######## wb_stage_flat ########
Fig. 1: wb_stage_flat, signal wires on met1
Drawn at 3 px/µm. Supply wires on this layer in gray.
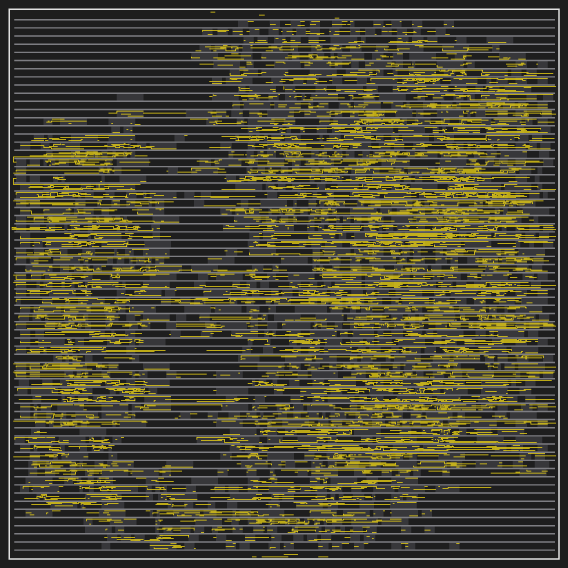

$ cat src/rtl/wb_stage_if.sv
// MEM->WB bus: the retiring instruction entering the stage and the writeback/debug view leaving it.
interface wb_stage_if #(
  parameter int unsigned XLEN      = 32,
  parameter int unsigned INSTRET_W = 64
);
  logic                 in_valid;
  logic [XLEN-1:0]      in_pc;
  logic [XLEN-1:0]      in_alu_result;
  logic [XLEN-1:0]      in_mem_rdata;
  logic [XLEN-1:0]      in_imm;
  logic [4:0]           in_rd;
  logic                 in_reg_write;
  logic [1:0]           in_wb_sel;
  logic [2:0]           in_funct3;

  logic [4:0]           Wt_addr;
  logic [XLEN-1:0]      Wt_data;
  logic                 RegWrite;
  logic                 wb_valid;
  logic [XLEN-1:0]      wb_pc;
  logic [INSTRET_W-1:0] instret;

  modport master (
    output in_valid, in_pc, in_alu_result, in_mem_rdata, in_imm,
           in_rd, in_reg_write, in_wb_sel, in_funct3,
    input  Wt_addr, Wt_data, RegWrite, wb_valid, wb_pc, instret
  );

  modport slave (
    input  in_valid, in_pc, in_alu_result, in_mem_rdata, in_imm,
           in_rd, in_reg_write, in_wb_sel, in_funct3,
    output Wt_addr, Wt_data, RegWrite, wb_valid, wb_pc, instret
  );
endinterface

$ cat src/rtl/wb_stage.sv
// MEM/WB pipeline register with load extraction, result select and register-file write port.
// Also keeps the retired-instruction counter shown on the debug view.
module wb_stage #(
  parameter int unsigned XLEN      = 32,
  parameter int unsigned INSTRET_W = 64
) (
  input  logic         clk,
  input  logic         rst,
  input  logic         stall,
  input  logic         flush,
  wb_stage_if.slave    bus
);

  localparam int unsigned RD_W  = 5;
  localparam int unsigned SEL_W = 2;
  localparam int unsigned F3_W  = 3;

  localparam logic [SEL_W-1:0] SEL_ALU  = 2'b00;
  localparam logic [SEL_W-1:0] SEL_LOAD = 2'b01;
  localparam logic [SEL_W-1:0] SEL_PC4  = 2'b10;

  localparam logic [F3_W-1:0] F3_LB  = 3'b000;
  localparam logic [F3_W-1:0] F3_LH  = 3'b001;
  localparam logic [F3_W-1:0] F3_LW  = 3'b010;
  localparam logic [F3_W-1:0] F3_LBU = 3'b100;
  localparam logic [F3_W-1:0] F3_LHU = 3'b101;

  logic                 valid_q,     valid_d;
  logic [XLEN-1:0]      pc_q,        pc_d;
  logic [XLEN-1:0]      alu_q,       alu_d;
  logic [XLEN-1:0]      rdata_q,     rdata_d;
  logic [XLEN-1:0]      imm_q,       imm_d;
  logic [RD_W-1:0]      rd_q,        rd_d;
  logic                 reg_write_q, reg_write_d;
  logic [SEL_W-1:0]     wb_sel_q,    wb_sel_d;
  logic [F3_W-1:0]      funct3_q,    funct3_d;
  logic [INSTRET_W-1:0] instret_q,   instret_d;

  logic [7:0]           byte_sel;
  logic [15:0]          half_sel;
  logic [XLEN-1:0]      load_data;
  logic [XLEN-1:0]      result;
  logic                 we;

  // Next-state: flush beats stall beats capture; a held valid instruction retires on any non-stalled edge.
  always_comb begin
    valid_d     = valid_q;
    pc_d        = pc_q;
    alu_d       = alu_q;
    rdata_d     = rdata_q;
    imm_d       = imm_q;
    rd_d        = rd_q;
    reg_write_d = reg_write_q;
    wb_sel_d    = wb_sel_q;
    funct3_d    = funct3_q;
    instret_d   = instret_q + INSTRET_W'(valid_q & ~stall);

    if (flush) begin
      valid_d = 1'b0;
    end else if (!stall) begin
      valid_d     = bus.in_valid;
      pc_d        = bus.in_pc;
      alu_d       = bus.in_alu_result;
      rdata_d     = bus.in_mem_rdata;
      imm_d       = bus.in_imm;
      rd_d        = bus.in_rd;
      reg_write_d = bus.in_reg_write;
      wb_sel_d    = bus.in_wb_sel;
      funct3_d    = bus.in_funct3;
    end
  end

  always_ff @(posedge clk or negedge rst) begin
    if (!rst) begin
      valid_q     <= 1'b0;
      pc_q        <= '0;
      alu_q       <= '0;
      rdata_q     <= '0;
      imm_q       <= '0;
      rd_q        <= '0;
      reg_write_q <= 1'b0;
      wb_sel_q    <= '0;
      funct3_q    <= '0;
      instret_q   <= '0;
    end else begin
      valid_q     <= valid_d;
      pc_q        <= pc_d;
      alu_q       <= alu_d;
      rdata_q     <= rdata_d;
      imm_q       <= imm_d;
      rd_q        <= rd_d;
      reg_write_q <= reg_write_d;
      wb_sel_q    <= wb_sel_d;
      funct3_q    <= funct3_d;
      instret_q   <= instret_d;
    end
  end

  // Lane extraction from the word-aligned read data; halfwords ignore address bit 0.
  always_comb begin
    byte_sel  = 8'h00;
    half_sel  = 16'h0000;
    load_data = '0;

    case (alu_q[1:0])
      2'd0:    byte_sel = rdata_q[7:0];
      2'd1:    byte_sel = rdata_q[15:8];
      2'd2:    byte_sel = rdata_q[23:16];
      default: byte_sel = rdata_q[31:24];
    endcase

    half_sel = alu_q[1] ? rdata_q[31:16] : rdata_q[15:0];

    case (funct3_q)
      F3_LB:   load_data = {{(XLEN-8){byte_sel[7]}}, byte_sel};
      F3_LBU:  load_data = {{(XLEN-8){1'b0}}, byte_sel};
      F3_LH:   load_data = {{(XLEN-16){half_sel[15]}}, half_sel};
      F3_LHU:  load_data = {{(XLEN-16){1'b0}}, half_sel};
      F3_LW:   load_data = rdata_q;
      default: load_data = '0;
    endcase
  end

  always_comb begin
    result = imm_q;
    case (wb_sel_q)
      SEL_ALU:  result = alu_q;
      SEL_LOAD: result = load_data;
      SEL_PC4:  result = pc_q + XLEN'(4);
      default:  result = imm_q;
    endcase
  end

  // x0 is hardwired, so a write to rd 0 is suppressed here rather than in the register file.
  assign we = valid_q & reg_write_q & (rd_q != RD_W'(0));

  assign bus.RegWrite = we;
  assign bus.Wt_addr  = we ? rd_q : RD_W'(0);
  assign bus.Wt_data  = result;
  assign bus.wb_valid = valid_q;
  assign bus.wb_pc    = pc_q;
  assign bus.instret  = instret_q;

endmodule

$ cat src/flat_wrapper.sv
// flat-port wrapper written by rule: the top's interface ports become plain ports
module wb_stage_flat 
#(
  parameter int unsigned XLEN      = 32,
  parameter int unsigned INSTRET_W = 64
)
  (clk, rst, stall, flush, bus_in_valid, bus_in_pc, bus_in_alu_result, bus_in_mem_rdata, bus_in_imm, bus_in_rd, bus_in_reg_write, bus_in_wb_sel, bus_in_funct3, bus_Wt_addr, bus_Wt_data, bus_RegWrite, bus_wb_valid, bus_wb_pc, bus_instret);
  wb_stage_if #(.XLEN(XLEN), .INSTRET_W(INSTRET_W)) bus_i ();
  input  logic clk;
  input  logic rst;
  input  logic stall;
  input  logic flush;
  input wire logic [$bits(bus_i.in_valid)-1:0] bus_in_valid;
  input wire logic [$bits(bus_i.in_pc)-1:0] bus_in_pc;
  input wire logic [$bits(bus_i.in_alu_result)-1:0] bus_in_alu_result;
  input wire logic [$bits(bus_i.in_mem_rdata)-1:0] bus_in_mem_rdata;
  input wire logic [$bits(bus_i.in_imm)-1:0] bus_in_imm;
  input wire logic [$bits(bus_i.in_rd)-1:0] bus_in_rd;
  input wire logic [$bits(bus_i.in_reg_write)-1:0] bus_in_reg_write;
  input wire logic [$bits(bus_i.in_wb_sel)-1:0] bus_in_wb_sel;
  input wire logic [$bits(bus_i.in_funct3)-1:0] bus_in_funct3;
  output wire logic [$bits(bus_i.Wt_addr)-1:0] bus_Wt_addr;
  output wire logic [$bits(bus_i.Wt_data)-1:0] bus_Wt_data;
  output wire logic [$bits(bus_i.RegWrite)-1:0] bus_RegWrite;
  output wire logic [$bits(bus_i.wb_valid)-1:0] bus_wb_valid;
  output wire logic [$bits(bus_i.wb_pc)-1:0] bus_wb_pc;
  output wire logic [$bits(bus_i.instret)-1:0] bus_instret;
  assign bus_i.in_valid = bus_in_valid;
  assign bus_i.in_pc = bus_in_pc;
  assign bus_i.in_alu_result = bus_in_alu_result;
  assign bus_i.in_mem_rdata = bus_in_mem_rdata;
  assign bus_i.in_imm = bus_in_imm;
  assign bus_i.in_rd = bus_in_rd;
  assign bus_i.in_reg_write = bus_in_reg_write;
  assign bus_i.in_wb_sel = bus_in_wb_sel;
  assign bus_i.in_funct3 = bus_in_funct3;
  assign bus_Wt_addr = bus_i.Wt_addr;
  assign bus_Wt_data = bus_i.Wt_data;
  assign bus_RegWrite = bus_i.RegWrite;
  assign bus_wb_valid = bus_i.wb_valid;
  assign bus_wb_pc = bus_i.wb_pc;
  assign bus_instret = bus_i.instret;
  wb_stage #(.XLEN(XLEN), .INSTRET_W(INSTRET_W)) u_core (.clk(clk), .rst(rst), .stall(stall), .flush(flush), .bus(bus_i));
endmodule
$ cat config.mk
export PLATFORM = sky130hd
export DESIGN_NAME = wb_stage_flat
export DESIGN_NICKNAME = d
export VERILOG_FILES = /design/src/rtl/wb_stage_if.sv /design/src/rtl/wb_stage.sv /design/src/flat_wrapper.sv
export SDC_FILE = /design/constraint.sdc
export NUM_CORES = 1
export LEC_CHECK = 0
export CAP_MARGIN = 10
export CELL_PAD_IN_SITES_DETAIL_PLACEMENT = 1
export CELL_PAD_IN_SITES_GLOBAL_PLACEMENT = 2
export CORE_UTILIZATION = 31
export CTS_CLUSTER_DIAMETER = 120
export DETAILED_ROUTE_END_ITERATION = 16
export PLACE_DENSITY = 0.85
export SETUP_SLACK_MARGIN = 0.05
export SYNTH_ARGS = -nofsm -noshare
export SYNTH_HDL_FRONTEND = slang
export SYNTH_SLANG_ARGS = --single-unit
$ cat constraint.sdc
create_clock -name clk -period 2.8 [get_ports clk]
set_input_delay 0.7 -clock clk [delete_from_list [all_inputs] [get_ports clk]]
set_output_delay 0.7 -clock clk [all_outputs]
set_load 0.005 [all_outputs]
######## ccg_sig_collector ########
**config.mk**
```make
export PLATFORM = sky130hd
export DESIGN_NAME = ccg_sig_collector
export DESIGN_NICKNAME = d
export VERILOG_FILES = /design/src/rtl/ccg_sig_collector.sv
export SDC_FILE = /design/constraint.sdc
export NUM_CORES = 1
export LEC_CHECK = 0
export ABC_CLOCK_PERIOD_IN_PS = 2270
export CORE_UTILIZATION = 47
export DETAILED_ROUTE_END_ITERATION = 8
export GPL_TIMING_DRIVEN = 0
export PLACE_DENSITY_LB_ADDON = 0.05
export SLEW_MARGIN = 10
export SYNTH_ARGS = -nofsm -noshare
export SYNTH_HDL_FRONTEND = slang
export SYNTH_SLANG_ARGS = --single-unit
```
**constraint.sdc**
```tcl
create_clock -name clk -period 2.27 [get_ports clk]
set_input_delay 0.3405 -clock clk [delete_from_list [all_inputs] [get_ports clk]]
set_output_delay 0.3405 -clock clk [all_outputs]
set_load 0.005 [all_outputs]
```
**src/rtl/ccg_sig_collector.sv**
```systemverilog
// Exhaustive pattern driver plus MISR signature collector for a CCG combinational benchmark.
// Optional golden-signature comparator is enabled with `define CCG_SIG_GOLDEN_CMP_EN.
//
// state  | meaning
// -------+-----------------------------------------------------------
// IDLE   | waiting for start; pat_out and sig hold last run's values
// DRIVE  | stepping pat_out through 0 .. 2^IN_W-1, one per cycle
// DRAIN  | pat_out held while the last RESP_LAT responses arrive
// DONE   | one-cycle done pulse, sig is final
module ccg_sig_collector #(
  parameter int                 IN_W     = 4,
  parameter int                 OUT_W    = 20,
  parameter logic [OUT_W-1:0]   POLY     = 20'h00009,
  parameter logic [OUT_W-1:0]   SEED     = '0,
  parameter int                 RESP_LAT = 0
) (
  input  logic             clk,
  input  logic             rst,
  input  logic             start,
  output logic [IN_W-1:0]  pat_out,
  input  logic [OUT_W-1:0] resp_in,
  output logic             busy,
  output logic             done,
  output logic [OUT_W-1:0] sig
`ifdef CCG_SIG_GOLDEN_CMP_EN
  ,
  input  logic [OUT_W-1:0] golden,
  output logic             pass
`endif
);

  localparam int             CW         = IN_W + 1;
  localparam int             DW         = (RESP_LAT > 0) ? RESP_LAT : 1;
  localparam logic [CW-1:0]  NPAT       = CW'(1) << IN_W;
  localparam logic [CW-1:0]  LAST_DRAIN = CW'(DW - 1);

  typedef enum logic [1:0] {
    S_IDLE  = 2'd0,
    S_DRIVE = 2'd1,
    S_DRAIN = 2'd2,
    S_DONE  = 2'd3
  } state_t;

  state_t           state;
  logic [CW-1:0]    cnt;
  logic [CW-1:0]    cnt_inc;
  logic [DW-1:0]    qual_dly;
  logic             drive_now;
  logic             absorb;
  logic             done_set;
  logic [OUT_W-1:0] misr_next;
  logic [OUT_W-1:0] sig_upd;

  always_comb begin
    drive_now = (state == S_DRIVE);
    cnt_inc   = cnt + CW'(1);
    // With zero latency the response to the current pattern is already present.
    absorb    = (RESP_LAT == 0) ? drive_now : qual_dly[DW-1];
    misr_next = {sig[OUT_W-2:0], 1'b0} ^ (sig[OUT_W-1] ? POLY : '0) ^ resp_in;
    sig_upd   = absorb ? misr_next : sig;
    done_set  = ((state == S_DRIVE) && (cnt_inc == NPAT) && (RESP_LAT == 0)) ||
                ((state == S_DRAIN) && (cnt == LAST_DRAIN));
  end

  generate
    if (DW == 1) begin : g_dly_1
      always_ff @(posedge clk) begin
        if (rst) qual_dly <= '0;
        else     qual_dly <= drive_now;
      end
    end else begin : g_dly_n
      always_ff @(posedge clk) begin
        if (rst) qual_dly <= '0;
        else     qual_dly <= {qual_dly[DW-2:0], drive_now};
      end
    end
  endgenerate

  always_ff @(posedge clk) begin
    if (rst) begin
      state   <= S_IDLE;
      cnt     <= '0;
      pat_out <= '0;
      sig     <= SEED;
      busy    <= 1'b0;
      done    <= 1'b0;
    end else begin
      done <= done_set;
      sig  <= sig_upd;
      case (state)
        S_IDLE: begin
          if (start) begin
            state   <= S_DRIVE;
            cnt     <= '0;
            pat_out <= '0;
            sig     <= SEED;
            busy    <= 1'b1;
          end
        end
        S_DRIVE: begin
          if (cnt_inc == NPAT) begin
            cnt   <= '0;
            state <= (RESP_LAT == 0) ? S_DONE : S_DRAIN;
          end else begin
            cnt     <= cnt_inc;
            pat_out <= cnt_inc[IN_W-1:0];
          end
        end
        S_DRAIN: begin
          if (cnt == LAST_DRAIN) begin
            cnt   <= '0;
            state <= S_DONE;
          end else begin
            cnt <= cnt_inc;
          end
        end
        S_DONE: begin
          state <= S_IDLE;
          busy  <= 1'b0;
        end
        default: state <= S_IDLE;
      endcase
    end
  end

`ifdef CCG_SIG_GOLDEN_CMP_EN
  // Compare against the value sig takes on the same edge that done rises.
  always_ff @(posedge clk) begin
    if (rst)                             pass <= 1'b0;
    else if ((state == S_IDLE) && start) pass <= 1'b0;
    else if (done_set)                   pass <= (sig_upd == golden);
  end
`endif

endmodule

```
######## pipeline_irq_controller ########
==> config.mk <==
export PLATFORM = sky130hd
export DESIGN_NAME = pipeline_irq_controller
export DESIGN_NICKNAME = d
export VERILOG_FILES = /design/src/rtl/pipeline_irq_controller.sv
export SDC_FILE = /design/constraint.sdc
export NUM_CORES = 1
export LEC_CHECK = 0
export ABC_AREA = 1
export CELL_PAD_IN_SITES_DETAIL_PLACEMENT = 1
export CELL_PAD_IN_SITES_GLOBAL_PLACEMENT = 2
export CORE_ASPECT_RATIO = 2
export CORE_MARGIN = 1
export CORE_UTILIZATION = 22
export CTS_CLUSTER_DIAMETER = 80
export DETAILED_ROUTE_END_ITERATION = 10
export GPL_TIMING_DRIVEN = 0
export HOLD_SLACK_MARGIN = 0.02
export PLACE_DENSITY_LB_ADDON = 0.12
export SLEW_MARGIN = 5
export SYNTH_ARGS = -nofsm -noshare
export SYNTH_HDL_FRONTEND = slang
export SYNTH_SLANG_ARGS = --single-unit
==> constraint.sdc <==
create_clock -name i_clk -period 1.4 [get_ports i_clk]
set_input_delay 0.14 -clock i_clk [delete_from_list [all_inputs] [get_ports i_clk]]
set_output_delay 0.14 -clock i_clk [all_outputs]
set_load 0.005 [all_outputs]
==> src/rtl/pipeline_irq_controller.sv <==
// Interrupt sequencer for the pipelined core: latches rising edges on the
// request lines, picks the lowest enabled line, then walks the pipeline
// through drain, return-PC push and vector redirect. Further entries are
// blocked until the handler signals return-from-interrupt.
module pipeline_irq_controller #(
    parameter int                  N_IRQ        = 4,
    parameter int                  PC_WIDTH     = 32,
    parameter logic [PC_WIDTH-1:0] VEC_BASE     = '0,
    parameter int                  VEC_STRIDE   = 2,
    parameter int                  DRAIN_CYCLES = 2,
    localparam int                 ID_W         = (N_IRQ > 1) ? $clog2(N_IRQ) : 1
) (
    input  logic                i_clk,
    input  logic                i_reset_n,
    input  logic [N_IRQ-1:0]    i_irq,
    input  logic [N_IRQ-1:0]    i_irq_mask,
    input  logic                i_global_en,
    input  logic                i_branch_busy,
    input  logic                i_rti,
    input  logic [PC_WIDTH-1:0] i_pc_fetch,
    output logic                o_stall_fetch,
    output logic                o_flush_f_d,
    output logic                o_flush_d_em,
    output logic                o_push_pc,
    output logic [PC_WIDTH-1:0] o_ret_pc,
    output logic                o_pc_redirect,
    output logic [PC_WIDTH-1:0] o_pc_new,
    output logic                o_in_service,
    output logic [ID_W-1:0]     o_active_id,
    output logic [N_IRQ-1:0]    o_pending
);

    typedef enum logic [1:0] {
        ST_IDLE,
        ST_DRAIN,
        ST_PUSH,
        ST_VECTOR
    } state_t;

    state_t              state;
    logic [3:0]          drain_cnt;
    logic [N_IRQ-1:0]    irq_q;
    logic [N_IRQ-1:0]    irq_rise;
    logic [N_IRQ-1:0]    eligible;
    logic [N_IRQ-1:0]    clear_mask;
    logic [ID_W-1:0]     winner;
    logic                winner_valid;
    logic                take;
    logic [PC_WIDTH-1:0] vec_addr;

    assign irq_rise = i_irq & ~irq_q;
    assign eligible = o_pending & i_irq_mask;

    // Fixed-priority pick: the lowest eligible index wins.
    always_comb begin
        // NOTE: every always_comb output gets a default first so no latch is inferred.
        winner       = '0;
        winner_valid = 1'b0;
        for (int i = N_IRQ - 1; i >= 0; i--) begin
            if (eligible[i]) begin
                winner       = ID_W'(i);
                winner_valid = 1'b1;
            end
        end
    end

    assign take = (state == ST_IDLE) && winner_valid && i_global_en &&
                  !o_in_service && !i_branch_busy;

    assign clear_mask = take ? (N_IRQ'(1) << winner) : '0;

    // Vector address in PC_WIDTH arithmetic; overflow wraps by truncation.
    assign vec_addr = VEC_BASE + PC_WIDTH'(o_active_id) * PC_WIDTH'(VEC_STRIDE);

    // Edge history and pending latch; a new edge beats a same-cycle clear.
    always_ff @(posedge i_clk or negedge i_reset_n) begin
        if (!i_reset_n) begin
            irq_q     <= '0;
            o_pending <= '0;
        end else begin
            // NOTE: sequential state uses non-blocking assignment so every flop samples pre-edge values.
            irq_q     <= i_irq;
            o_pending <= (o_pending & ~clear_mask) | irq_rise;
        end
    end

    // Entry sequencer with registered control outputs.
    always_ff @(posedge i_clk or negedge i_reset_n) begin
        if (!i_reset_n) begin
            state         <= ST_IDLE;
            drain_cnt     <= '0;
            o_stall_fetch <= 1'b0;
            o_flush_f_d   <= 1'b0;
            o_flush_d_em  <= 1'b0;
            o_push_pc     <= 1'b0;
            o_ret_pc      <= '0;
            o_pc_redirect <= 1'b0;
            o_pc_new      <= '0;
            o_in_service  <= 1'b0;
            o_active_id   <= '0;
        end else begin
            case (state)
                ST_IDLE: begin
                    if (o_in_service && i_rti) begin
                        o_in_service <= 1'b0;
                    end
                    if (take) begin
                        state         <= ST_DRAIN;
                        o_active_id   <= winner;
                        drain_cnt     <= 4'(DRAIN_CYCLES - 1);
                        o_stall_fetch <= 1'b1;
                        o_flush_f_d   <= 1'b1;
                    end
                end
                ST_DRAIN: begin
                    if (drain_cnt == '0) begin
                        state       <= ST_PUSH;
                        o_ret_pc    <= i_pc_fetch;
                        o_flush_f_d <= 1'b0;
                        o_push_pc   <= 1'b1;
                    end else begin
                        drain_cnt <= drain_cnt - 4'd1;
                    end
                end
                ST_PUSH: begin
                    state         <= ST_VECTOR;
                    o_push_pc     <= 1'b0;
                    o_stall_fetch <= 1'b0;
                    o_pc_redirect <= 1'b1;
                    o_pc_new      <= vec_addr;
                    o_flush_f_d   <= 1'b1;
                    o_flush_d_em  <= 1'b1;
                end
                ST_VECTOR: begin
                    state         <= ST_IDLE;
                    o_pc_redirect <= 1'b0;
                    o_flush_f_d   <= 1'b0;
                    o_flush_d_em  <= 1'b0;
                    o_in_service  <= 1'b1;
                end
                default: begin
                    state <= ST_IDLE;
                end
            endcase
        end
    end

endmodule
######## fifo_wr_arbiter_flat ########
$ cat src/rtl/fifo_wr_arbiter_if.sv
// Producer-side bundle of the FIFO write arbiter: requests and words in,
// grants, FIFO write port and occupancy out.
interface fifo_wr_arbiter_if #(
   parameter int WIDTH     = 8,
   parameter int NREQ      = 4,
   parameter int LVL_WIDTH = 5
);
   logic [NREQ-1:0]       req;
   logic [NREQ*WIDTH-1:0] wdata_in;
   logic                  fifo_rd_en;
   logic [NREQ-1:0]       gnt;
   logic                  fifo_wr_en;
   logic [WIDTH-1:0]      fifo_wdata;
   logic [LVL_WIDTH-1:0]  level;
   logic                  busy;

   modport master (
      output req, wdata_in, fifo_rd_en,
      input  gnt, fifo_wr_en, fifo_wdata, level, busy
   );

   modport slave (
      input  req, wdata_in, fifo_rd_en,
      output gnt, fifo_wr_en, fifo_wdata, level, busy
   );
endinterface

$ cat src/rtl/fifo_wr_arbiter.sv
// Round-robin write arbiter in front of one synchronous FIFO, with bounded
// bursts per owner and a private credit counter so the FIFO is never overfilled.
module fifo_wr_arbiter #(
   parameter int WIDTH     = 8,
   parameter int DEPTH     = 16,
   parameter int NREQ      = 4,
   parameter int MAX_BURST = 4,
   parameter int LVL_WIDTH = $clog2(DEPTH) + 1
) (
   input  logic            clk,
   input  logic            rst,
   fifo_wr_arbiter_if.slave bus
);
   localparam int PTR_W = $clog2(NREQ);
   localparam int BC_W  = $clog2(MAX_BURST + 1);

   typedef enum logic {IDLE = 1'b0, BURST = 1'b1} state_t;

   state_t                state_q, state_d;
   logic [PTR_W-1:0]      owner_q, owner_d;
   logic [PTR_W-1:0]      rr_ptr_q, rr_ptr_d;
   logic [BC_W-1:0]       burst_cnt_q, burst_cnt_d;
   logic [NREQ-1:0]       gnt_q, gnt_d;
   logic                  wr_en_q, wr_en_d;
   logic [WIDTH-1:0]      wdata_q, wdata_d;
   logic [LVL_WIDTH-1:0]  level_q, level_d;

   logic                  space;
   logic                  rd_ok;
   logic [PTR_W-1:0]      owner_inc;
   logic [PTR_W-1:0]      start;
   logic [NREQ-1:0]       req_rot;
   logic                  found;
   logic [PTR_W-1:0]      offset;
   logic [PTR_W-1:0]      winner;
   logic                  issue;
   logic [PTR_W-1:0]      issue_idx;
   logic [WIDTH-1:0]      word [NREQ];

   function automatic logic [PTR_W-1:0] wrap_add(input logic [PTR_W-1:0] a,
                                                 input logic [PTR_W-1:0] b);
      logic [PTR_W:0] s;
      s = {1'b0, a} + {1'b0, b};
      if (s >= (PTR_W+1)'(NREQ)) s = s - (PTR_W+1)'(NREQ);
      return s[PTR_W-1:0];
   endfunction

   // Credit check uses the in-flight write too, since the FIFO's own full flag lags.
   assign space     = ({1'b0, level_q} + {{LVL_WIDTH{1'b0}}, wr_en_q}) < (LVL_WIDTH+1)'(DEPTH);
   assign rd_ok     = bus.fifo_rd_en && (level_q != '0);
   assign owner_inc = wrap_add(owner_q, PTR_W'(1));
   assign start     = (state_q == BURST) ? owner_inc : rr_ptr_q;

   generate
      for (genvar gi = 0; gi < NREQ; gi++) begin : g_req
         assign req_rot[gi] = bus.req[wrap_add(start, PTR_W'(gi))];
         assign word[gi]    = bus.wdata_in[gi*WIDTH +: WIDTH];
      end
   endgenerate

   always_comb begin
      found  = 1'b0;
      offset = '0;
      for (int i = NREQ - 1; i >= 0; i--) begin
         if (req_rot[i]) begin
            found  = 1'b1;
            offset = PTR_W'(i);
         end
      end
      winner = wrap_add(start, offset);
   end

   always_comb begin
      state_d     = state_q;
      owner_d     = owner_q;
      rr_ptr_d    = rr_ptr_q;
      burst_cnt_d = burst_cnt_q;
      gnt_d       = '0;
      wr_en_d     = 1'b0;
      wdata_d     = wdata_q;
      issue       = 1'b0;
      issue_idx   = owner_q;
      case (state_q)
         IDLE: begin
            if (found && space) begin
               issue       = 1'b1;
               issue_idx   = winner;
               owner_d     = winner;
               burst_cnt_d = BC_W'(1);
               state_d     = BURST;
            end
         end
         BURST: begin
            if (bus.req[owner_q] && space && (burst_cnt_q < BC_W'(MAX_BURST))) begin
               issue       = 1'b1;
               burst_cnt_d = burst_cnt_q + 1'b1;
            end else begin
               // Release re-arbitrates from owner+1 in the same cycle: no bubble.
               rr_ptr_d = owner_inc;
               if (found && space) begin
                  issue       = 1'b1;
                  issue_idx   = winner;
                  owner_d     = winner;
                  burst_cnt_d = BC_W'(1);
               end else begin
                  burst_cnt_d = '0;
                  state_d     = IDLE;
               end
            end
         end
      endcase
      if (issue) begin
         gnt_d   = NREQ'(1) << issue_idx;
         wr_en_d = 1'b1;
         wdata_d = word[issue_idx];
      end
   end

   always_comb begin
      level_d = level_q;
      case ({wr_en_q, rd_ok})
         2'b10:   level_d = level_q + 1'b1;
         2'b01:   level_d = level_q - 1'b1;
         default: level_d = level_q;
      endcase
   end

   always_ff @(posedge clk or posedge rst) begin
      if (rst) begin
         state_q     <= IDLE;
         owner_q     <= '0;
         rr_ptr_q    <= '0;
         burst_cnt_q <= '0;
         gnt_q       <= '0;
         wr_en_q     <= 1'b0;
         wdata_q     <= '0;
         level_q     <= '0;
      end else begin
         state_q     <= state_d;
         owner_q     <= owner_d;
         rr_ptr_q    <= rr_ptr_d;
         burst_cnt_q <= burst_cnt_d;
         gnt_q       <= gnt_d;
         wr_en_q     <= wr_en_d;
         wdata_q     <= wdata_d;
         level_q     <= level_d;
      end
   end

   assign bus.gnt        = gnt_q;
   assign bus.fifo_wr_en = wr_en_q;
   assign bus.fifo_wdata = wdata_q;
   assign bus.level      = level_q;
   assign bus.busy       = (state_q == BURST);
endmodule

$ cat src/flat_wrapper.sv
// flat-port wrapper written by rule: the top's interface ports become plain ports
module fifo_wr_arbiter_flat 
#(
   parameter int WIDTH     = 8,
   parameter int DEPTH     = 16,
   parameter int NREQ      = 4,
   parameter int MAX_BURST = 4,
   parameter int LVL_WIDTH = $clog2(DEPTH) + 1
)
  (clk, rst, bus_req, bus_wdata_in, bus_fifo_rd_en, bus_gnt, bus_fifo_wr_en, bus_fifo_wdata, bus_level, bus_busy);
  fifo_wr_arbiter_if #(.WIDTH(WIDTH), .NREQ(NREQ), .LVL_WIDTH(LVL_WIDTH)) bus_i ();
  input  logic clk;
  input  logic rst;
  input wire logic [$bits(bus_i.req)-1:0] bus_req;
  input wire logic [$bits(bus_i.wdata_in)-1:0] bus_wdata_in;
  input wire logic [$bits(bus_i.fifo_rd_en)-1:0] bus_fifo_rd_en;
  output wire logic [$bits(bus_i.gnt)-1:0] bus_gnt;
  output wire logic [$bits(bus_i.fifo_wr_en)-1:0] bus_fifo_wr_en;
  output wire logic [$bits(bus_i.fifo_wdata)-1:0] bus_fifo_wdata;
  output wire logic [$bits(bus_i.level)-1:0] bus_level;
  output wire logic [$bits(bus_i.busy)-1:0] bus_busy;
  assign bus_i.req = bus_req;
  assign bus_i.wdata_in = bus_wdata_in;
  assign bus_i.fifo_rd_en = bus_fifo_rd_en;
  assign bus_gnt = bus_i.gnt;
  assign bus_fifo_wr_en = bus_i.fifo_wr_en;
  assign bus_fifo_wdata = bus_i.fifo_wdata;
  assign bus_level = bus_i.level;
  assign bus_busy = bus_i.busy;
  fifo_wr_arbiter #(.WIDTH(WIDTH), .DEPTH(DEPTH), .NREQ(NREQ), .MAX_BURST(MAX_BURST), .LVL_WIDTH(LVL_WIDTH)) u_core (.clk(clk), .rst(rst), .bus(bus_i));
endmodule
$ cat config.mk
export PLATFORM = sky130hd
export DESIGN_NAME = fifo_wr_arbiter_flat
export DESIGN_NICKNAME = d
export VERILOG_FILES = /design/src/rtl/fifo_wr_arbiter_if.sv /design/src/rtl/fifo_wr_arbiter.sv /design/src/flat_wrapper.sv
export SDC_FILE = /design/constraint.sdc
export NUM_CORES = 1
export LEC_CHECK = 0
export CORE_ASPECT_RATIO = 1.75
export CORE_MARGIN = 2
export CORE_UTILIZATION = 49
export DETAILED_ROUTE_END_ITERATION = 10
export MAX_ROUTING_LAYER = met4
export PLACE_DENSITY = 0.84
export SETUP_SLACK_MARGIN = 0.02
export SLEW_MARGIN = 20
export SYNTH_ARGS = -nofsm -noshare
export SYNTH_HDL_FRONTEND = slang
export SYNTH_SLANG_ARGS = --single-unit
export TNS_END_PERCENT = 10
$ cat constraint.sdc
create_clock -name clk -period 6.95 [get_ports clk]
set_clock_uncertainty 0.15 [all_clocks]
set_input_delay 1.39 -clock clk [delete_from_list [all_inputs] [get_ports clk]]
set_output_delay 1.39 -clock clk [all_outputs]
set_load 0.005 [all_outputs]

==> notes/layouts.md <==
Pictures saved along the way, in no particular order.

Local utilization.
image #1
Drawn at 6 px/µm. 6 x 6 tiles, from dark blue (low) to red (high), 0 to 100% covered.
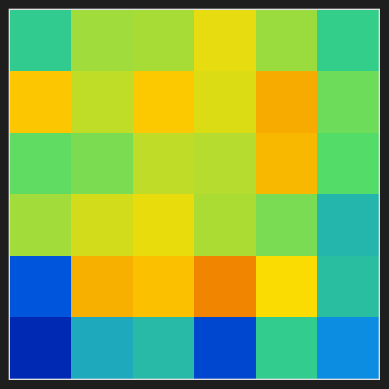
image #2
Drawn at 2 px/µm. 18 x 18 tiles, from dark blue (low) to red (high), 0 to 100% covered.
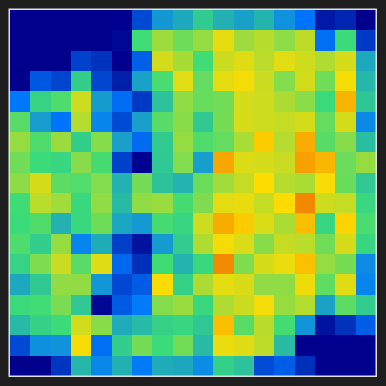
image #3
Drawn at 3 px/µm. 8 x 16 tiles, from dark blue (low) to red (high), 0 to 100% covered.
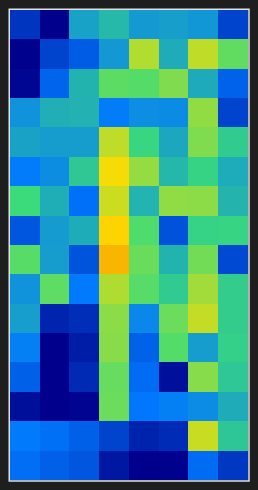
image #4
Drawn at 6 px/µm. 5 x 8 tiles, from dark blue (low) to red (high), 0 to 100% covered.
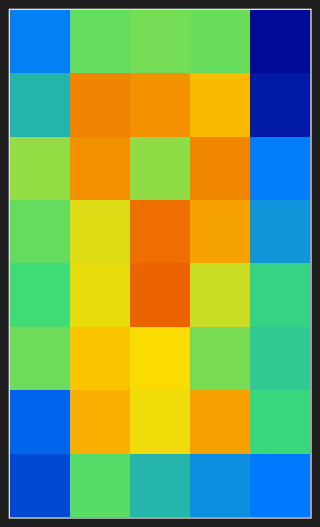
image #4: fifo_wr_arbiter_flat
image #3: pipeline_irq_controller
image #1: ccg_sig_collector
image #2: wb_stage_flat

Key to image #1:
fullest tile: 85%
tiles over 75% full: 19%
emptiest ninth of the die: lower left

Fig. 2: ccg_sig_collector, placed standard cells
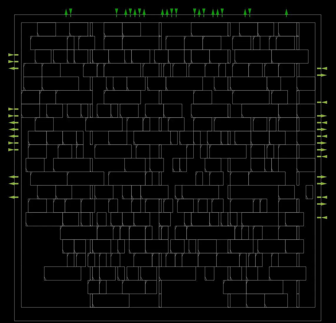
post-route non-filler standard cell count: 283
tapcell count: 46
core region area: 0.00336 mm²
Rows: 21

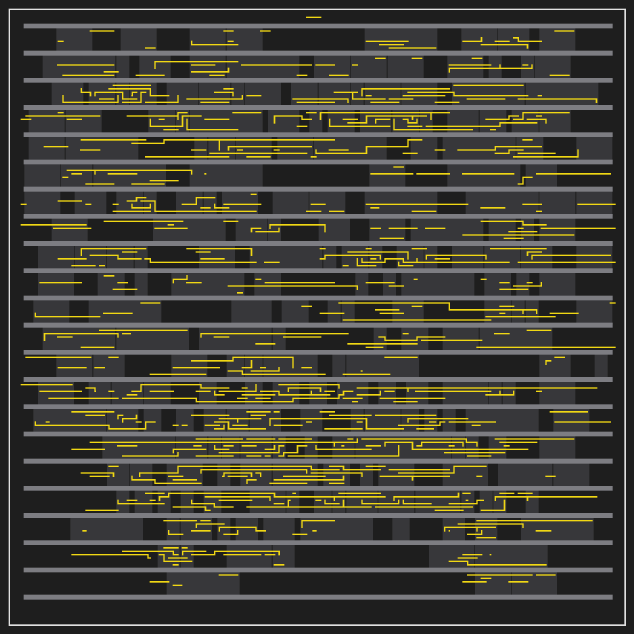
Fig. 3. Signal wires on met1 (ccg_sig_collector).
Drawn at 10 px/µm. Supply wires on this layer in gray.
share of all routed wire: 46%
main direction: horizontal
wire length on this layer: 1730 µm
nets with wire on the layer: 236

==> summary.txt, ccg_sig_collector <==
Latest figures from synthesis and place and route.

Traced cell by cell, the critical path runs through inv_1 -> ha_1 -> mux2i_1 -> nand2_1 -> a31o_2 -> a31oi_1. The layout filler cell count is about 320. On met2, the global router reports a usage of between 30% and 40%. The share of the clock period used by the worst path after layout is approximately 80%. The source of the worst hold timing path is pat_out[1]. STA shows the worst reg2reg path with a cell count of 6. The met1 track demand over resource is between 20% and 30%. Looking at the power breakdown, combinational cells take between 50 and 60% of the total. The DRC violation count after routing is 0. By startpoint and endpoint, the worst setup path is classified as reg2reg. Detailed placement ended at an HPWL of about 2800 µm. The final report gives the core utilization as between 60% and 70%. The critical path capture point type is a flip-flop. For this run, the slowest stage of the critical path takes 450 ps. The hold-fix buffer count after cts is 0. The number of ports placed on the die boundary is approximately 49.

The total number of clock tree sinks is 33. The detailed placer reported the number of placed instances as between 200 and 300. For flop-to-flop paths, the worst setup slack is 400 ps. The maximum ir drop on the vdd rail is about 0.5 mV. The floorplan step defined a die boundary enclosing 0.00377 mm².

The main area contributors are sky130_fd_sc_hd__dfxtp_1, sky130_fd_sc_hd__xnor2_1, sky130_fd_sc_hd__a211oi_1, sky130_fd_sc_hd__nor2_1, sky130_fd_sc_hd__ha_1. The data arrival time reported for the critical path is roughly 2100 ps. The synthesized area per cell is approximately 9.1 µm². The number of buffers added on ports is around 47. For the worst reg-to-reg path, the endpoint reported by OpenROAD is cnt[4].

The leading area contributor after synthesis is sky130_fd_sc_hd__dfxtp_1. The top logic cell by instance count in the layout is sky130_fd_sc_hd__clkdlybuf4s50_1. The run finished with clean final reports. Data on the critical path is required at its endpoint by between 2000 and 3000 ps. The congestion estimate from routability-driven global placement came to ~0.78.
==> ccg_sig_collector: layout make-up <==
type | count | area share (%)
plain buffers | 10 | 2.07
clock buffers | 6 | 1.84
clock inverters | 2 | 0.447
inverters | 6 | 1.01
multi-input cells | 133 | 41.6
flip-flops and latches | 33 | 29.5
well taps | 46 | 2.57
repair buffers | 47 | 21.0
==> ccg_sig_collector: sequential cells by signal, indices dropped and copies added (netlist names) <==
register	count
state	2
done	1
pat_out	4
busy	1
cnt	5
sig	20
==> ccg_sig_collector: power groups by stage <==
| stage | registers (µW) | logic [µW] | clock network [µW] |
|---|---|---|---|
| 4_1_cts | 882 | 1200 | 326 |
| 2_1_floorplan | 883 | 740 | 0 |
| 6_report | 882 | 1200 | 312 |
| 3_3_place_gp | 879 | 1160 | 0 |
| 3_5_place_dp | 894 | 1200 | 0 |
| 5_1_grt | 902 | 1340 | 349 |
==> ccg_sig_collector: cells by family after synthesis <==
logic type	Yosys count	synth area share, %
and+or+nand+nor	60	17.8
AOI/OAI and AO/OA	38	17.5
DFF	33	39.8
xor gates and xnor gates	22	11.6
buffers and inverters	16	4.14
adders and majority gates	7	5.27
muxes	6	3.92
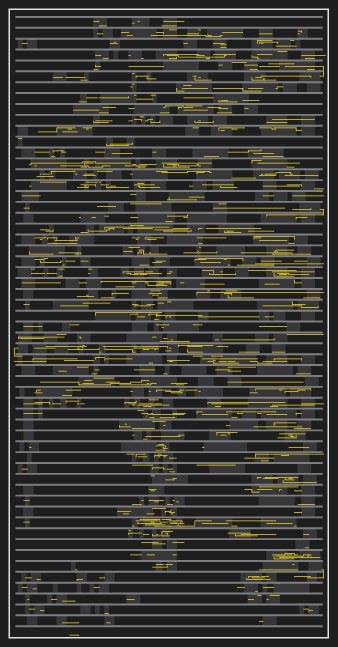
Fig. 4. Signal wires on met1 (pipeline_irq_controller).
Drawn at 4 px/µm. Supply wires on this layer in gray.
longest straight run: 31.7 µm
share of all routed wire: 35%
nets with wire on the layer: 351
wire length on this layer: 2450 µm
met1 demand-to-capacity share in global routing: 11.3%
vias post-DR: 2092
routed wire length: 6970 µm

==> summary.txt, pipeline_irq_controller <==
Latest figures from synthesis and place and route.

The number of antenna violations at the first check in global routing was 0. The effective utilization at floorplan is 22.5%. The final setup violation count is 41.

The master cell of the clock root buffer is sky130_fd_sc_hd__clkbuf_16. RePlAce ended its routability-driven mode at a weighted congestion of just over 0.7. The most critical min-delay path falls under in2reg. Once routing completed, OpenROAD measured the worst setup slack at -115 ps. The clock skew is roughly 8 ps. The data arrival time of the critical path is approximately 1700 ps. The final reports fail on negative setup slack.

The fraction of the mapped netlist area in adder cells is under 10%. The number of buffers inserted by post-CTS setup repair is 19. The ratio of cells with drive above 1 in the final layout is about two fifths. The placed wire-length estimate after detailed placement is 4910 µm. The worst hold path depth is 1.

Across all stage logs, warnings added up to 32. The area share of the largest cell type after synthesis is between 50% and 60%. In the finished design, the share of the clock period the worst path needs comes to 108%.

The post-synthesis xor/xnor area fraction is 0%. The maximum ir drop on the vdd rail is roughly 0.65 mV. The top cell type in the final layout, fill and taps aside, is sky130_fd_sc_hd__clkdlybuf4s50_1.

The flow ran to the end, but the final reports show violations. The cell with the largest stage delay on the worst path is sky130_fd_sc_hd__dfrtp_2. The maximum frequency from static timing analysis is roughly 660 MHz.
-- pipeline_irq_controller: through the flow --
step | instance area (µm²) | util (%) | setup slack (ps) | std cells | setup TNS (ps)
floorplan | 2800 | - | 19.2 | 257 | 0
global placement | 3890 | 33.2 | -1760 | 492 | -101130
detailed placement | 3880 | 33.2 | -263 | 492 | -5140
CTS | 4390 | 37.5 | -118 | 521 | -3440
global route | 4540 | 38.8 | -144 | 532 | -4920
finish | 4540 | 38.8 | -115 | 532 | -3340
-- pipeline_irq_controller: layout make-up --
type | instances | area (µm²) | share of cell area (%)
flip-flops and latches | 55 | 1380 | 30.3
repair buffers | 122 | 1230 | 27.1
plain buffers | 34 | 293 | 6.45
well taps | 145 | 181 | 3.99
clock buffers | 5 | 125 | 2.75
inverters | 17 | 71.3 | 1.57
clock inverters | 3 | 46.3 | 1.02
multi-input cells | 151 | 1220 | 26.8
-- pipeline_irq_controller: routing by layer --
metal	vias up	global-route usage [%]	wire length (µm)
met5	-	0	0
met1	1010	11.3	2450
met4	0	4.68	115
met3	7	2.51	435
met2	80	22.4	3970
li1	995	-	-
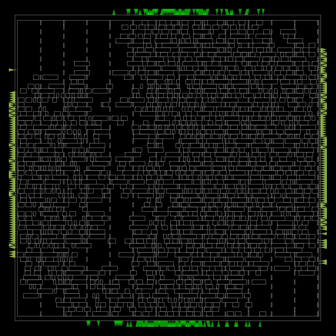
Fig. 5. Placed standard cells (wb_stage_flat).
Rows: 65
registers: 204

About Fig. 1:
nets with wire on the layer: 1307
main direction: horizontal
wire length on this layer: 15900 µm
met1 demand-to-capacity share in global routing: 27.6%
routed wire length: 41500 µm
vias post-DR: 9169

==> summary.txt, wb_stage_flat <==
Latest figures from synthesis and place and route.

The run finished, with violations left. The checks that failed: negative setup slack. The switching component of the power is between 3000 and 4000 µW. The placeable core area is roughly 0.032 mm². For this block, the initial DRC count from the detailed router was approximately 550.

The number of nets in the synthesized netlist is between 1000 and 1500. Setup repair after global routing could not meet its margin everywhere. The worst setup margin is -434 ps.

Per the gpl log, the routability congestion estimate is about 0.92. Sequential cells account for ~36% of the total power. CTS reports a maximum clock tree buffer depth of 3. The class of the worst hold path is in2async.

The OpenROAD report gives the critical path a required time of 2100 ps. The synthesized design contains 0 enable-type register cells. The delay of the slowest cell on the worst path is roughly 450 ps. The met1 wire length is roughly 16000 µm. The commonest register cell is sky130_fd_sc_hd__dfrtp_1. The launch point of the worst reg-to-reg path is u_core.bus.wb_valid.

The top logic cell by instance count in the layout is sky130_fd_sc_hd__clkdlybuf4s50_1. The registers of the reported paths see a clock transition of around 60 ps. Once the floorplan was initialized, standard cells occupied between 30% and 40% of the core. OpenROAD emitted warnings numbering 28. Compared with the post-synthesis result, the final layout area differs by 59.2%.

Entering global routing, the biggest net connects 65 pins. The synthesized netlist handed to floorplanning was reported with a cell count of between 800 and 900. The compound-gate portion of the synthesized area is 7.83%. The last timing report of the flow puts the setup violation total at 32. The type of the worst setup path is reg2out. For this run, the top clock speed supported by timing is ~300 MHz. The number of flip-flops in the largest register is around 64. Per the placement log, port buffering inserted 278 buffers.

The net count of the finished layout is ~1500. STA classifies the critical path endpoint as a primary output.
## wb_stage_flat: metrics by stage
stage          setup slack (ps)  cells  hold WS, ps  setup TNS [ps]
6_report                   -434   1770          133          -10000
4_1_cts                    -357   1754          140           -8100
5_1_grt                    -494   1765          161          -11960
3_5_place_dp               -242   1686          467           -6450
3_3_place_gp               -192   1686          465           -3520
2_1_floorplan               264    872          404               0
## wb_stage_flat: power by group through the flow
| stage | combinational (µW) | sequential (µW) | clock, µW |
|---|---|---|---|
| after global routing | 3040 | 3630 | 3710 |
| after global placement | 2420 | 3570 | 0 |
| after CTS | 2710 | 3570 | 3600 |
| after detailed placement | 2470 | 3600 | 0 |
| after floorplan | 924 | 3540 | 0 |
| final | 2890 | 3590 | 3550 |
## wb_stage_flat: area by class of cell
cell class                      count  area share [%]
Timing Repair Buffer              452            25.9
Inverter                           16           0.372
Tap cell                          435            3.37
Sequential cell                   204            31.7
Clock buffer                       30            4.18
Multi-Input combinational cell    612            33.1
Clock inverter                     15            1.34
Antenna cell                        6          0.0931
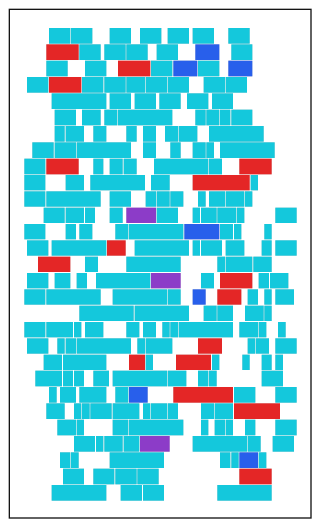
Fig. 6. Cell sizes after repair (fifo_wr_arbiter_flat).
Drawn at 6 px/µm.
[x3 and x4] red | cells: 16 | most used: mux2_4
[x2] blue | cells: 7 | most used: mux2_2
[x6 and larger] purple | cells: 3 | most used: clkbuf_8
[x1 and smaller] cyan | cells: 209 | most used: clkdlybuf4s50_1

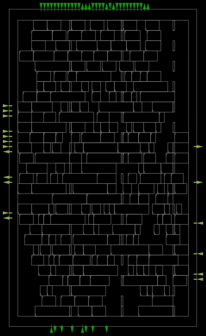
Fig. 7. Placed standard cells (fifo_wr_arbiter_flat).
post-route non-filler standard cell count: 281
tapcell count: 46
fill cell count: 282

==> summary.txt, fifo_wr_arbiter_flat <==
Latest figures from synthesis and place and route.

The synthesized area per cell is between 9 and 10 µm². For this run, the detailed router's first-pass iteration total came to 4. Per the OpenROAD timing report, the critical path contains 13 cells.

The largest net degree at the start of global routing is 26. The total number of clock tree sinks is 25. Between the synthesized netlist and the finished layout, the area growth was recorded as 33.6%. The final route contains around 1600 vias.

The synthesis report gives the async set-or-reset register share as 100%. The tally of clock buffers in the finished layout is 3. The fraction of the mapped netlist area in adder cells is between 5 and 6%.

The run finished with clean final reports. The cell type taking the most area is combinational gates. The minimum period implied by the final worst setup slack is about 4400 ps.

In the final layout, the multi-input gates occupy between 0.001 and 0.0015 mm². The net count of the finished layout is around 280. In the final layout, multi-input gates take up around 44% of the cell area. OpenSTA lists the critical path endpoint as u_core.bus.fifo_wdata[4]. The cell count after synthesis is 184. The number of buffers between clock root and the deepest sink is 2.

IR analysis of the VDD net gives a maximum drop of ~0.33 mV. After the first detailed-routing iteration, the DRC count stood at 28. The worst hold path depth is 2.

Summing every instance area after synthesis gives around 0.0018 mm². Looking at the reg2reg group, the worst path ends at u_core.bus.fifo_wdata[4]. The startpoint class of the critical path is a primary input. There are 25 flip-flops and latches. The number of antenna violations at the first check in global routing is 0.

The net count after synthesis is roughly 230. The routed design shows a wire length per standard cell of ~16 µm. For this run, design rule violations remaining after detail routing come to 0. The combined global-route utilization of all metal layers is a little under a quarter.

The multi-input combinational gate total is 137. The number of CTS-inserted buffers is 3. On met2, the global router reports a usage of approximately 39%. sky130_fd_sc_hd__dfrtp_1 takes more of the synthesized area than any other cell. The number of instances resized during post-cts repair is 0.

The uppermost metal layer occupied by signal nets is met4.
fifo_wr_arbiter_flat: stage by stage:
| stage | worst slack (ps) | total power [µW] | area [µm²] | util [%] | instances |
|---|---|---|---|---|---|
| floorplan | 3320 | 914 | 1820 | - | 184 |
| global placement | 2480 | 1110 | 2380 | 66.2 | 277 |
| detailed placement | 2280 | 1130 | 2380 | 66.2 | 277 |
| CTS | 2570 | 1230 | 2430 | 67.6 | 281 |
| global route | 2310 | 1320 | 2430 | 67.6 | 281 |
| finish | 2550 | 1220 | 2430 | 67.6 | 281 |
fifo_wr_arbiter_flat: flip-flops by register name, indices dropped and copies added (netlist names):
signal,flops
u_core.burst_cnt_q,3
u_core.bus.fifo_wdata,8
u_core.bus.busy,1
u_core.owner_q,2
u_core.bus.gnt,4
u_core.rr_ptr_q,2
u_core.bus.level,5
fifo_wr_arbiter_flat: report_power, final:
part / total, µW / internal, µW / switching [µW]
Clock: 91.0 / 40.8 / 50.2
Combinational: 834 / 423 / 411
Sequential: 294 / 217 / 76.6

######## fifo_reader_flat ########
Fig. 8: fifo_reader_flat, nets reached from selected ports
Drawn at 3 px/µm.
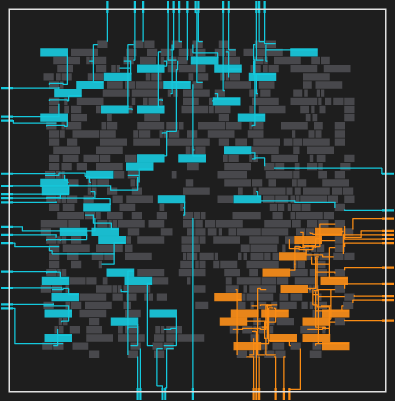

--- src/rtl/fifo_pkg.sv ---
// fifo_pkg -- shared definitions for the FIFO reader slice.
//   DEF_WIDTH / DEF_CNT_W : default data and counter widths
//   occ_t                 : 2-bit buffer occupancy (0..2)
//   room_for_pop()        : decides whether another pop can be issued
package fifo_pkg;

   localparam int DEF_WIDTH = 36;
   localparam int DEF_CNT_W = 16;

   typedef logic [1:0] occ_t;

   localparam occ_t OCC_MAX = 2'd2;

   // A new pop is safe only if the words already held, plus the one in
   // flight, minus the one leaving this cycle, leave a free slot when the
   // popped word lands one cycle from now.
   function automatic logic room_for_pop(occ_t occ, logic pop_q, logic deq);
      logic [2:0] pending;
      pending = {1'b0, occ} + {2'b00, pop_q} - {2'b00, deq};
      return pending < {1'b0, OCC_MAX};
   endfunction

endpackage

--- src/rtl/fifo_reader_if.sv ---
// fifo_reader_if -- FIFO read side plus downstream valid/ready stream.
//   fifo_empty : FIFO empty flag (registered in the FIFO)
//   fifo_pop   : pop strobe, data returns on fifo_dout one cycle later
//   fifo_dout  : FIFO read data
//   m_valid    : downstream data valid
//   m_ready    : downstream accept
//   m_data     : downstream data
// master = the reader; slave = the FIFO/downstream environment.
interface fifo_reader_if #(
   parameter int WIDTH = fifo_pkg::DEF_WIDTH
);

   logic             fifo_empty;
   logic             fifo_pop;
   logic [WIDTH-1:0] fifo_dout;
   logic             m_valid;
   logic             m_ready;
   logic [WIDTH-1:0] m_data;

   modport master (
      input  fifo_empty,
      input  fifo_dout,
      input  m_ready,
      output fifo_pop,
      output m_valid,
      output m_data
   );

   modport slave (
      output fifo_empty,
      output fifo_dout,
      output m_ready,
      input  fifo_pop,
      input  m_valid,
      input  m_data
   );

endinterface

--- src/rtl/reader_buf.sv ---
// reader_buf -- 2-entry in-order register buffer.
//   clk, rst   : clock, asynchronous active-high reset
//   push       : append push_data at the tail
//   pop        : drop the head (ignored when empty)
//   clear      : discard all entries (wins over push/pop)
//   occ        : number of held entries, 0..2
//   valid      : registered (occ != 0)
//   head       : registered head entry
module reader_buf
   import fifo_pkg::*;
#(
   parameter int WIDTH = DEF_WIDTH
) (
   input  logic             clk,
   input  logic             rst,
   input  logic             push,
   input  logic [WIDTH-1:0] push_data,
   input  logic             pop,
   input  logic             clear,
   output occ_t             occ,
   output logic             valid,
   output logic [WIDTH-1:0] head
);

   occ_t             occ_reg, occ_next;
   logic             valid_reg;
   logic [WIDTH-1:0] head_reg, head_next;
   logic [WIDTH-1:0] tail_reg, tail_next;
   logic             pop_ok, push_ok;

   assign pop_ok  = pop && (occ_reg != 2'd0);
   // A full buffer accepts a push only when the head leaves in the same cycle.
   assign push_ok = push && ((occ_reg != OCC_MAX) || pop_ok);

   always_comb begin
      occ_next  = occ_reg;
      head_next = head_reg;
      tail_next = tail_reg;
      if (clear) begin
         occ_next = 2'd0;
      end else begin
         case ({push_ok, pop_ok})
            2'b10: begin
               if (occ_reg == 2'd0) head_next = push_data;
               else                 tail_next = push_data;
               occ_next = occ_reg + 2'd1;
            end
            2'b01: begin
               head_next = tail_reg;
               occ_next  = occ_reg - 2'd1;
            end
            2'b11: begin
               // Head advances and the new word joins behind it.
               if (occ_reg == 2'd1) begin
                  head_next = push_data;
               end else begin
                  head_next = tail_reg;
                  tail_next = push_data;
               end
            end
            default: ;
         endcase
      end
   end

   always_ff @(posedge clk or posedge rst) begin
      if (rst) begin
         occ_reg   <= 2'd0;
         valid_reg <= 1'b0;
         head_reg  <= '0;
         tail_reg  <= '0;
      end else begin
         occ_reg   <= occ_next;
         valid_reg <= (occ_next != 2'd0);
         head_reg  <= head_next;
         tail_reg  <= tail_next;
      end
   end

   assign occ   = occ_reg;
   assign valid = valid_reg;
   assign head  = head_reg;

endmodule

--- src/rtl/fifo_reader.sv ---
// fifo_reader -- drains a registered-output FIFO into a valid/ready stream.
//   clk, rst  : clock, asynchronous active-high reset
//   flush     : discard buffered and in-flight words, no pop this cycle
//   bus       : fifo_reader_if.master (FIFO read side + downstream stream)
//   xfer_cnt  : completed downstream handshakes, wraps
//   drop_cnt  : words discarded by flush, wraps
module fifo_reader
   import fifo_pkg::*;
#(
   parameter int WIDTH = DEF_WIDTH,
   parameter int CNT_W = DEF_CNT_W
) (
   input  logic             clk,
   input  logic             rst,
   input  logic             flush,
   fifo_reader_if.master    bus,
   output logic [CNT_W-1:0] xfer_cnt,
   output logic [CNT_W-1:0] drop_cnt
);

   occ_t             occ;
   logic             buf_valid;
   logic [WIDTH-1:0] buf_head;
   logic             pop_q;
   logic             deq;
   logic [1:0]       drop_now;
   logic [CNT_W-1:0] xfer_cnt_reg;
   logic [CNT_W-1:0] drop_cnt_reg;

   assign deq = buf_valid && bus.m_ready;

   // rst gates the pop so nothing is requested while the FIFO is resetting.
   assign bus.fifo_pop = !rst && !bus.fifo_empty && !flush &&
                         room_for_pop(occ, pop_q, deq);

   // On flush, the word handshaking this cycle counts as a transfer; the
   // rest of the buffer and any word landing now are dropped.
   always_comb begin
      drop_now = 2'd0;
      if (flush) drop_now = occ - {1'b0, deq} + {1'b0, pop_q};
   end

   always_ff @(posedge clk or posedge rst) begin
      if (rst) begin
         pop_q        <= 1'b0;
         xfer_cnt_reg <= '0;
         drop_cnt_reg <= '0;
      end else begin
         pop_q        <= bus.fifo_pop;
         xfer_cnt_reg <= xfer_cnt_reg + CNT_W'(deq);
         drop_cnt_reg <= drop_cnt_reg + CNT_W'(drop_now);
      end
   end

   reader_buf #(
      .WIDTH (WIDTH)
   ) u_buf (
      .clk       (clk),
      .rst       (rst),
      .push      (pop_q && !flush),
      .push_data (bus.fifo_dout),
      .pop       (deq),
      .clear     (flush),
      .occ       (occ),
      .valid     (buf_valid),
      .head      (buf_head)
   );

   assign bus.m_valid = buf_valid;
   assign bus.m_data  = buf_head;
   assign xfer_cnt    = xfer_cnt_reg;
   assign drop_cnt    = drop_cnt_reg;

endmodule

--- src/flat_wrapper.sv ---
// flat-port wrapper written by rule: the top's interface ports become plain ports
module fifo_reader_flat import fifo_pkg::*;
#(
   parameter int WIDTH = DEF_WIDTH,
   parameter int CNT_W = DEF_CNT_W
)
  (clk, rst, flush, xfer_cnt, drop_cnt, bus_fifo_empty, bus_fifo_dout, bus_m_ready, bus_fifo_pop, bus_m_valid, bus_m_data);
  fifo_reader_if #(.WIDTH(WIDTH)) bus_i ();
  input  logic clk;
  input  logic rst;
  input  logic flush;
  output logic [CNT_W-1:0] xfer_cnt;
  output logic [CNT_W-1:0] drop_cnt;
  input wire logic [$bits(bus_i.fifo_empty)-1:0] bus_fifo_empty;
  input wire logic [$bits(bus_i.fifo_dout)-1:0] bus_fifo_dout;
  input wire logic [$bits(bus_i.m_ready)-1:0] bus_m_ready;
  output wire logic [$bits(bus_i.fifo_pop)-1:0] bus_fifo_pop;
  output wire logic [$bits(bus_i.m_valid)-1:0] bus_m_valid;
  output wire logic [$bits(bus_i.m_data)-1:0] bus_m_data;
  assign bus_i.fifo_empty = bus_fifo_empty;
  assign bus_i.fifo_dout = bus_fifo_dout;
  assign bus_i.m_ready = bus_m_ready;
  assign bus_fifo_pop = bus_i.fifo_pop;
  assign bus_m_valid = bus_i.m_valid;
  assign bus_m_data = bus_i.m_data;
  fifo_reader #(.WIDTH(WIDTH), .CNT_W(CNT_W)) u_core (.clk(clk), .rst(rst), .flush(flush), .bus(bus_i), .xfer_cnt(xfer_cnt), .drop_cnt(drop_cnt));
endmodule
--- config.mk ---
export PLATFORM = sky130hd
export DESIGN_NAME = fifo_reader_flat
export DESIGN_NICKNAME = d
export VERILOG_FILES = /design/src/rtl/fifo_pkg.sv /design/src/rtl/fifo_reader_if.sv /design/src/rtl/reader_buf.sv /design/src/rtl/fifo_reader.sv /design/src/flat_wrapper.sv
export SDC_FILE = /design/constraint.sdc
export NUM_CORES = 1
export LEC_CHECK = 0
export CAP_MARGIN = 20
export CORE_AREA = 10 10 115 117
export DETAILED_ROUTE_END_ITERATION = 7
export DIE_AREA = 0 0 125 127
export GPL_ROUTABILITY_DRIVEN = 0
export GPL_TIMING_DRIVEN = 0
export PLACE_DENSITY_LB_ADDON = 0.12
export SYNTH_ARGS = -nofsm -noshare
export SYNTH_HDL_FRONTEND = slang
export SYNTH_HIERARCHICAL = 1
export SYNTH_SLANG_ARGS = --single-unit
--- constraint.sdc ---
create_clock -name clk -period 2.46 [get_ports clk]
set_input_delay 0.492 -clock clk [delete_from_list [all_inputs] [get_ports clk]]
set_output_delay 0.492 -clock clk [all_outputs]
set_load 0.02 [all_outputs]
######## regfile_write_scheduler ########
--- src/rtl/regfile_write_scheduler.sv ---
// rtl/regfile_write_scheduler.sv - two-requester register-file write arbiter with pending-write scoreboard
//
// Purpose: arbitrates ALU (req0) and load (req1) writebacks onto a single
// register-file write port with round-robin priority, and tracks which
// registers have an in-flight write so the issue stage can stall on them.
//
// Ports:
//   clk, rst_n                      clock, asynchronous active-low reset
//   req0_valid/reg/data, req0_ready ALU writeback requester
//   req1_valid/reg/data, req1_ready load writeback requester
//   write_reg, write_data           registered write port address/data
//   signal_reg_write                one-cycle write strobe (never for reg 0)
//   mark_valid, mark_reg            issue stage marks a destination pending
//   read_reg_1/2, busy_1/2          pending status of source registers
//   flush                           blocks grants and clears the scoreboard
module regfile_write_scheduler #(
    parameter int DATA_W = 32,
    parameter int ADDR_W = 5
) (
    input  logic              clk,
    input  logic              rst_n,
    input  logic              req0_valid,
    input  logic [ADDR_W-1:0] req0_reg,
    input  logic [DATA_W-1:0] req0_data,
    output logic              req0_ready,
    input  logic              req1_valid,
    input  logic [ADDR_W-1:0] req1_reg,
    input  logic [DATA_W-1:0] req1_data,
    output logic              req1_ready,
    output logic [ADDR_W-1:0] write_reg,
    output logic [DATA_W-1:0] write_data,
    output logic              signal_reg_write,
    input  logic              mark_valid,
    input  logic [ADDR_W-1:0] mark_reg,
    input  logic [ADDR_W-1:0] read_reg_1,
    input  logic [ADDR_W-1:0] read_reg_2,
    output logic              busy_1,
    output logic              busy_2,
    input  logic              flush
);

    localparam int NREG = 1 << ADDR_W;

    // r_ptr names the requester that wins a tie: 0 = req0, 1 = req1.
    logic              r_ptr;
    logic [NREG-1:0]   r_busy;
    logic [ADDR_W-1:0] r_write_reg;
    logic [DATA_W-1:0] r_write_data;
    logic              r_write_en;

    logic              w_grant0;
    logic              w_grant1;
    logic              w_xfer;
    logic [ADDR_W-1:0] w_win_reg;
    logic [DATA_W-1:0] w_win_data;
    logic [NREG-1:0]   w_busy_nxt;

    // Grants are qualified by valid, so a grant is always a transfer.
    // rst_n gates the grants so ready stays low for the whole reset window.
    always_comb begin
        w_grant0 = 1'b0;
        w_grant1 = 1'b0;
        if (rst_n && !flush) begin
            if (req0_valid && req1_valid) begin
                w_grant0 = ~r_ptr;
                w_grant1 = r_ptr;
            end else begin
                w_grant0 = req0_valid;
                w_grant1 = req1_valid;
            end
        end
    end

    assign req0_ready = w_grant0;
    assign req1_ready = w_grant1;
    assign w_xfer     = w_grant0 | w_grant1;
    assign w_win_reg  = w_grant1 ? req1_reg  : req0_reg;
    assign w_win_data = w_grant1 ? req1_data : req0_data;

    // Clear for the committed write is applied before the set so that a
    // new mark of the same register in the same cycle leaves it pending.
    always_comb begin
        w_busy_nxt = r_busy;
        if (flush) begin
            w_busy_nxt = '0;
        end else begin
            if (w_xfer && (w_win_reg != '0)) begin
                w_busy_nxt[w_win_reg] = 1'b0;
            end
            if (mark_valid && (mark_reg != '0)) begin
                w_busy_nxt[mark_reg] = 1'b1;
            end
        end
    end

    always_ff @(posedge clk or negedge rst_n) begin
        if (!rst_n) begin
            r_ptr        <= 1'b0;
            r_busy       <= '0;
            r_write_reg  <= '0;
            r_write_data <= '0;
            r_write_en   <= 1'b0;
        end else begin
            r_busy <= w_busy_nxt;
            if (w_xfer) begin
                // Hand priority to whichever requester did not win.
                r_ptr        <= w_grant0;
                r_write_reg  <= w_win_reg;
                r_write_data <= w_win_data;
                r_write_en   <= (w_win_reg != '0);
            end else begin
                r_write_en   <= 1'b0;
            end
        end
    end

    assign write_reg        = r_write_reg;
    assign write_data       = r_write_data;
    assign signal_reg_write = r_write_en;

    // Register 0 is hardwired zero, so it is never reported pending.
    assign busy_1 = (read_reg_1 != '0) && r_busy[read_reg_1];
    assign busy_2 = (read_reg_2 != '0) && r_busy[read_reg_2];

endmodule

--- config.mk ---
export PLATFORM = sky130hd
export DESIGN_NAME = regfile_write_scheduler
export DESIGN_NICKNAME = d
export VERILOG_FILES = /design/src/rtl/regfile_write_scheduler.sv
export SDC_FILE = /design/constraint.sdc
export NUM_CORES = 1
export LEC_CHECK = 0
export CORE_MARGIN = 10
export CORE_UTILIZATION = 43
export CTS_BUF_LIST = sky130_fd_sc_hd__clkbuf_16
export DETAILED_ROUTE_END_ITERATION = 8
export GPL_TIMING_DRIVEN = 1
export HOLD_SLACK_MARGIN = 0.12
export MAX_ROUTING_LAYER = met4
export PLACE_DENSITY = 0.81
export SLEW_MARGIN = 25
export SYNTH_ARGS = -nofsm -noshare
export SYNTH_HDL_FRONTEND = slang
export SYNTH_SLANG_ARGS = --single-unit
--- constraint.sdc ---
create_clock -name clk -period 1.5 [get_ports clk]
set_input_delay 0.15 -clock clk [delete_from_list [all_inputs] [get_ports clk]]
set_output_delay 0.15 -clock clk [all_outputs]
set_load 0.01 [all_outputs]
######## seq_detect_param ########
File: src/rtl/seq_detect_param.sv
// Serial pattern detector: shifts accepted bits into a window, flags a registered
// Moore match against a runtime-loadable pattern, and counts matches with saturation.
module seq_detect_param #(
    parameter int                 PAT_LEN = 4,
    parameter logic [PAT_LEN-1:0] PATTERN = 4'b1101,
    parameter bit                 OVERLAP = 1'b1,
    parameter int                 CNT_W   = 8,
    localparam int                FW      = $clog2(PAT_LEN + 1)
) (
    input  logic               clock,
    input  logic               reset,
    input  logic               enable,
    input  logic               seq_in,
    input  logic               load_pat,
    input  logic [PAT_LEN-1:0] pat_in,
    input  logic               clear_cnt,
    output logic               seq_out,
    output logic [CNT_W-1:0]   match_count,
    output logic               cnt_sat,
    output logic [FW-1:0]      fill
);

    localparam logic [FW-1:0]    FILL_FULL = FW'(PAT_LEN);
    localparam logic [CNT_W-1:0] CNT_MAX   = '1;

    logic [PAT_LEN-1:0] window_q, window_d;
    logic [PAT_LEN-1:0] pat_q, pat_d;
    logic [FW-1:0]      fill_q, fill_d, fill_inc;
    logic               seq_out_q, seq_out_d;
    logic [CNT_W-1:0]   cnt_q, cnt_d;
    logic               sat_q, sat_d;
    logic               accept;
    logic               match;

    always_ff @(posedge clock or posedge reset) begin
        if (reset) begin
            window_q  <= '0;
            pat_q     <= PATTERN;
            fill_q    <= '0;
            seq_out_q <= 1'b0;
            cnt_q     <= '0;
            sat_q     <= 1'b0;
        end else begin
            window_q  <= window_d;
            pat_q     <= pat_d;
            fill_q    <= fill_d;
            seq_out_q <= seq_out_d;
            cnt_q     <= cnt_d;
            sat_q     <= sat_d;
        end
    end

    always_comb begin
        window_d  = window_q;
        pat_d     = pat_q;
        fill_d    = fill_q;
        seq_out_d = seq_out_q;
        accept    = enable && !load_pat;
        fill_inc  = (fill_q == FILL_FULL) ? FILL_FULL : fill_q + FW'(1);
        // A match needs a full window; stale bits left behind by a restart never count.
        match     = accept && (fill_inc == FILL_FULL) &&
                    ({window_q[PAT_LEN-2:0], seq_in} == pat_q);

        if (load_pat) begin
            pat_d     = pat_in;
            fill_d    = '0;
            seq_out_d = 1'b0;
        end else if (accept) begin
            window_d  = {window_q[PAT_LEN-2:0], seq_in};
            seq_out_d = match;
            fill_d    = (!OVERLAP && match) ? '0 : fill_inc;
        end
    end

    always_comb begin
        cnt_d = cnt_q;
        if (clear_cnt) begin
            cnt_d = '0;
        end else if (match && (cnt_q != CNT_MAX)) begin
            cnt_d = cnt_q + CNT_W'(1);
        end
        sat_d = (cnt_d == CNT_MAX);
    end

    assign seq_out     = seq_out_q;
    assign match_count = cnt_q;
    assign cnt_sat     = sat_q;
    assign fill        = fill_q;

endmodule

File: config.mk
export PLATFORM = sky130hd
export DESIGN_NAME = seq_detect_param
export DESIGN_NICKNAME = d
export VERILOG_FILES = /design/src/rtl/seq_detect_param.sv
export SDC_FILE = /design/constraint.sdc
export NUM_CORES = 1
export LEC_CHECK = 0
export ABC_CLOCK_PERIOD_IN_PS = 5900
export CAP_MARGIN = 25
export CORE_MARGIN = 3
export CORE_UTILIZATION = 54
export CTS_BUF_LIST = sky130_fd_sc_hd__clkbuf_16
export CTS_CLUSTER_DIAMETER = 60
export DETAILED_ROUTE_END_ITERATION = 12
export PLACE_DENSITY = 0.83
export SLEW_MARGIN = 15
export SYNTH_ARGS = -nofsm -noshare
export SYNTH_HDL_FRONTEND = slang
export SYNTH_SLANG_ARGS = --single-unit
File: constraint.sdc
create_clock -name clock -period 5.9 [get_ports clock]
set_clock_uncertainty 0.05 [all_clocks]
set_input_delay 0.885 -clock clock [delete_from_list [all_inputs] [get_ports clock]]
set_output_delay 0.885 -clock clock [all_outputs]
set_load 0.005 [all_outputs]

==> notes/layouts.md <==
Pictures saved along the way, in no particular order.

Signal wires on met1.
shot_01.png
Drawn at 4 px/µm. Supply wires on this layer in gray.
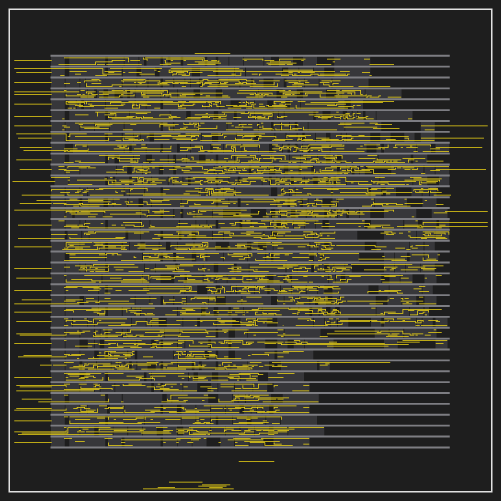
shot_02.png
Drawn at 12 px/µm. Supply wires on this layer in gray.
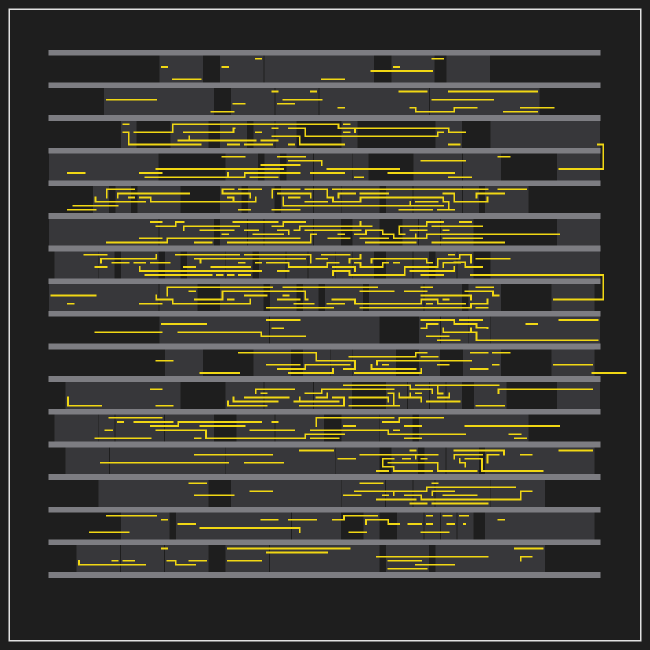
shot_03.png
Drawn at 4 px/µm. Supply wires on this layer in gray.
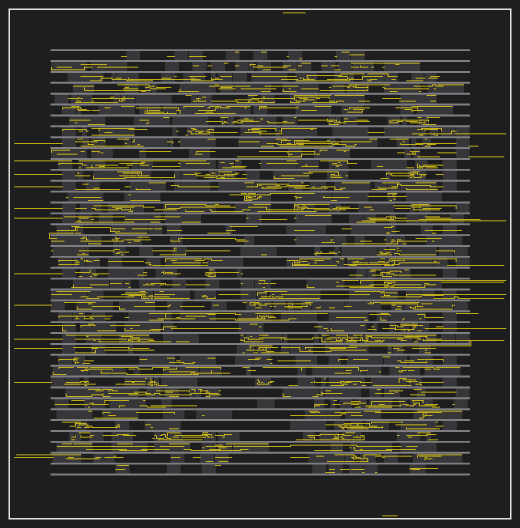
- smallest die: shot_02.png
fifo_reader_flat: shot_03.png
regfile_write_scheduler: shot_01.png
seq_detect_param: shot_02.png

Fig. 9: regfile_write_scheduler, placed standard cells
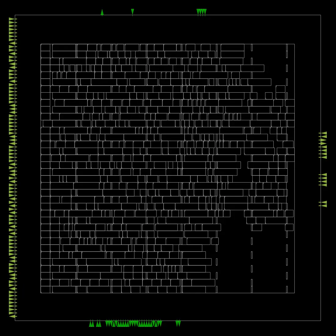
tapcell count: 133
Rows: 36
sequential portion of the cell area: 22.6%
core region area: 0.00977 mm²
registers: 70

==> summary.txt, regfile_write_scheduler <==
Latest figures from synthesis and place and route.

Listed in order, past its start point the critical path passes buf_4 -> mux4_2 -> mux2i_1 -> mux2i_1 -> o211a_1 -> buf_2. Measured against the total synthesized area, the mux share comes to a little under a fifth. Measured along the x axis, the die boundary spans between 100 and 150 µm. Of the total synthesized cell area, the portion taken by AND, OR, NAND and NOR gates is 17.0%. The area share of buffers outside the clock network is around a third. The tightest min-delay check is of the in2async type. The cell with the largest stage delay on the worst path is sky130_fd_sc_hd__mux4_2. Final hold analysis gives a worst-case slack of between 200 and 300 ps. For the worst reg-to-reg path, the endpoint reported by OpenROAD is r_busy[16]. The compound-gate portion of the synthesized area is 19.5%.

The net count of the finished layout is just under 800. The switching portion of total power comes to 30.4%. The combined area of all synthesized cells is roughly 0.0043 mm². The global routing met2 resource utilization is a little over 40%.

The placed wire-length estimate after detailed placement is around 12000 µm. The checks that failed: negative setup slack. The wire length recorded after detailed routing is a little over 20000 µm. Per report_power, the clock group accounts for a little over a third of the total. The number of buffers between clock root and the deepest sink is 2.

about 140 I/O pins were placed. Per the post-synthesis report, the number of cells in the design is between 400 and 500. The worst setup margin is -551 ps. Per the layout area report, the combinational fraction of cell area is a little under two fifths.

The Yosys warning count is 0. In this run the worst setup path terminates at busy_2. In this run the tightest slew margin relative to its limit is roughly 69%. The power report attributes to the sequential group a share of about a third. In the final routing, the length of wire on met1 measures about 7500 µm.

From the final report, the count of setup violators was given as ~73. The flow ran to the end, but the final reports show violations. Looking at the area split, the leading class of cells is combinational gates. The top logic cell by instance count in the layout is sky130_fd_sc_hd__clkdlybuf4s50_1. The combinational gate area is ~0.0029 mm². The highest layer touched by signal routing is met4. The area share of the largest cell type after synthesis is just over 40%. The clock skew is 8.22 ps.
-- regfile_write_scheduler: power by group through the flow --
stage,combinational [µW],sequential [µW],clock (µW)
global placement,1450,2190,0
CTS,1680,2170,2150
finish,1910,2190,2180
global route,2010,2200,2260
floorplan,449,2270,0
detailed placement,1490,2200,0
-- regfile_write_scheduler: cell families after synthesis --
logic type             after synthesis
AND-OR/OR-AND                      128
flip-flops                          70
buffers and inverters               42
multiplexers                        63
AND/OR/NAND/NOR                    144
-- regfile_write_scheduler: what timing repair did --
item / CTS / global route
hold buffers: 1 / 0
endpoints found under the hold margin: 70 / 0
setup endpoints to repair: 71 / 73
cloned: 3 / 0
resized: 136 / 61
pin swaps: 49 / 25
buffers inserted: 22 / 15
-- regfile_write_scheduler: through the flow --
step	power, µW	cells	instance area [µm²]	setup WS [ps]
after CTS	6010	821	7380	-539
after floorplan	2720	447	4350	-52.0
after detailed placement	3680	779	6490	-914
after global placement	3630	779	6490	-854
final	6280	837	7750	-551
after global routing	6470	837	7750	-626
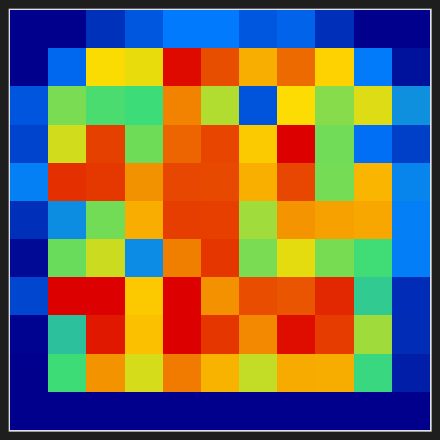
Fig. 10. Local utilization (seq_detect_param).
Drawn at 8 px/µm. 11 x 11 tiles, from dark blue (low) to red (high), 0 to 100% covered.
nearly empty tiles: 15%
fullest tile: 100%
densest ninth of the die: center
mean over tiles: 53%
tiles over 75% full: 39%

==> summary.txt, seq_detect_param <==
Latest figures from synthesis and place and route.

The switching component of the power is around 80 µW. The flow ran to the end, and the final reports show no timing, DRC or antenna violations. The worst hold path depth is 1. The layout filler cell count is between 100 and 150. The routed length on met3 is 93 µm. The total number of clock tree sinks is 20. The global-route met3 utilization is under 10%. The detailed router placed a little under 1000 vias in this run. The floorplan step set the die height to roughly 53 µm. Per the layout report, the design carries 22 non-clock buffers. The proportion of power drawn by the clock network is about 40%. Per the synthesis report, the XOR/XNOR share of the synthesized area is 6.75%. The part of the Yosys area used for sequential elements is 43.1%. The number of antenna violations at the first check in global routing is 0.

The total of max-cap violations is 0. The die span in x is roughly 53 µm. The worst-case hold path end point is seq_out. The global-route layer with the greatest usage is met2. The delay of the slowest cell on the worst path is ~560 ps.
seq_detect_param: sequential cells by signal, indices dropped and copies added, names as in the netlist:
name and count:
pat_q 4, window_q 3, seq_out 1, cnt_sat 1
fill 3, match_count 8
seq_detect_param: cell usage in the layout, fill, tap and decap left out, types with 2 or more instances in the layout:
cell,n
sky130_fd_sc_hd__nor2b_1,3
sky130_fd_sc_hd__xnor2_1,8
sky130_fd_sc_hd__a21oi_1,4
sky130_fd_sc_hd__dfrtp_1,17
sky130_fd_sc_hd__nor4_1,6
sky130_fd_sc_hd__and3_1,2
sky130_fd_sc_hd__nand4_1,4
sky130_fd_sc_hd__nand3_1,6
sky130_fd_sc_hd__clkdlybuf4s50_1,22
sky130_fd_sc_hd__clkbuf_16,3
sky130_fd_sc_hd__ha_1,3
sky130_fd_sc_hd__a21o_1,2
sky130_fd_sc_hd__nand2b_1,3
sky130_fd_sc_hd__dfstp_2,3
sky130_fd_sc_hd__nor2_1,9
sky130_fd_sc_hd__mux2_2,8
sky130_fd_sc_hd__nor3_1,3
sky130_fd_sc_hd__nand2_1,5
sky130_fd_sc_hd__inv_1,8
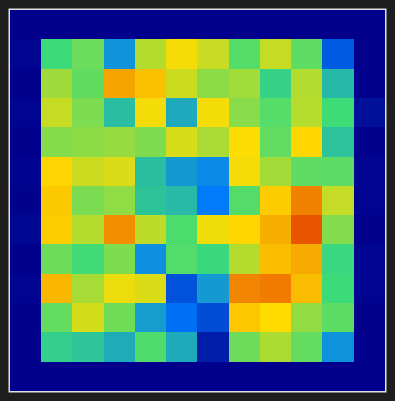
Fig. 11. Local utilization (fifo_reader_flat).
Drawn at 3 px/µm. 12 x 13 tiles, from dark blue (low) to red (high), 0 to 100% covered.
tiles over 75% full: 13%
mean over tiles: 41%
fullest tile: 90%
nearly empty tiles: 29%

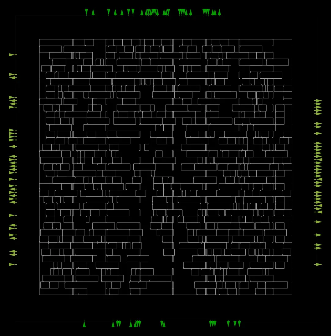
Fig. 12. Placed standard cells (fifo_reader_flat).
Rows: 39
registers: 108

## Picture notes: Fig. 8
[drop_cnt] orange | bits: 16 | direction: output | end cells: 16 | wire: 663 µm
[bus_m_data] cyan | bits: 36 | direction: output | end cells: 36 | wire: 1360 µm

==> summary.txt, fifo_reader_flat <==
Latest figures from synthesis and place and route.

The post-route antenna net violation count is 0. The detailed router put a total of slightly below 5000 µm of wire on met1. The final setup violation count is 9. The combined area of all synthesized cells is about 0.0049 mm².

The flow ran to the end, but the final reports show violations. The final reports fail on negative setup slack. The post-detailed-placement cell area is about 0.0063 mm². The area growth from synthesis to layout is 36.4%. Routing resource usage on met2 recorded by global route was approximately 22%. The capturing point of the worst reg2reg path is u_core/drop_cnt[12]. Counting instances in the post-synthesis netlist gives the leading cell types as sky130_fd_sc_hd__dfrtp_1, sky130_fd_sc_hd__nor2_1, sky130_fd_sc_hd__mux2i_1, sky130_fd_sc_hd__a21oi_1, sky130_fd_sc_hd__mux2_4. Across all checked pins, the minimum headroom to the slew limit is around 58%. The final timing report gives a worst setup slack of -239 ps. The fraction of area in registers is between 40% and 50%. The post-CTS clock slew at the launch and capture registers of the worst setup and hold paths is approximately 60 ps.

The OpenROAD report gives the critical path a required time of approximately 2000 ps.
fifo_reader_flat: placed cells by master (no fill, tap or decap), types with 5 or more instances in the layout:
cell type / count
sky130_fd_sc_hd__clkdlybuf4s50_1: 107
sky130_fd_sc_hd__dfrtp_1: 107
sky130_fd_sc_hd__nor2_1: 42
sky130_fd_sc_hd__mux2i_1: 39
sky130_fd_sc_hd__a21oi_1: 37
sky130_fd_sc_hd__mux2_4: 30
sky130_fd_sc_hd__xnor2_1: 19
sky130_fd_sc_hd__nand2_1: 13
sky130_fd_sc_hd__xor2_1: 10
sky130_fd_sc_hd__clkbuf_16: 9
sky130_fd_sc_hd__inv_1: 9
sky130_fd_sc_hd__and3_1: 8
sky130_fd_sc_hd__nand3_1: 8
sky130_fd_sc_hd__buf_6: 8
sky130_fd_sc_hd__buf_4: 6
sky130_fd_sc_hd__nand4_1: 6
sky130_fd_sc_hd__buf_2: 6
sky130_fd_sc_hd__mux2_2: 6
sky130_fd_sc_hd__ha_1: 5
fifo_reader_flat: kinds of logic after synthesis:
logic type,count (synthesis),share of synthesized area [%]
flops,108,55.0
simple gates,99,10.1
mux,75,18.5
compound gates,43,4.81
xor+xnor,32,5.70
buf+inv,27,3.38
fa+ha+maj,9,2.60

######## cmd_to_bus ########
Fig. 13: cmd_to_bus, placed standard cells
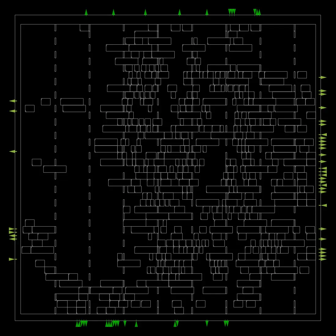

**config.mk**
```make
export PLATFORM = sky130hd
export DESIGN_NAME = cmd_to_bus
export DESIGN_NICKNAME = d
export VERILOG_FILES = /design/src/rtl/cmd_to_bus.sv
export SDC_FILE = /design/constraint.sdc
export NUM_CORES = 1
export LEC_CHECK = 0
export CAP_MARGIN = 30
export CORE_MARGIN = 2
export CORE_UTILIZATION = 28
export CTS_CLUSTER_DIAMETER = 80
export CTS_CLUSTER_SIZE = 14
export DETAILED_ROUTE_END_ITERATION = 8
export PLACE_DENSITY = 0.55
export SKIP_CTS_REPAIR_TIMING = 1
export SLEW_MARGIN = 20
export SYNTH_ARGS = -nofsm -noshare
export SYNTH_HDL_FRONTEND = slang
export SYNTH_SLANG_ARGS = --single-unit
```
**constraint.sdc**
```tcl
create_clock -name BUS_CLK -period 3.4 [get_ports BUS_CLK]
set_clock_uncertainty 0.1 [all_clocks]
set_input_delay 0.51 -clock BUS_CLK [delete_from_list [all_inputs] [get_ports BUS_CLK]]
set_output_delay 0.51 -clock BUS_CLK [all_outputs]
set_load 0.05 [all_outputs]
```
**src/rtl/cmd_to_bus.sv**
```systemverilog
// Byte-stream command parser that masters the basil register bus and
// returns read data as a byte stream.
module cmd_to_bus #(
  parameter int unsigned ABUSWIDTH = 16
) (
  input  logic                 BUS_CLK,
  input  logic                 BUS_RST,
  input  logic [7:0]           CMD_DATA,
  input  logic                 CMD_VALID,
  output logic                 CMD_READY,
  output logic [7:0]           RSP_DATA,
  output logic                 RSP_VALID,
  input  logic                 RSP_READY,
  output logic [ABUSWIDTH-1:0] BUS_ADD,
  output logic [7:0]           BUS_DATA_OUT,
  input  logic [7:0]           BUS_DATA_IN,
  output logic                 BUS_RD,
  output logic                 BUS_WR,
  output logic                 BUSY,
  output logic [7:0]           ERR_CNT
);

  localparam int unsigned NBYTES = ABUSWIDTH / 8;
  localparam logic [1:0] LAST_ABYTE = 2'(NBYTES - 1);

  typedef enum logic [2:0] {
    S_IDLE,
    S_LEN,
    S_ADDR,
    S_WR_DATA,
    S_RD_STROBE,
    S_RD_WAIT,
    S_RD_OUT
  } state_t;

  state_t                 state_q, state_d;
  logic                   is_read_q, is_read_d;
  logic                   fixed_q, fixed_d;
  logic [8:0]             cnt_q, cnt_d;
  logic [1:0]             abyte_q, abyte_d;
  logic [ABUSWIDTH-1:0]   addr_q, addr_d;
  logic [7:0]             rsp_data_q, rsp_data_d;
  logic                   rsp_valid_q, rsp_valid_d;
  logic [ABUSWIDTH-1:0]   bus_add_q, bus_add_d;
  logic [7:0]             bus_data_q, bus_data_d;
  logic                   bus_rd_q, bus_rd_d;
  logic                   bus_wr_q, bus_wr_d;
  logic                   busy_q, busy_d;
  logic [7:0]             err_cnt_q, err_cnt_d;
  logic                   cmd_ready_q, cmd_ready_d;

  logic                   cmd_fire;
  logic                   rsp_fire;
  logic [ABUSWIDTH-1:0]   addr_shift;
  logic [ABUSWIDTH-1:0]   addr_next;

  assign cmd_fire   = CMD_VALID & cmd_ready_q;
  assign rsp_fire   = rsp_valid_q & RSP_READY;
  assign addr_shift = (addr_q << 8) | ABUSWIDTH'(CMD_DATA);
  assign addr_next  = fixed_q ? addr_q : addr_q + ABUSWIDTH'(1);

  always_comb begin
    state_d     = state_q;
    is_read_d   = is_read_q;
    fixed_d     = fixed_q;
    cnt_d       = cnt_q;
    abyte_d     = abyte_q;
    addr_d      = addr_q;
    rsp_data_d  = rsp_data_q;
    rsp_valid_d = rsp_valid_q;
    err_cnt_d   = err_cnt_q;
    // Bus outputs idle at zero so downstream decoders never see a stray match.
    bus_add_d   = '0;
    bus_data_d  = '0;
    bus_rd_d    = 1'b0;
    bus_wr_d    = 1'b0;

    case (state_q)
      S_IDLE: begin
        if (cmd_fire) begin
          if (CMD_DATA[7:2] != '0) begin
            if (err_cnt_q != '1) err_cnt_d = err_cnt_q + 8'd1;
          end else begin
            is_read_d = CMD_DATA[0];
            fixed_d   = CMD_DATA[1];
            state_d   = S_LEN;
          end
        end
      end
      S_LEN: begin
        if (cmd_fire) begin
          cnt_d   = (CMD_DATA == 8'd0) ? 9'd256 : {1'b0, CMD_DATA};
          abyte_d = '0;
          state_d = S_ADDR;
        end
      end
      S_ADDR: begin
        if (cmd_fire) begin
          addr_d  = addr_shift;
          abyte_d = abyte_q + 2'd1;
          if (abyte_q == LAST_ABYTE) begin
            if (is_read_q) begin
              bus_rd_d  = 1'b1;
              bus_add_d = addr_shift;
              state_d   = S_RD_STROBE;
            end else begin
              state_d = S_WR_DATA;
            end
          end
        end
      end
      S_WR_DATA: begin
        if (cmd_fire) begin
          bus_wr_d   = 1'b1;
          bus_add_d  = addr_q;
          bus_data_d = CMD_DATA;
          addr_d     = addr_next;
          cnt_d      = cnt_q - 9'd1;
          if (cnt_q == 9'd1) state_d = S_IDLE;
        end
      end
      S_RD_STROBE: begin
        state_d = S_RD_WAIT;
      end
      S_RD_WAIT: begin
        rsp_data_d  = BUS_DATA_IN;
        rsp_valid_d = 1'b1;
        state_d     = S_RD_OUT;
      end
      S_RD_OUT: begin
        // The next strobe is issued from the handshake edge itself, giving a
        // 3-cycle read turnaround.
        if (rsp_fire) begin
          rsp_valid_d = 1'b0;
          cnt_d       = cnt_q - 9'd1;
          if (cnt_q == 9'd1) begin
            state_d = S_IDLE;
          end else begin
            addr_d    = addr_next;
            bus_rd_d  = 1'b1;
            bus_add_d = addr_next;
            state_d   = S_RD_STROBE;
          end
        end
      end
      default: begin
        state_d = S_IDLE;
      end
    endcase

    cmd_ready_d = (state_d == S_IDLE) || (state_d == S_LEN) ||
                  (state_d == S_ADDR) || (state_d == S_WR_DATA);
    busy_d      = (state_d != S_IDLE);
  end

  always_ff @(posedge BUS_CLK or posedge BUS_RST) begin
    if (BUS_RST) begin
      state_q     <= S_IDLE;
      is_read_q   <= 1'b0;
      fixed_q     <= 1'b0;
      cnt_q       <= '0;
      abyte_q     <= '0;
      addr_q      <= '0;
      rsp_data_q  <= '0;
      rsp_valid_q <= 1'b0;
      bus_add_q   <= '0;
      bus_data_q  <= '0;
      bus_rd_q    <= 1'b0;
      bus_wr_q    <= 1'b0;
      busy_q      <= 1'b0;
      err_cnt_q   <= '0;
      cmd_ready_q <= 1'b0;
    end else begin
      state_q     <= state_d;
      is_read_q   <= is_read_d;
      fixed_q     <= fixed_d;
      cnt_q       <= cnt_d;
      abyte_q     <= abyte_d;
      addr_q      <= addr_d;
      rsp_data_q  <= rsp_data_d;
      rsp_valid_q <= rsp_valid_d;
      bus_add_q   <= bus_add_d;
      bus_data_q  <= bus_data_d;
      bus_rd_q    <= bus_rd_d;
      bus_wr_q    <= bus_wr_d;
      busy_q      <= busy_d;
      err_cnt_q   <= err_cnt_d;
      cmd_ready_q <= cmd_ready_d;
    end
  end

  assign CMD_READY    = cmd_ready_q;
  assign RSP_DATA     = rsp_data_q;
  assign RSP_VALID    = rsp_valid_q;
  assign BUS_ADD      = bus_add_q;
  assign BUS_DATA_OUT = bus_data_q;
  assign BUS_RD       = bus_rd_q;
  assign BUS_WR       = bus_wr_q;
  assign BUSY         = busy_q;
  assign ERR_CNT      = err_cnt_q;

endmodule

```
######## interposer_arbiter_flat ########
[config.mk]
export PLATFORM = sky130hd
export DESIGN_NAME = interposer_arbiter_flat
export DESIGN_NICKNAME = d
export VERILOG_FILES = /design/src/rtl/interposer_arbiter_if.sv /design/src/rtl/interposer_arbiter.sv /design/src/flat_wrapper.sv
export SDC_FILE = /design/constraint.sdc
export NUM_CORES = 1
export LEC_CHECK = 0
export ABC_AREA = 0
export CORE_MARGIN = 10
export CORE_UTILIZATION = 30
export CTS_CLUSTER_SIZE = 14
export DETAILED_ROUTE_END_ITERATION = 10
export MAX_ROUTING_LAYER = met4
export PLACE_DENSITY = 0.49
export SLEW_MARGIN = 5
export SYNTH_ARGS = -nofsm -noshare
export SYNTH_HDL_FRONTEND = slang
export SYNTH_SLANG_ARGS = --single-unit
[constraint.sdc]
create_clock -name clk -period 5.1 [get_ports clk]
set_input_delay 0.765 -clock clk [delete_from_list [all_inputs] [get_ports clk]]
set_output_delay 0.765 -clock clk [all_outputs]
set_load 0.01 [all_outputs]
[src/rtl/interposer_arbiter_if.sv]
// Request/control bundle between the ring arbiter and the node I/O blocks.
// master = arbiter side, slave = ring/node side.
interface interposer_arbiter_if #(
  parameter int unsigned NUM_NODES = 8,
  parameter int unsigned ID_W      = 3
);
  logic [4*NUM_NODES-1:0] req_in;
  logic [3*NUM_NODES-1:0] ctrl_out;
  logic                   busy;
  logic [ID_W-1:0]        grant_id;
  logic                   err_valid;
  logic [ID_W-1:0]        err_node;
  logic [15:0]            msg_count;

  modport master (
    input  req_in,
    output ctrl_out, busy, grant_id, err_valid, err_node, msg_count
  );

  modport slave (
    output req_in,
    input  ctrl_out, busy, grant_id, err_valid, err_node, msg_count
  );
endinterface

[src/rtl/interposer_arbiter.sv]
// Round-robin ring arbiter: picks one sender, then drives send, receive and
// bypass control words along the increasing-id path to the destination.
module interposer_arbiter #(
  parameter int unsigned NUM_NODES = 8,
  parameter int unsigned ID_W      = 3
) (
  input  logic                clk,
  input  logic                reset,
  interposer_arbiter_if.master bus
);
  localparam int unsigned DW = ID_W + 1;

  typedef enum logic [1:0] {IDLE, GRANT, DELIVER, RELEASE} state_t;

  state_t                 state_q, state_d;
  logic [ID_W-1:0]        src_q, src_d, dest_q, dest_d;
  logic [ID_W-1:0]        rr_ptr_q, rr_ptr_d;
  logic [ID_W-1:0]        grant_q, grant_d, err_node_q, err_node_d;
  logic [NUM_NODES-1:0]   mask_q, mask_d, node_valid;
  logic [2:0]             node_dest [NUM_NODES];
  logic [3*NUM_NODES-1:0] ctrl_q, ctrl_d;
  logic                   busy_q, busy_d, err_valid_q, err_valid_d;
  logic [15:0]            msg_count_q, msg_count_d;

  logic                   win_found, win_legal;
  logic [ID_W-1:0]        win_id, cand;
  logic [DW-1:0]          cand_sum, path_len;
  logic [2:0]             win_dest;

  function automatic logic [ID_W-1:0] next_id(input logic [ID_W-1:0] id);
    if (32'(id) + 32'd1 >= NUM_NODES) return '0;
    return id + ID_W'(1);
  endfunction

  // Hops from 'from' to 'to' going in increasing-id direction around the ring.
  function automatic logic [DW-1:0] ring_dist(input logic [ID_W-1:0] from,
                                              input logic [ID_W-1:0] to);
    if (to >= from) return {1'b0, to} - {1'b0, from};
    return {1'b0, to} + DW'(NUM_NODES) - {1'b0, from};
  endfunction

  assign path_len = ring_dist(src_q, dest_q);

  for (genvar g = 0; g < NUM_NODES; g++) begin : g_node
    assign node_valid[g]    = bus.req_in[4*g+3];
    assign node_dest[g]     = bus.req_in[4*g +: 3];
    assign ctrl_d[3*g+2]    = (state_d == GRANT)   && (src_d  == ID_W'(g));
    assign ctrl_d[3*g+1]    = (state_d == DELIVER) && (dest_q == ID_W'(g));
    assign ctrl_d[3*g]      = (state_d == DELIVER) &&
                              (ring_dist(src_q, ID_W'(g)) != '0) &&
                              (ring_dist(src_q, ID_W'(g)) <  path_len);
  end

  // rr_ptr already points past the last source when RELEASE arbitrates.
  always_comb begin
    win_found = 1'b0;
    win_id    = '0;
    cand_sum  = '0;
    cand      = '0;
    for (int unsigned i = 0; i < NUM_NODES; i++) begin
      cand_sum = {1'b0, rr_ptr_q} + DW'(i);
      if (cand_sum >= DW'(NUM_NODES)) cand_sum = cand_sum - DW'(NUM_NODES);
      cand = cand_sum[ID_W-1:0];
      if (!win_found && node_valid[cand] && !mask_q[cand] &&
          !(state_q == RELEASE && cand == src_q)) begin
        win_found = 1'b1;
        win_id    = cand;
      end
    end
    win_dest  = node_dest[win_id];
    win_legal = (ID_W'(win_dest) != win_id) && (32'(win_dest) < NUM_NODES);
  end

  always_comb begin
    state_d     = state_q;
    src_d       = src_q;
    dest_d      = dest_q;
    rr_ptr_d    = rr_ptr_q;
    mask_d      = mask_q & node_valid;
    err_valid_d = 1'b0;
    err_node_d  = err_node_q;
    msg_count_d = msg_count_q;
    case (state_q)
      GRANT:   state_d = DELIVER;
      DELIVER: begin
        state_d  = RELEASE;
        rr_ptr_d = next_id(src_q);
      end
      default: begin
        if (state_q == RELEASE) msg_count_d = msg_count_q + 16'd1;
        state_d = IDLE;
        if (win_found) begin
          if (win_legal) begin
            src_d   = win_id;
            dest_d  = ID_W'(win_dest);
            state_d = GRANT;
          end else begin
            err_valid_d    = 1'b1;
            err_node_d     = win_id;
            mask_d[win_id] = 1'b1;
            rr_ptr_d       = next_id(win_id);
          end
        end
      end
    endcase
    busy_d  = (state_d == GRANT) || (state_d == DELIVER);
    grant_d = (state_d == GRANT) ? src_d : grant_q;
  end

  always_ff @(posedge clk or negedge reset) begin
    if (!reset) begin
      state_q     <= IDLE;
      src_q       <= '0;
      dest_q      <= '0;
      rr_ptr_q    <= '0;
      mask_q      <= '0;
      ctrl_q      <= '0;
      busy_q      <= 1'b0;
      grant_q     <= '0;
      err_valid_q <= 1'b0;
      err_node_q  <= '0;
      msg_count_q <= '0;
    end else begin
      state_q     <= state_d;
      src_q       <= src_d;
      dest_q      <= dest_d;
      rr_ptr_q    <= rr_ptr_d;
      mask_q      <= mask_d;
      ctrl_q      <= ctrl_d;
      busy_q      <= busy_d;
      grant_q     <= grant_d;
      err_valid_q <= err_valid_d;
      err_node_q  <= err_node_d;
      msg_count_q <= msg_count_d;
    end
  end

  assign bus.ctrl_out  = ctrl_q;
  assign bus.busy      = busy_q;
  assign bus.grant_id  = grant_q;
  assign bus.err_valid = err_valid_q;
  assign bus.err_node  = err_node_q;
  assign bus.msg_count = msg_count_q;
endmodule

[src/flat_wrapper.sv]
// flat-port wrapper written by rule: the top's interface ports become plain ports
module interposer_arbiter_flat 
#(
  parameter int unsigned NUM_NODES = 8,
  parameter int unsigned ID_W      = 3
)
  (clk, reset, bus_req_in, bus_ctrl_out, bus_busy, bus_grant_id, bus_err_valid, bus_err_node, bus_msg_count);
  interposer_arbiter_if #(.NUM_NODES(NUM_NODES), .ID_W(ID_W)) bus_i ();
  input  logic clk;
  input  logic reset;
  input wire logic [$bits(bus_i.req_in)-1:0] bus_req_in;
  output wire logic [$bits(bus_i.ctrl_out)-1:0] bus_ctrl_out;
  output wire logic [$bits(bus_i.busy)-1:0] bus_busy;
  output wire logic [$bits(bus_i.grant_id)-1:0] bus_grant_id;
  output wire logic [$bits(bus_i.err_valid)-1:0] bus_err_valid;
  output wire logic [$bits(bus_i.err_node)-1:0] bus_err_node;
  output wire logic [$bits(bus_i.msg_count)-1:0] bus_msg_count;
  assign bus_i.req_in = bus_req_in;
  assign bus_ctrl_out = bus_i.ctrl_out;
  assign bus_busy = bus_i.busy;
  assign bus_grant_id = bus_i.grant_id;
  assign bus_err_valid = bus_i.err_valid;
  assign bus_err_node = bus_i.err_node;
  assign bus_msg_count = bus_i.msg_count;
  interposer_arbiter #(.NUM_NODES(NUM_NODES), .ID_W(ID_W)) u_core (.clk(clk), .reset(reset), .bus(bus_i));
endmodule
######## sram_arbiter ########
### src/rtl/nora_mem_pkg.sv
// Shared definitions for the SRAM arbiter and its strobe sequencer:
// sequencer state encoding, access owner encoding and SRAM address width.
package nora_mem_pkg;

  localparam int SRAM_ADDR_W = 21;

  typedef enum logic [1:0] {
    ST_IDLE   = 2'd0,
    ST_SETUP  = 2'd1,
    ST_STROBE = 2'd2,
    ST_HOLD   = 2'd3
  } seq_state_e;

  typedef enum logic {
    OWNER_CPU = 1'b0,
    OWNER_ICD = 1'b1
  } owner_e;

endpackage

### src/rtl/sram_strobe_seq.sv
// SETUP -> STROBE -> HOLD sequencer for one SRAM access. All strobes and the
// done pulse are registered from the next state, so the pins never glitch.
module sram_strobe_seq
  import nora_mem_pkg::*;
#(
  parameter int STROBE_CYCLES = 2
) (
  input  logic       clk6x,
  input  logic       resetn,
  input  logic       start,
  input  logic       start_rwn,
  output logic [1:0] state_o,
  output logic       rd_sample,
  output logic       done,
  output logic       m1csn,
  output logic       mrdn,
  output logic       mwrn,
  output logic       mem_oe
);

  localparam logic [1:0] CNT_INIT = 2'(STROBE_CYCLES - 1);

  seq_state_e state_q, state_d;
  logic [1:0] cnt_q, cnt_d;
  logic       rwn_q, rwn_d;
  logic       m1csn_q, m1csn_d, mrdn_q, mrdn_d, mwrn_q, mwrn_d;
  logic       oe_q, oe_d, done_q, done_d;

  always_comb begin
    state_d = state_q;
    cnt_d   = cnt_q;
    rwn_d   = rwn_q;
    case (state_q)
      ST_IDLE: begin
        if (start) begin
          state_d = ST_SETUP;
          rwn_d   = start_rwn;
        end
      end
      ST_SETUP: begin
        state_d = ST_STROBE;
        cnt_d   = CNT_INIT;
      end
      ST_STROBE: begin
        if (cnt_q == 2'd0) state_d = ST_HOLD;
        else               cnt_d   = cnt_q - 2'd1;
      end
      ST_HOLD: state_d = ST_IDLE;
      default: state_d = ST_IDLE;
    endcase

    // mrdn only in SETUP/STROBE of reads, mwrn only in STROBE of writes:
    // the two can never be low together.
    m1csn_d = (state_d == ST_IDLE);
    mrdn_d  = !(rwn_d && (state_d == ST_SETUP || state_d == ST_STROBE));
    mwrn_d  = !(!rwn_d && state_d == ST_STROBE);
    oe_d    = !rwn_d && (state_d != ST_IDLE);
    done_d  = (state_d == ST_HOLD);
  end

  always_ff @(posedge clk6x) begin
    if (!resetn) begin
      state_q <= ST_IDLE;
      cnt_q   <= 2'd0;
      rwn_q   <= 1'b1;
      m1csn_q <= 1'b1;
      mrdn_q  <= 1'b1;
      mwrn_q  <= 1'b1;
      oe_q    <= 1'b0;
      done_q  <= 1'b0;
    end else begin
      state_q <= state_d;
      cnt_q   <= cnt_d;
      rwn_q   <= rwn_d;
      m1csn_q <= m1csn_d;
      mrdn_q  <= mrdn_d;
      mwrn_q  <= mwrn_d;
      oe_q    <= oe_d;
      done_q  <= done_d;
    end
  end

  assign state_o   = state_q;
  assign rd_sample = (state_q == ST_STROBE) && (cnt_q == 2'd0) && rwn_q;
  assign done      = done_q;
  assign m1csn     = m1csn_q;
  assign mrdn      = mrdn_q;
  assign mwrn      = mwrn_q;
  assign mem_oe    = oe_q;

endmodule

### src/rtl/sram_arbiter.sv
// SRAM owner: fixed-priority CPU port plus req/ack ICD debug master.
// Define SRAM_ARB_STATS_EN to add saturating icd/collide counters.
module sram_arbiter
  import nora_mem_pkg::*;
#(
  parameter int STROBE_CYCLES = 2,
  parameter int ADDR_W        = SRAM_ADDR_W
) (
  input  logic              clk6x,
  input  logic              resetn,
  input  logic              cpu_req,
  input  logic              cpu_rwn,
  input  logic [ADDR_W-1:0] cpu_addr,
  input  logic [7:0]        cpu_wdata,
  output logic [7:0]        cpu_rdata,
  output logic              cpu_done,
  input  logic              cpu_window,
  input  logic              icd_req,
  input  logic              icd_rwn,
  input  logic [ADDR_W-1:0] icd_addr,
  input  logic [7:0]        icd_wdata,
  output logic [7:0]        icd_rdata,
  output logic              icd_ack,
  output logic [ADDR_W-1:0] mem_addr,
  output logic [7:0]        mem_wdata,
  output logic              mem_oe,
  input  logic [7:0]        mem_rdata,
  output logic              m1csn,
  output logic              mrdn,
  output logic              mwrn,
  output logic              collide
`ifdef SRAM_ARB_STATS_EN
  ,
  input  logic              stats_clr,
  output logic [15:0]       icd_count,
  output logic [15:0]       collide_count
`endif
);

  logic [1:0]        seq_state;
  logic              seq_idle, seq_done, rd_sample;
  logic              grant_cpu, grant_icd, rwn_sel;
  owner_e            owner_q, owner_d;
  logic              pend_q, pend_d, collide_q, collide_d;
  logic [ADDR_W-1:0] addr_q, addr_d;
  logic [7:0]        wdata_q, wdata_d;
  logic [7:0]        cpu_rdata_q, cpu_rdata_d, icd_rdata_q, icd_rdata_d;

  assign seq_idle = (seq_state == ST_IDLE);

  always_comb begin
    grant_cpu   = seq_idle && (cpu_req || pend_q);
    grant_icd   = seq_idle && !grant_cpu && icd_req && !cpu_window;
    owner_d     = owner_q;
    pend_d      = pend_q;
    addr_d      = addr_q;
    wdata_d     = wdata_q;
    rwn_sel     = 1'b1;
    collide_d   = 1'b0;
    cpu_rdata_d = cpu_rdata_q;
    icd_rdata_d = icd_rdata_q;

    if (grant_cpu) begin
      owner_d = OWNER_CPU;
      pend_d  = 1'b0;
      addr_d  = cpu_addr;
      wdata_d = cpu_wdata;
      rwn_sel = cpu_rwn;
    end else if (grant_icd) begin
      owner_d = OWNER_ICD;
      addr_d  = icd_addr;
      wdata_d = icd_wdata;
      rwn_sel = icd_rwn;
    end else if (!seq_idle && cpu_req && !pend_q) begin
      // CPU request during a busy access is parked; a repeat while parked is dropped.
      pend_d    = 1'b1;
      collide_d = (owner_q == OWNER_ICD);
    end

    if (rd_sample) begin
      if (owner_q == OWNER_CPU) cpu_rdata_d = mem_rdata;
      else                      icd_rdata_d = mem_rdata;
    end
  end

  always_ff @(posedge clk6x) begin
    if (!resetn) begin
      owner_q     <= OWNER_CPU;
      pend_q      <= 1'b0;
      collide_q   <= 1'b0;
      addr_q      <= '0;
      wdata_q     <= '0;
      cpu_rdata_q <= '0;
      icd_rdata_q <= '0;
    end else begin
      owner_q     <= owner_d;
      pend_q      <= pend_d;
      collide_q   <= collide_d;
      addr_q      <= addr_d;
      wdata_q     <= wdata_d;
      cpu_rdata_q <= cpu_rdata_d;
      icd_rdata_q <= icd_rdata_d;
    end
  end

  sram_strobe_seq #(
    .STROBE_CYCLES(STROBE_CYCLES)
  ) u_seq (
    .clk6x    (clk6x),
    .resetn   (resetn),
    .start    (grant_cpu || grant_icd),
    .start_rwn(rwn_sel),
    .state_o  (seq_state),
    .rd_sample(rd_sample),
    .done     (seq_done),
    .m1csn    (m1csn),
    .mrdn     (mrdn),
    .mwrn     (mwrn),
    .mem_oe   (mem_oe)
  );

  assign cpu_done  = seq_done && (owner_q == OWNER_CPU);
  assign icd_ack   = seq_done && (owner_q == OWNER_ICD);
  assign collide   = collide_q;
  assign mem_addr  = addr_q;
  assign mem_wdata = wdata_q;
  assign cpu_rdata = cpu_rdata_q;
  assign icd_rdata = icd_rdata_q;

  a_single_pending: assert property (@(posedge clk6x) disable iff (!resetn)
    !(cpu_req && pend_q));

`ifdef SRAM_ARB_STATS_EN
  logic [15:0] icd_cnt_q, icd_cnt_d, col_cnt_q, col_cnt_d;

  always_comb begin
    icd_cnt_d = icd_cnt_q;
    col_cnt_d = col_cnt_q;
    if (stats_clr) begin
      icd_cnt_d = '0;
      col_cnt_d = '0;
    end else begin
      if (icd_ack && icd_cnt_q != 16'hFFFF)   icd_cnt_d = icd_cnt_q + 16'd1;
      if (collide_q && col_cnt_q != 16'hFFFF) col_cnt_d = col_cnt_q + 16'd1;
    end
  end

  always_ff @(posedge clk6x) begin
    if (!resetn) begin
      icd_cnt_q <= '0;
      col_cnt_q <= '0;
    end else begin
      icd_cnt_q <= icd_cnt_d;
      col_cnt_q <= col_cnt_d;
    end
  end

  assign icd_count     = icd_cnt_q;
  assign collide_count = col_cnt_q;
`endif

endmodule

### config.mk
export PLATFORM = sky130hd
export DESIGN_NAME = sram_arbiter
export DESIGN_NICKNAME = d
export VERILOG_FILES = /design/src/rtl/nora_mem_pkg.sv /design/src/rtl/sram_strobe_seq.sv /design/src/rtl/sram_arbiter.sv
export SDC_FILE = /design/constraint.sdc
export NUM_CORES = 1
export LEC_CHECK = 0
export CORE_MARGIN = 5
export CORE_UTILIZATION = 41
export DETAILED_ROUTE_END_ITERATION = 10
export PLACE_DENSITY = 0.81
export SLEW_MARGIN = 10
export SYNTH_ARGS = -nofsm -noshare
export SYNTH_HDL_FRONTEND = slang
export SYNTH_SLANG_ARGS = --single-unit
### constraint.sdc
create_clock -name clk6x -period 1.95 [get_ports clk6x]
set_input_delay 0.39 -clock clk6x [delete_from_list [all_inputs] [get_ports clk6x]]
set_output_delay 0.39 -clock clk6x [all_outputs]
set_load 0.02 [all_outputs]
Fig. 14: interposer_arbiter_flat, local utilization
Drawn at 2 px/µm. 15 x 15 tiles, from dark blue (low) to red (high), 0 to 100% covered.
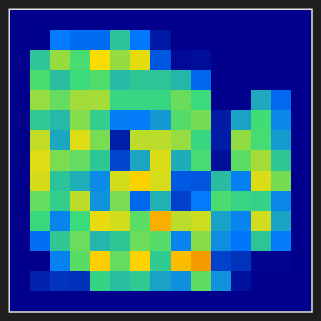
tiles over 75% full: 2.7%
nearly empty tiles: 35%
fullest tile: 82%
mean over tiles: 29%
emptiest ninth of the die: upper right
pre-placement core utilization: 30.7%
core region area: 0.0166 mm²
utilization after layout: 40.7%

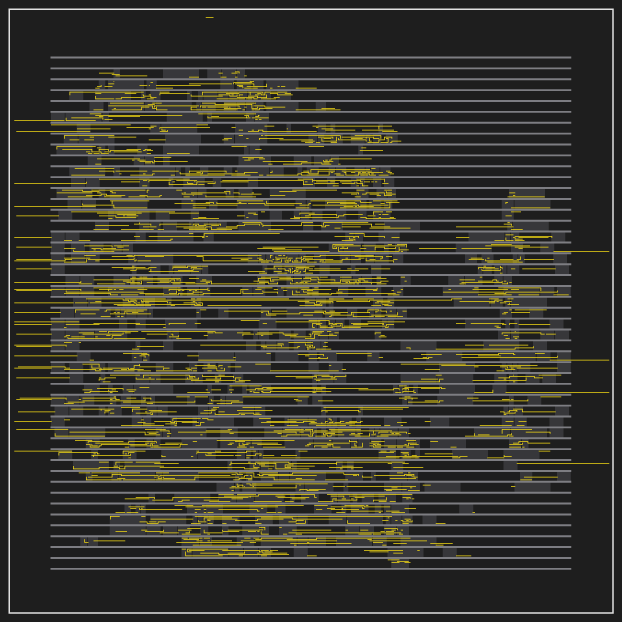
Fig. 15. Signal wires on met1 (interposer_arbiter_flat).
Drawn at 4 px/µm. Supply wires on this layer in gray.
longest straight run: 56.1 µm
wire length on this layer: 7220 µm
nets with wire on the layer: 662
vias post-DR: 4520
met1 demand-to-capacity share in global routing: 18.1%
routed wire length: 15500 µm

==> summary.txt, interposer_arbiter_flat <==
Latest figures from synthesis and place and route.

The flow ran to the end, and the final reports show no timing, DRC or antenna violations. The CTS tree is done. After floorplanning, the core was divided into ~47 placement rows. The launch point of the worst reg-to-reg path is u_core.rr_ptr_q[0]. Leaving out the clock tree, the finished layout contains an inverter count of 32. The delay of the slowest cell on the worst path is 510 ps. The signal on the critical path passes through clkdlybuf4s50_1 -> nor2b_1 -> mux4_2 -> and2_1 -> a311oi_2 -> o211ai_2 -> nor4b_2 -> o31a_2 -> nand2_4 -> mux2_1 -> mux4_2 -> a2111oi_4 -> nand3_2 -> buf_4 -> o31ai_1.

The post-route worst hold slack is 468 ps. By instance count after routing, the leading logic cell type is sky130_fd_sc_hd__clkdlybuf4s50_1. The fraction of the mapped netlist area in adder cells is 12.7%.

The mapped netlist covers ~0.0051 mm². At the later pin of the worst-skew pair, clock insertion delay measures roughly 350 ps. The data arrival time reported for the critical path is about 5000 ps.

The type of the worst setup path is in2reg. The cell count after synthesis is roughly 530.

The number of enable flip-flop cells is 0. The met1 wire length is ~7200 µm. The synthesized area per cell is a little under 10 µm². The final weighted congestion in routability-driven placement is between 0.9 and 1.

The clock skew is 14.1 ps. The wire length per cell after detailed routing is 17.7 µm. Hold analysis lists the worst path endpoint as u_core.bus.msg_count[15]. For the pin with the worst max-slew slack, the measured transition is between 800 and 900 ps. The headroom to the max-slew limit is 40.6%. The combined global-route utilization of all metal layers is about 14%.
[interposer_arbiter_flat: worst max-delay path, delay by kind of cell]
kind                   cells  cell delay [ps]
buffers and inverters      2              690
AOI/OAI and AO/OA          5             1320
muxes                      3             1320
and+or+nand+nor            5              990
[interposer_arbiter_flat: logic make-up after synthesis]
family                     after synthesis
adders and majority gates               50
buffers and inverters                   51
xor gates and xnor gates                29
DFF                                     67
AOI/OAI and AO/OA                      115
other                                    1
muxes                                   38
and+or+nand+nor                        174
[interposer_arbiter_flat: registers in the layout, indices dropped and copies added (netlist names), 3 cells and up]
name and cells:
u_core.bus.grant_id 3, u_core.rr_ptr_q 3, u_core.bus.err_node 3, u_core.bus.ctrl_out 24
u_core.src_q 3, u_core.dest_q 3, u_core.mask_q 8, u_core.bus.msg_count 16
[interposer_arbiter_flat: per-layer routing]
metal | global-route usage (%) | vias up
li1 | - | 2178
met2 | 21.8 | 143
met1 | 18.1 | 2172
met5 | - | -
met4 | 4.91 | 0
met3 | 3.66 | 27
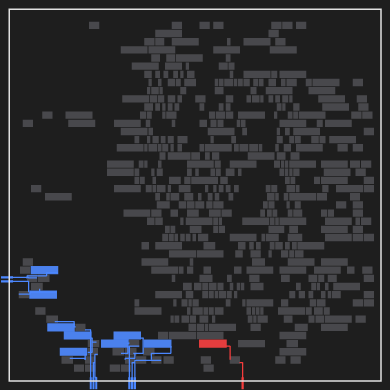
Fig. 16. Nets reached from selected ports (cmd_to_bus).
Drawn at 3 px/µm.
[BUSY] red | bits: 1 | direction: output | end cells: 1 | wire: 12.3 µm
[RSP_DATA] blue | bits: 8 | direction: output | end cells: 8 | wire: 169 µm
count of port buffers added during placement: 64
number of ports placed on the die boundary: 65

Notes on Fig. 13 above:
sequential portion of the cell area: 37.8%
fill cell count: 1391

==> summary.txt, cmd_to_bus <==
Latest figures from synthesis and place and route.

RePlAce ended its routability-driven mode at a weighted congestion of between 0.8 and 0.9. The yosys synthesis chip area is between 0.003 and 0.004 mm². The number of CTS-inserted buffers is 9.

The region available for standard cell placement spans 0.0139 mm². For this run, the post-layout net count is just under 500. The area fraction in mux cells is under 10%. The met2 wire length is between 4000 and 5000 µm. The flow ran to the end, and the final reports show no timing, DRC or antenna violations. The total negative slack is 0 ps. The total number of clock tree sinks is around 77.

The OpenROAD warning count is 27. The minimum period implied by the final worst setup slack is 2560 ps. After detailed routing, the wire length on met1 is 4880 µm. Cells with a size suffix above 1 make up between 10% and 20% of the layout. For this run, global-route usage on met2 was measured as between 20% and 30%.

Yosys mapped a number of flops with a built-in enable equal to 0. The synthesized area per cell is roughly 9.8 µm². The placed wire-length estimate after detailed placement is roughly 7400 µm. Clock latency on the worst-skew pair, taken at its later pin, is about 350 ps. The part of the Yosys area used for sequential elements is 48.2%. The global-route met3 utilization is 2.54%. After Yosys synthesis, and, or, nand and nor cells account for roughly 20% of the synthesized area. For this block, the routed nets add up to 10400 µm of wire. Warnings reported by Yosys during synthesis add up to 0. Detailed routing inserted a total of 3441 vias. STA classifies the critical path startpoint as a flip-flop. The final count of pins violating max slew is 0. The number of standard cells in the layout, taps in and fillers out is about 660. Nets still carrying antenna violations after routing amount to 0. For this design, Yosys synthesis ends with a cell count of approximately 410.

The measured slew at the worst slew-check pin is 807 ps.
cmd_to_bus: flip-flops by register name (all words and copies together) (netlist names), 2 cells and up:
signal,count
BUS_ADD,16
state_q,3
cnt_q,9
abyte_q,2
RSP_DATA,8
ERR_CNT,8
addr_q,16
BUS_DATA_OUT,8
cmd_to_bus: worst paths after layout:
kind	slack [ps]	cells after the start	start	end
worst max-delay path	840	7	cnt_q[1]	BUS_ADD[2]
worst min-delay path	400	1	RSP_DATA[1]	RSP_DATA[1]
worst max register to register	840	7	cnt_q[1]	BUS_ADD[2]
worst min register to register	400	1	RSP_DATA[1]	RSP_DATA[1]
max in group asynchronous	1990	3	BUS_RST	addr_q[12]
min in group asynchronous	470	2	BUS_RST	BUS_DATA_OUT[2]
cmd_to_bus: layout make-up:
class / count / area share, %
clock buffers: 10 / 4.69
clock inverters: 6 / 0.761
inverters: 15 / 1.13
multi-input cells: 292 / 36.9
flip-flops and latches: 77 / 37.8
well taps: 180 / 4.42
repair buffers: 75 / 14.3
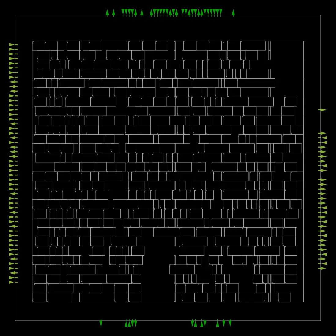
Fig. 17. Placed standard cells (sram_arbiter).
tapcell count: 75
Rows: 28
registers: 58
fill cell count: 488
sequential portion of the cell area: 28.5%

==> summary.txt, sram_arbiter <==
Latest figures from synthesis and place and route.

After layout, the setup clock skew is reported as around 11 ps. The fraction of registers with async set/reset is 0%. The cell count after synthesis is about 300. The area recorded from the Yosys report for this design is between 0.002 and 0.003 mm². The number of ports placed on the die boundary is 125. The vertical die size is between 80 and 90 µm. The cell with the largest stage delay on the worst path is sky130_fd_sc_hd__clkdlybuf4s50_1. After clock tree synthesis, the setup repair step added 0 buffers.

The register with the most flip-flops in the layout has 21 of them. The kind of cell with the highest combined delay along the critical path is buffers and inverters. Along the critical path, the tally of buffer and inverter instances is 1. The flow ran to the end, and the final reports show no timing, DRC or antenna violations.

The number of antenna violations at the first check in global routing is 0. The horizontal die dimension reported for this design is 89.2 µm. TritonCTS built the clock tree. The layout stage reports a final design area of ~0.0041 mm². The total negative slack is 0 ps. The ratio of cells with drive above 1 in the final layout is roughly 7.0%. The finished design was reported to have a net count of between 500 and 600. The post-synth count of flops with an enable pin is 0.

The maximum level of the CTS H-tree is 3. The hold violation count in the final report is 0. Each instance of the synthesized netlist takes up on average approximately 8.6 µm². The worst setup margin is ~110 ps. The final weighted congestion in routability-driven placement is 0.806. The required time at the worst endpoint is listed as ~1600 ps. Counting I/O delays and the setup requirement, the final critical path takes ~1800 ps.

The worst hold path depth is 2. The tool flagged a number of max-cap violations equal to 0.

The most used flip-flop cell after synthesis is sky130_fd_sc_hd__dfxtp_1. The number of vias after detailed routing is about 2500.
==> sram_arbiter: cell families (layout without fill, tap and decap cells) <==
kind of cell	Yosys count	count (layout)	share of synthesized area (%)
AND/OR/NAND/NOR	123	123	21.6
AND-OR/OR-AND	81	81	24.0
flip-flops	58	58	45.1
buffers and inverters	30	158	5.40
adder cells (fa/ha/maj)	8	8	3.89
==> sram_arbiter: metal layers <==
layer / global-route usage, % / vias to the layer above / wire length (µm) / share of wire, %
met1: 22.8 / 1135 / 3160 / 41
met3: 7.93 / 12 / 819 / 11
met4: 8.66 / 0 / 141 / 1.9
met2: 31.6 / 101 / 3490 / 46
met5: 0 / - / 0 / 0
li1: - / 1283 / - / -
==> sram_arbiter: timing repair <==
item                                    4_1_cts  5_1_grt
hold buffers                                  0        0
endpoints found under the setup margin        1        0
gates resized                                 1        0
hold endpoints to repair                      0        0
==> sram_arbiter: layout by cell type, fill, tap and decap left out, drive strengths merged, types with 2 or more instances in the layout <==
cell / n
a21boi: 17
clkinv: 3
nor2: 6
nand2: 65
buf: 11
clkbuf: 11
inv: 8
ha: 8
and2: 5
dfxtp: 58
nor3: 2
o21ai: 31
nand2b: 6
o211a: 30
nand3: 33
clkdlybuf4s50: 122


==> screenshots <==
Nets reached from selected ports.
picture 1
Drawn at 6 px/µm.
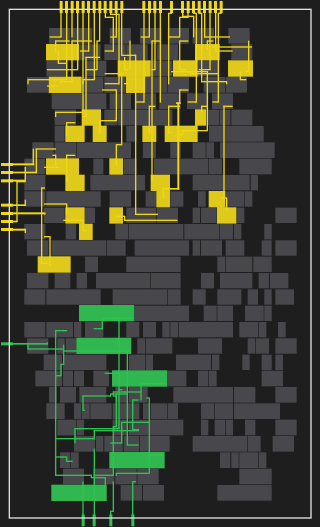
picture 2
Drawn at 3 px/µm.
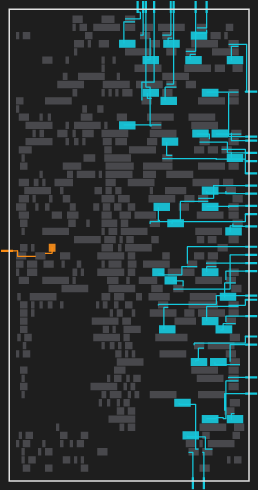
picture 3
Drawn at 6 px/µm.
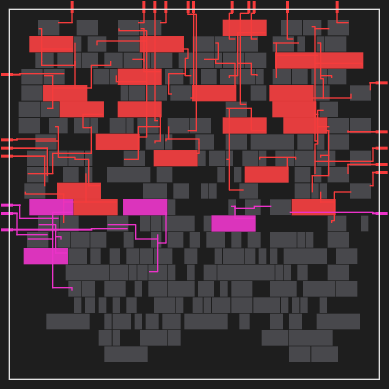
picture 4
Drawn at 4 px/µm.
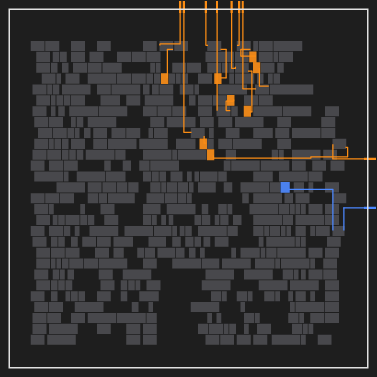
picture 5
Drawn at 2 px/µm.
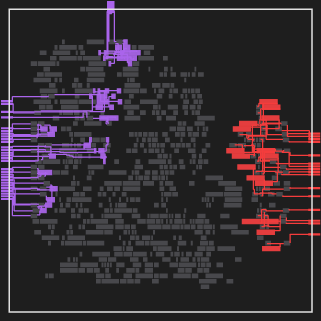
picture 6
Drawn at 8 px/µm.
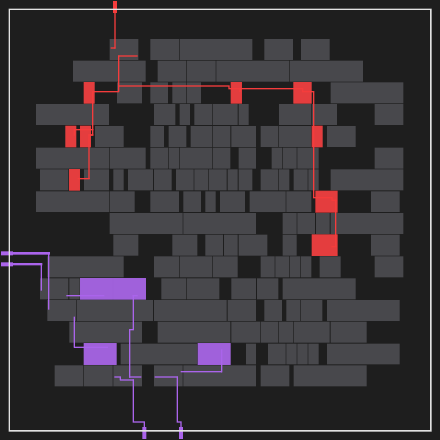
sram_arbiter -> picture 4
pipeline_irq_controller -> picture 2
fifo_wr_arbiter_flat -> picture 1
interposer_arbiter_flat -> picture 5
ccg_sig_collector -> picture 3
seq_detect_param -> picture 6

Key to picture 3:
[sig] red | bits: 20 | direction: output | end cells: 20 | wire: 558 µm
[pat_out] magenta | bits: 4 | direction: output | end cells: 4 | wire: 124 µm


==> notes/layouts.md <==
Pictures saved along the way, in no particular order.

Cell sizes after repair.
Plate I
Drawn at 3 px/µm.
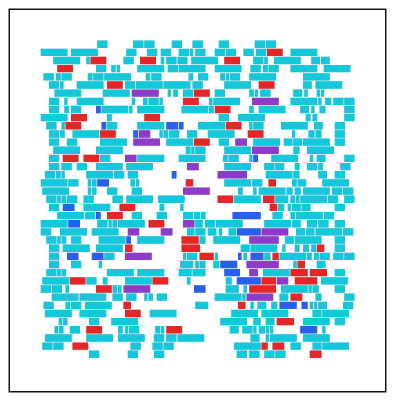
Plate II
Drawn at 4 px/µm.
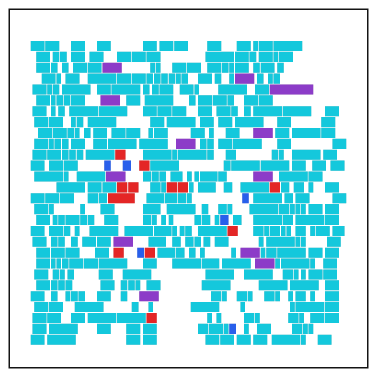
Plate III
Drawn at 2 px/µm.
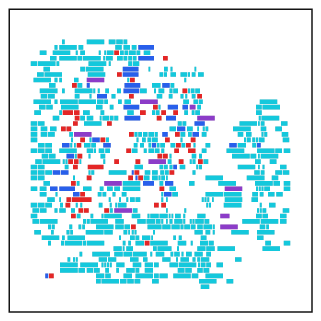
Plate IV
Drawn at 3 px/µm.
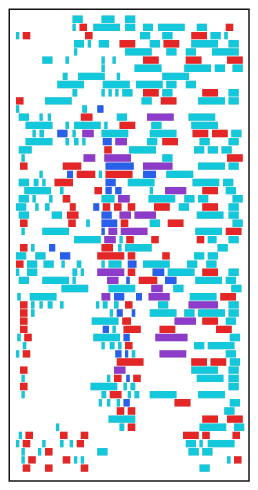
Plate V
Drawn at 3 px/µm.
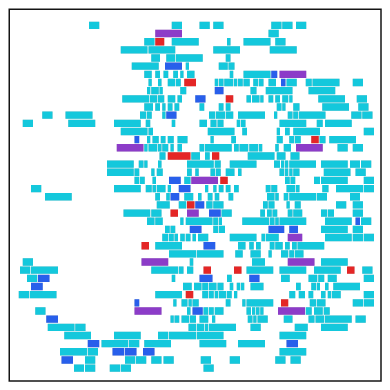
Plate VI
Drawn at 8 px/µm.
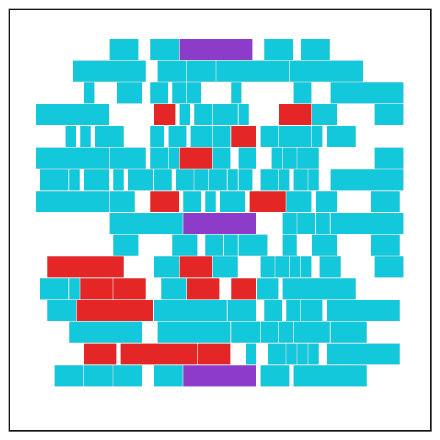
- most cells: Plate III
- fewest cells: Plate VI
interposer_arbiter_flat is Plate III.
seq_detect_param is Plate VI.
cmd_to_bus is Plate V.
sram_arbiter is Plate II.
fifo_reader_flat is Plate I.
pipeline_irq_controller is Plate IV.

Key to Plate I:
[x6 and larger] purple | cells: 21 | most used: clkbuf_16
[x3 and x4] red | cells: 53 | most used: mux2_4
[x1 and smaller] cyan | cells: 426
[x2] blue | cells: 25

Power figures rest on the tool's default switching activity, not on a simulated workload.
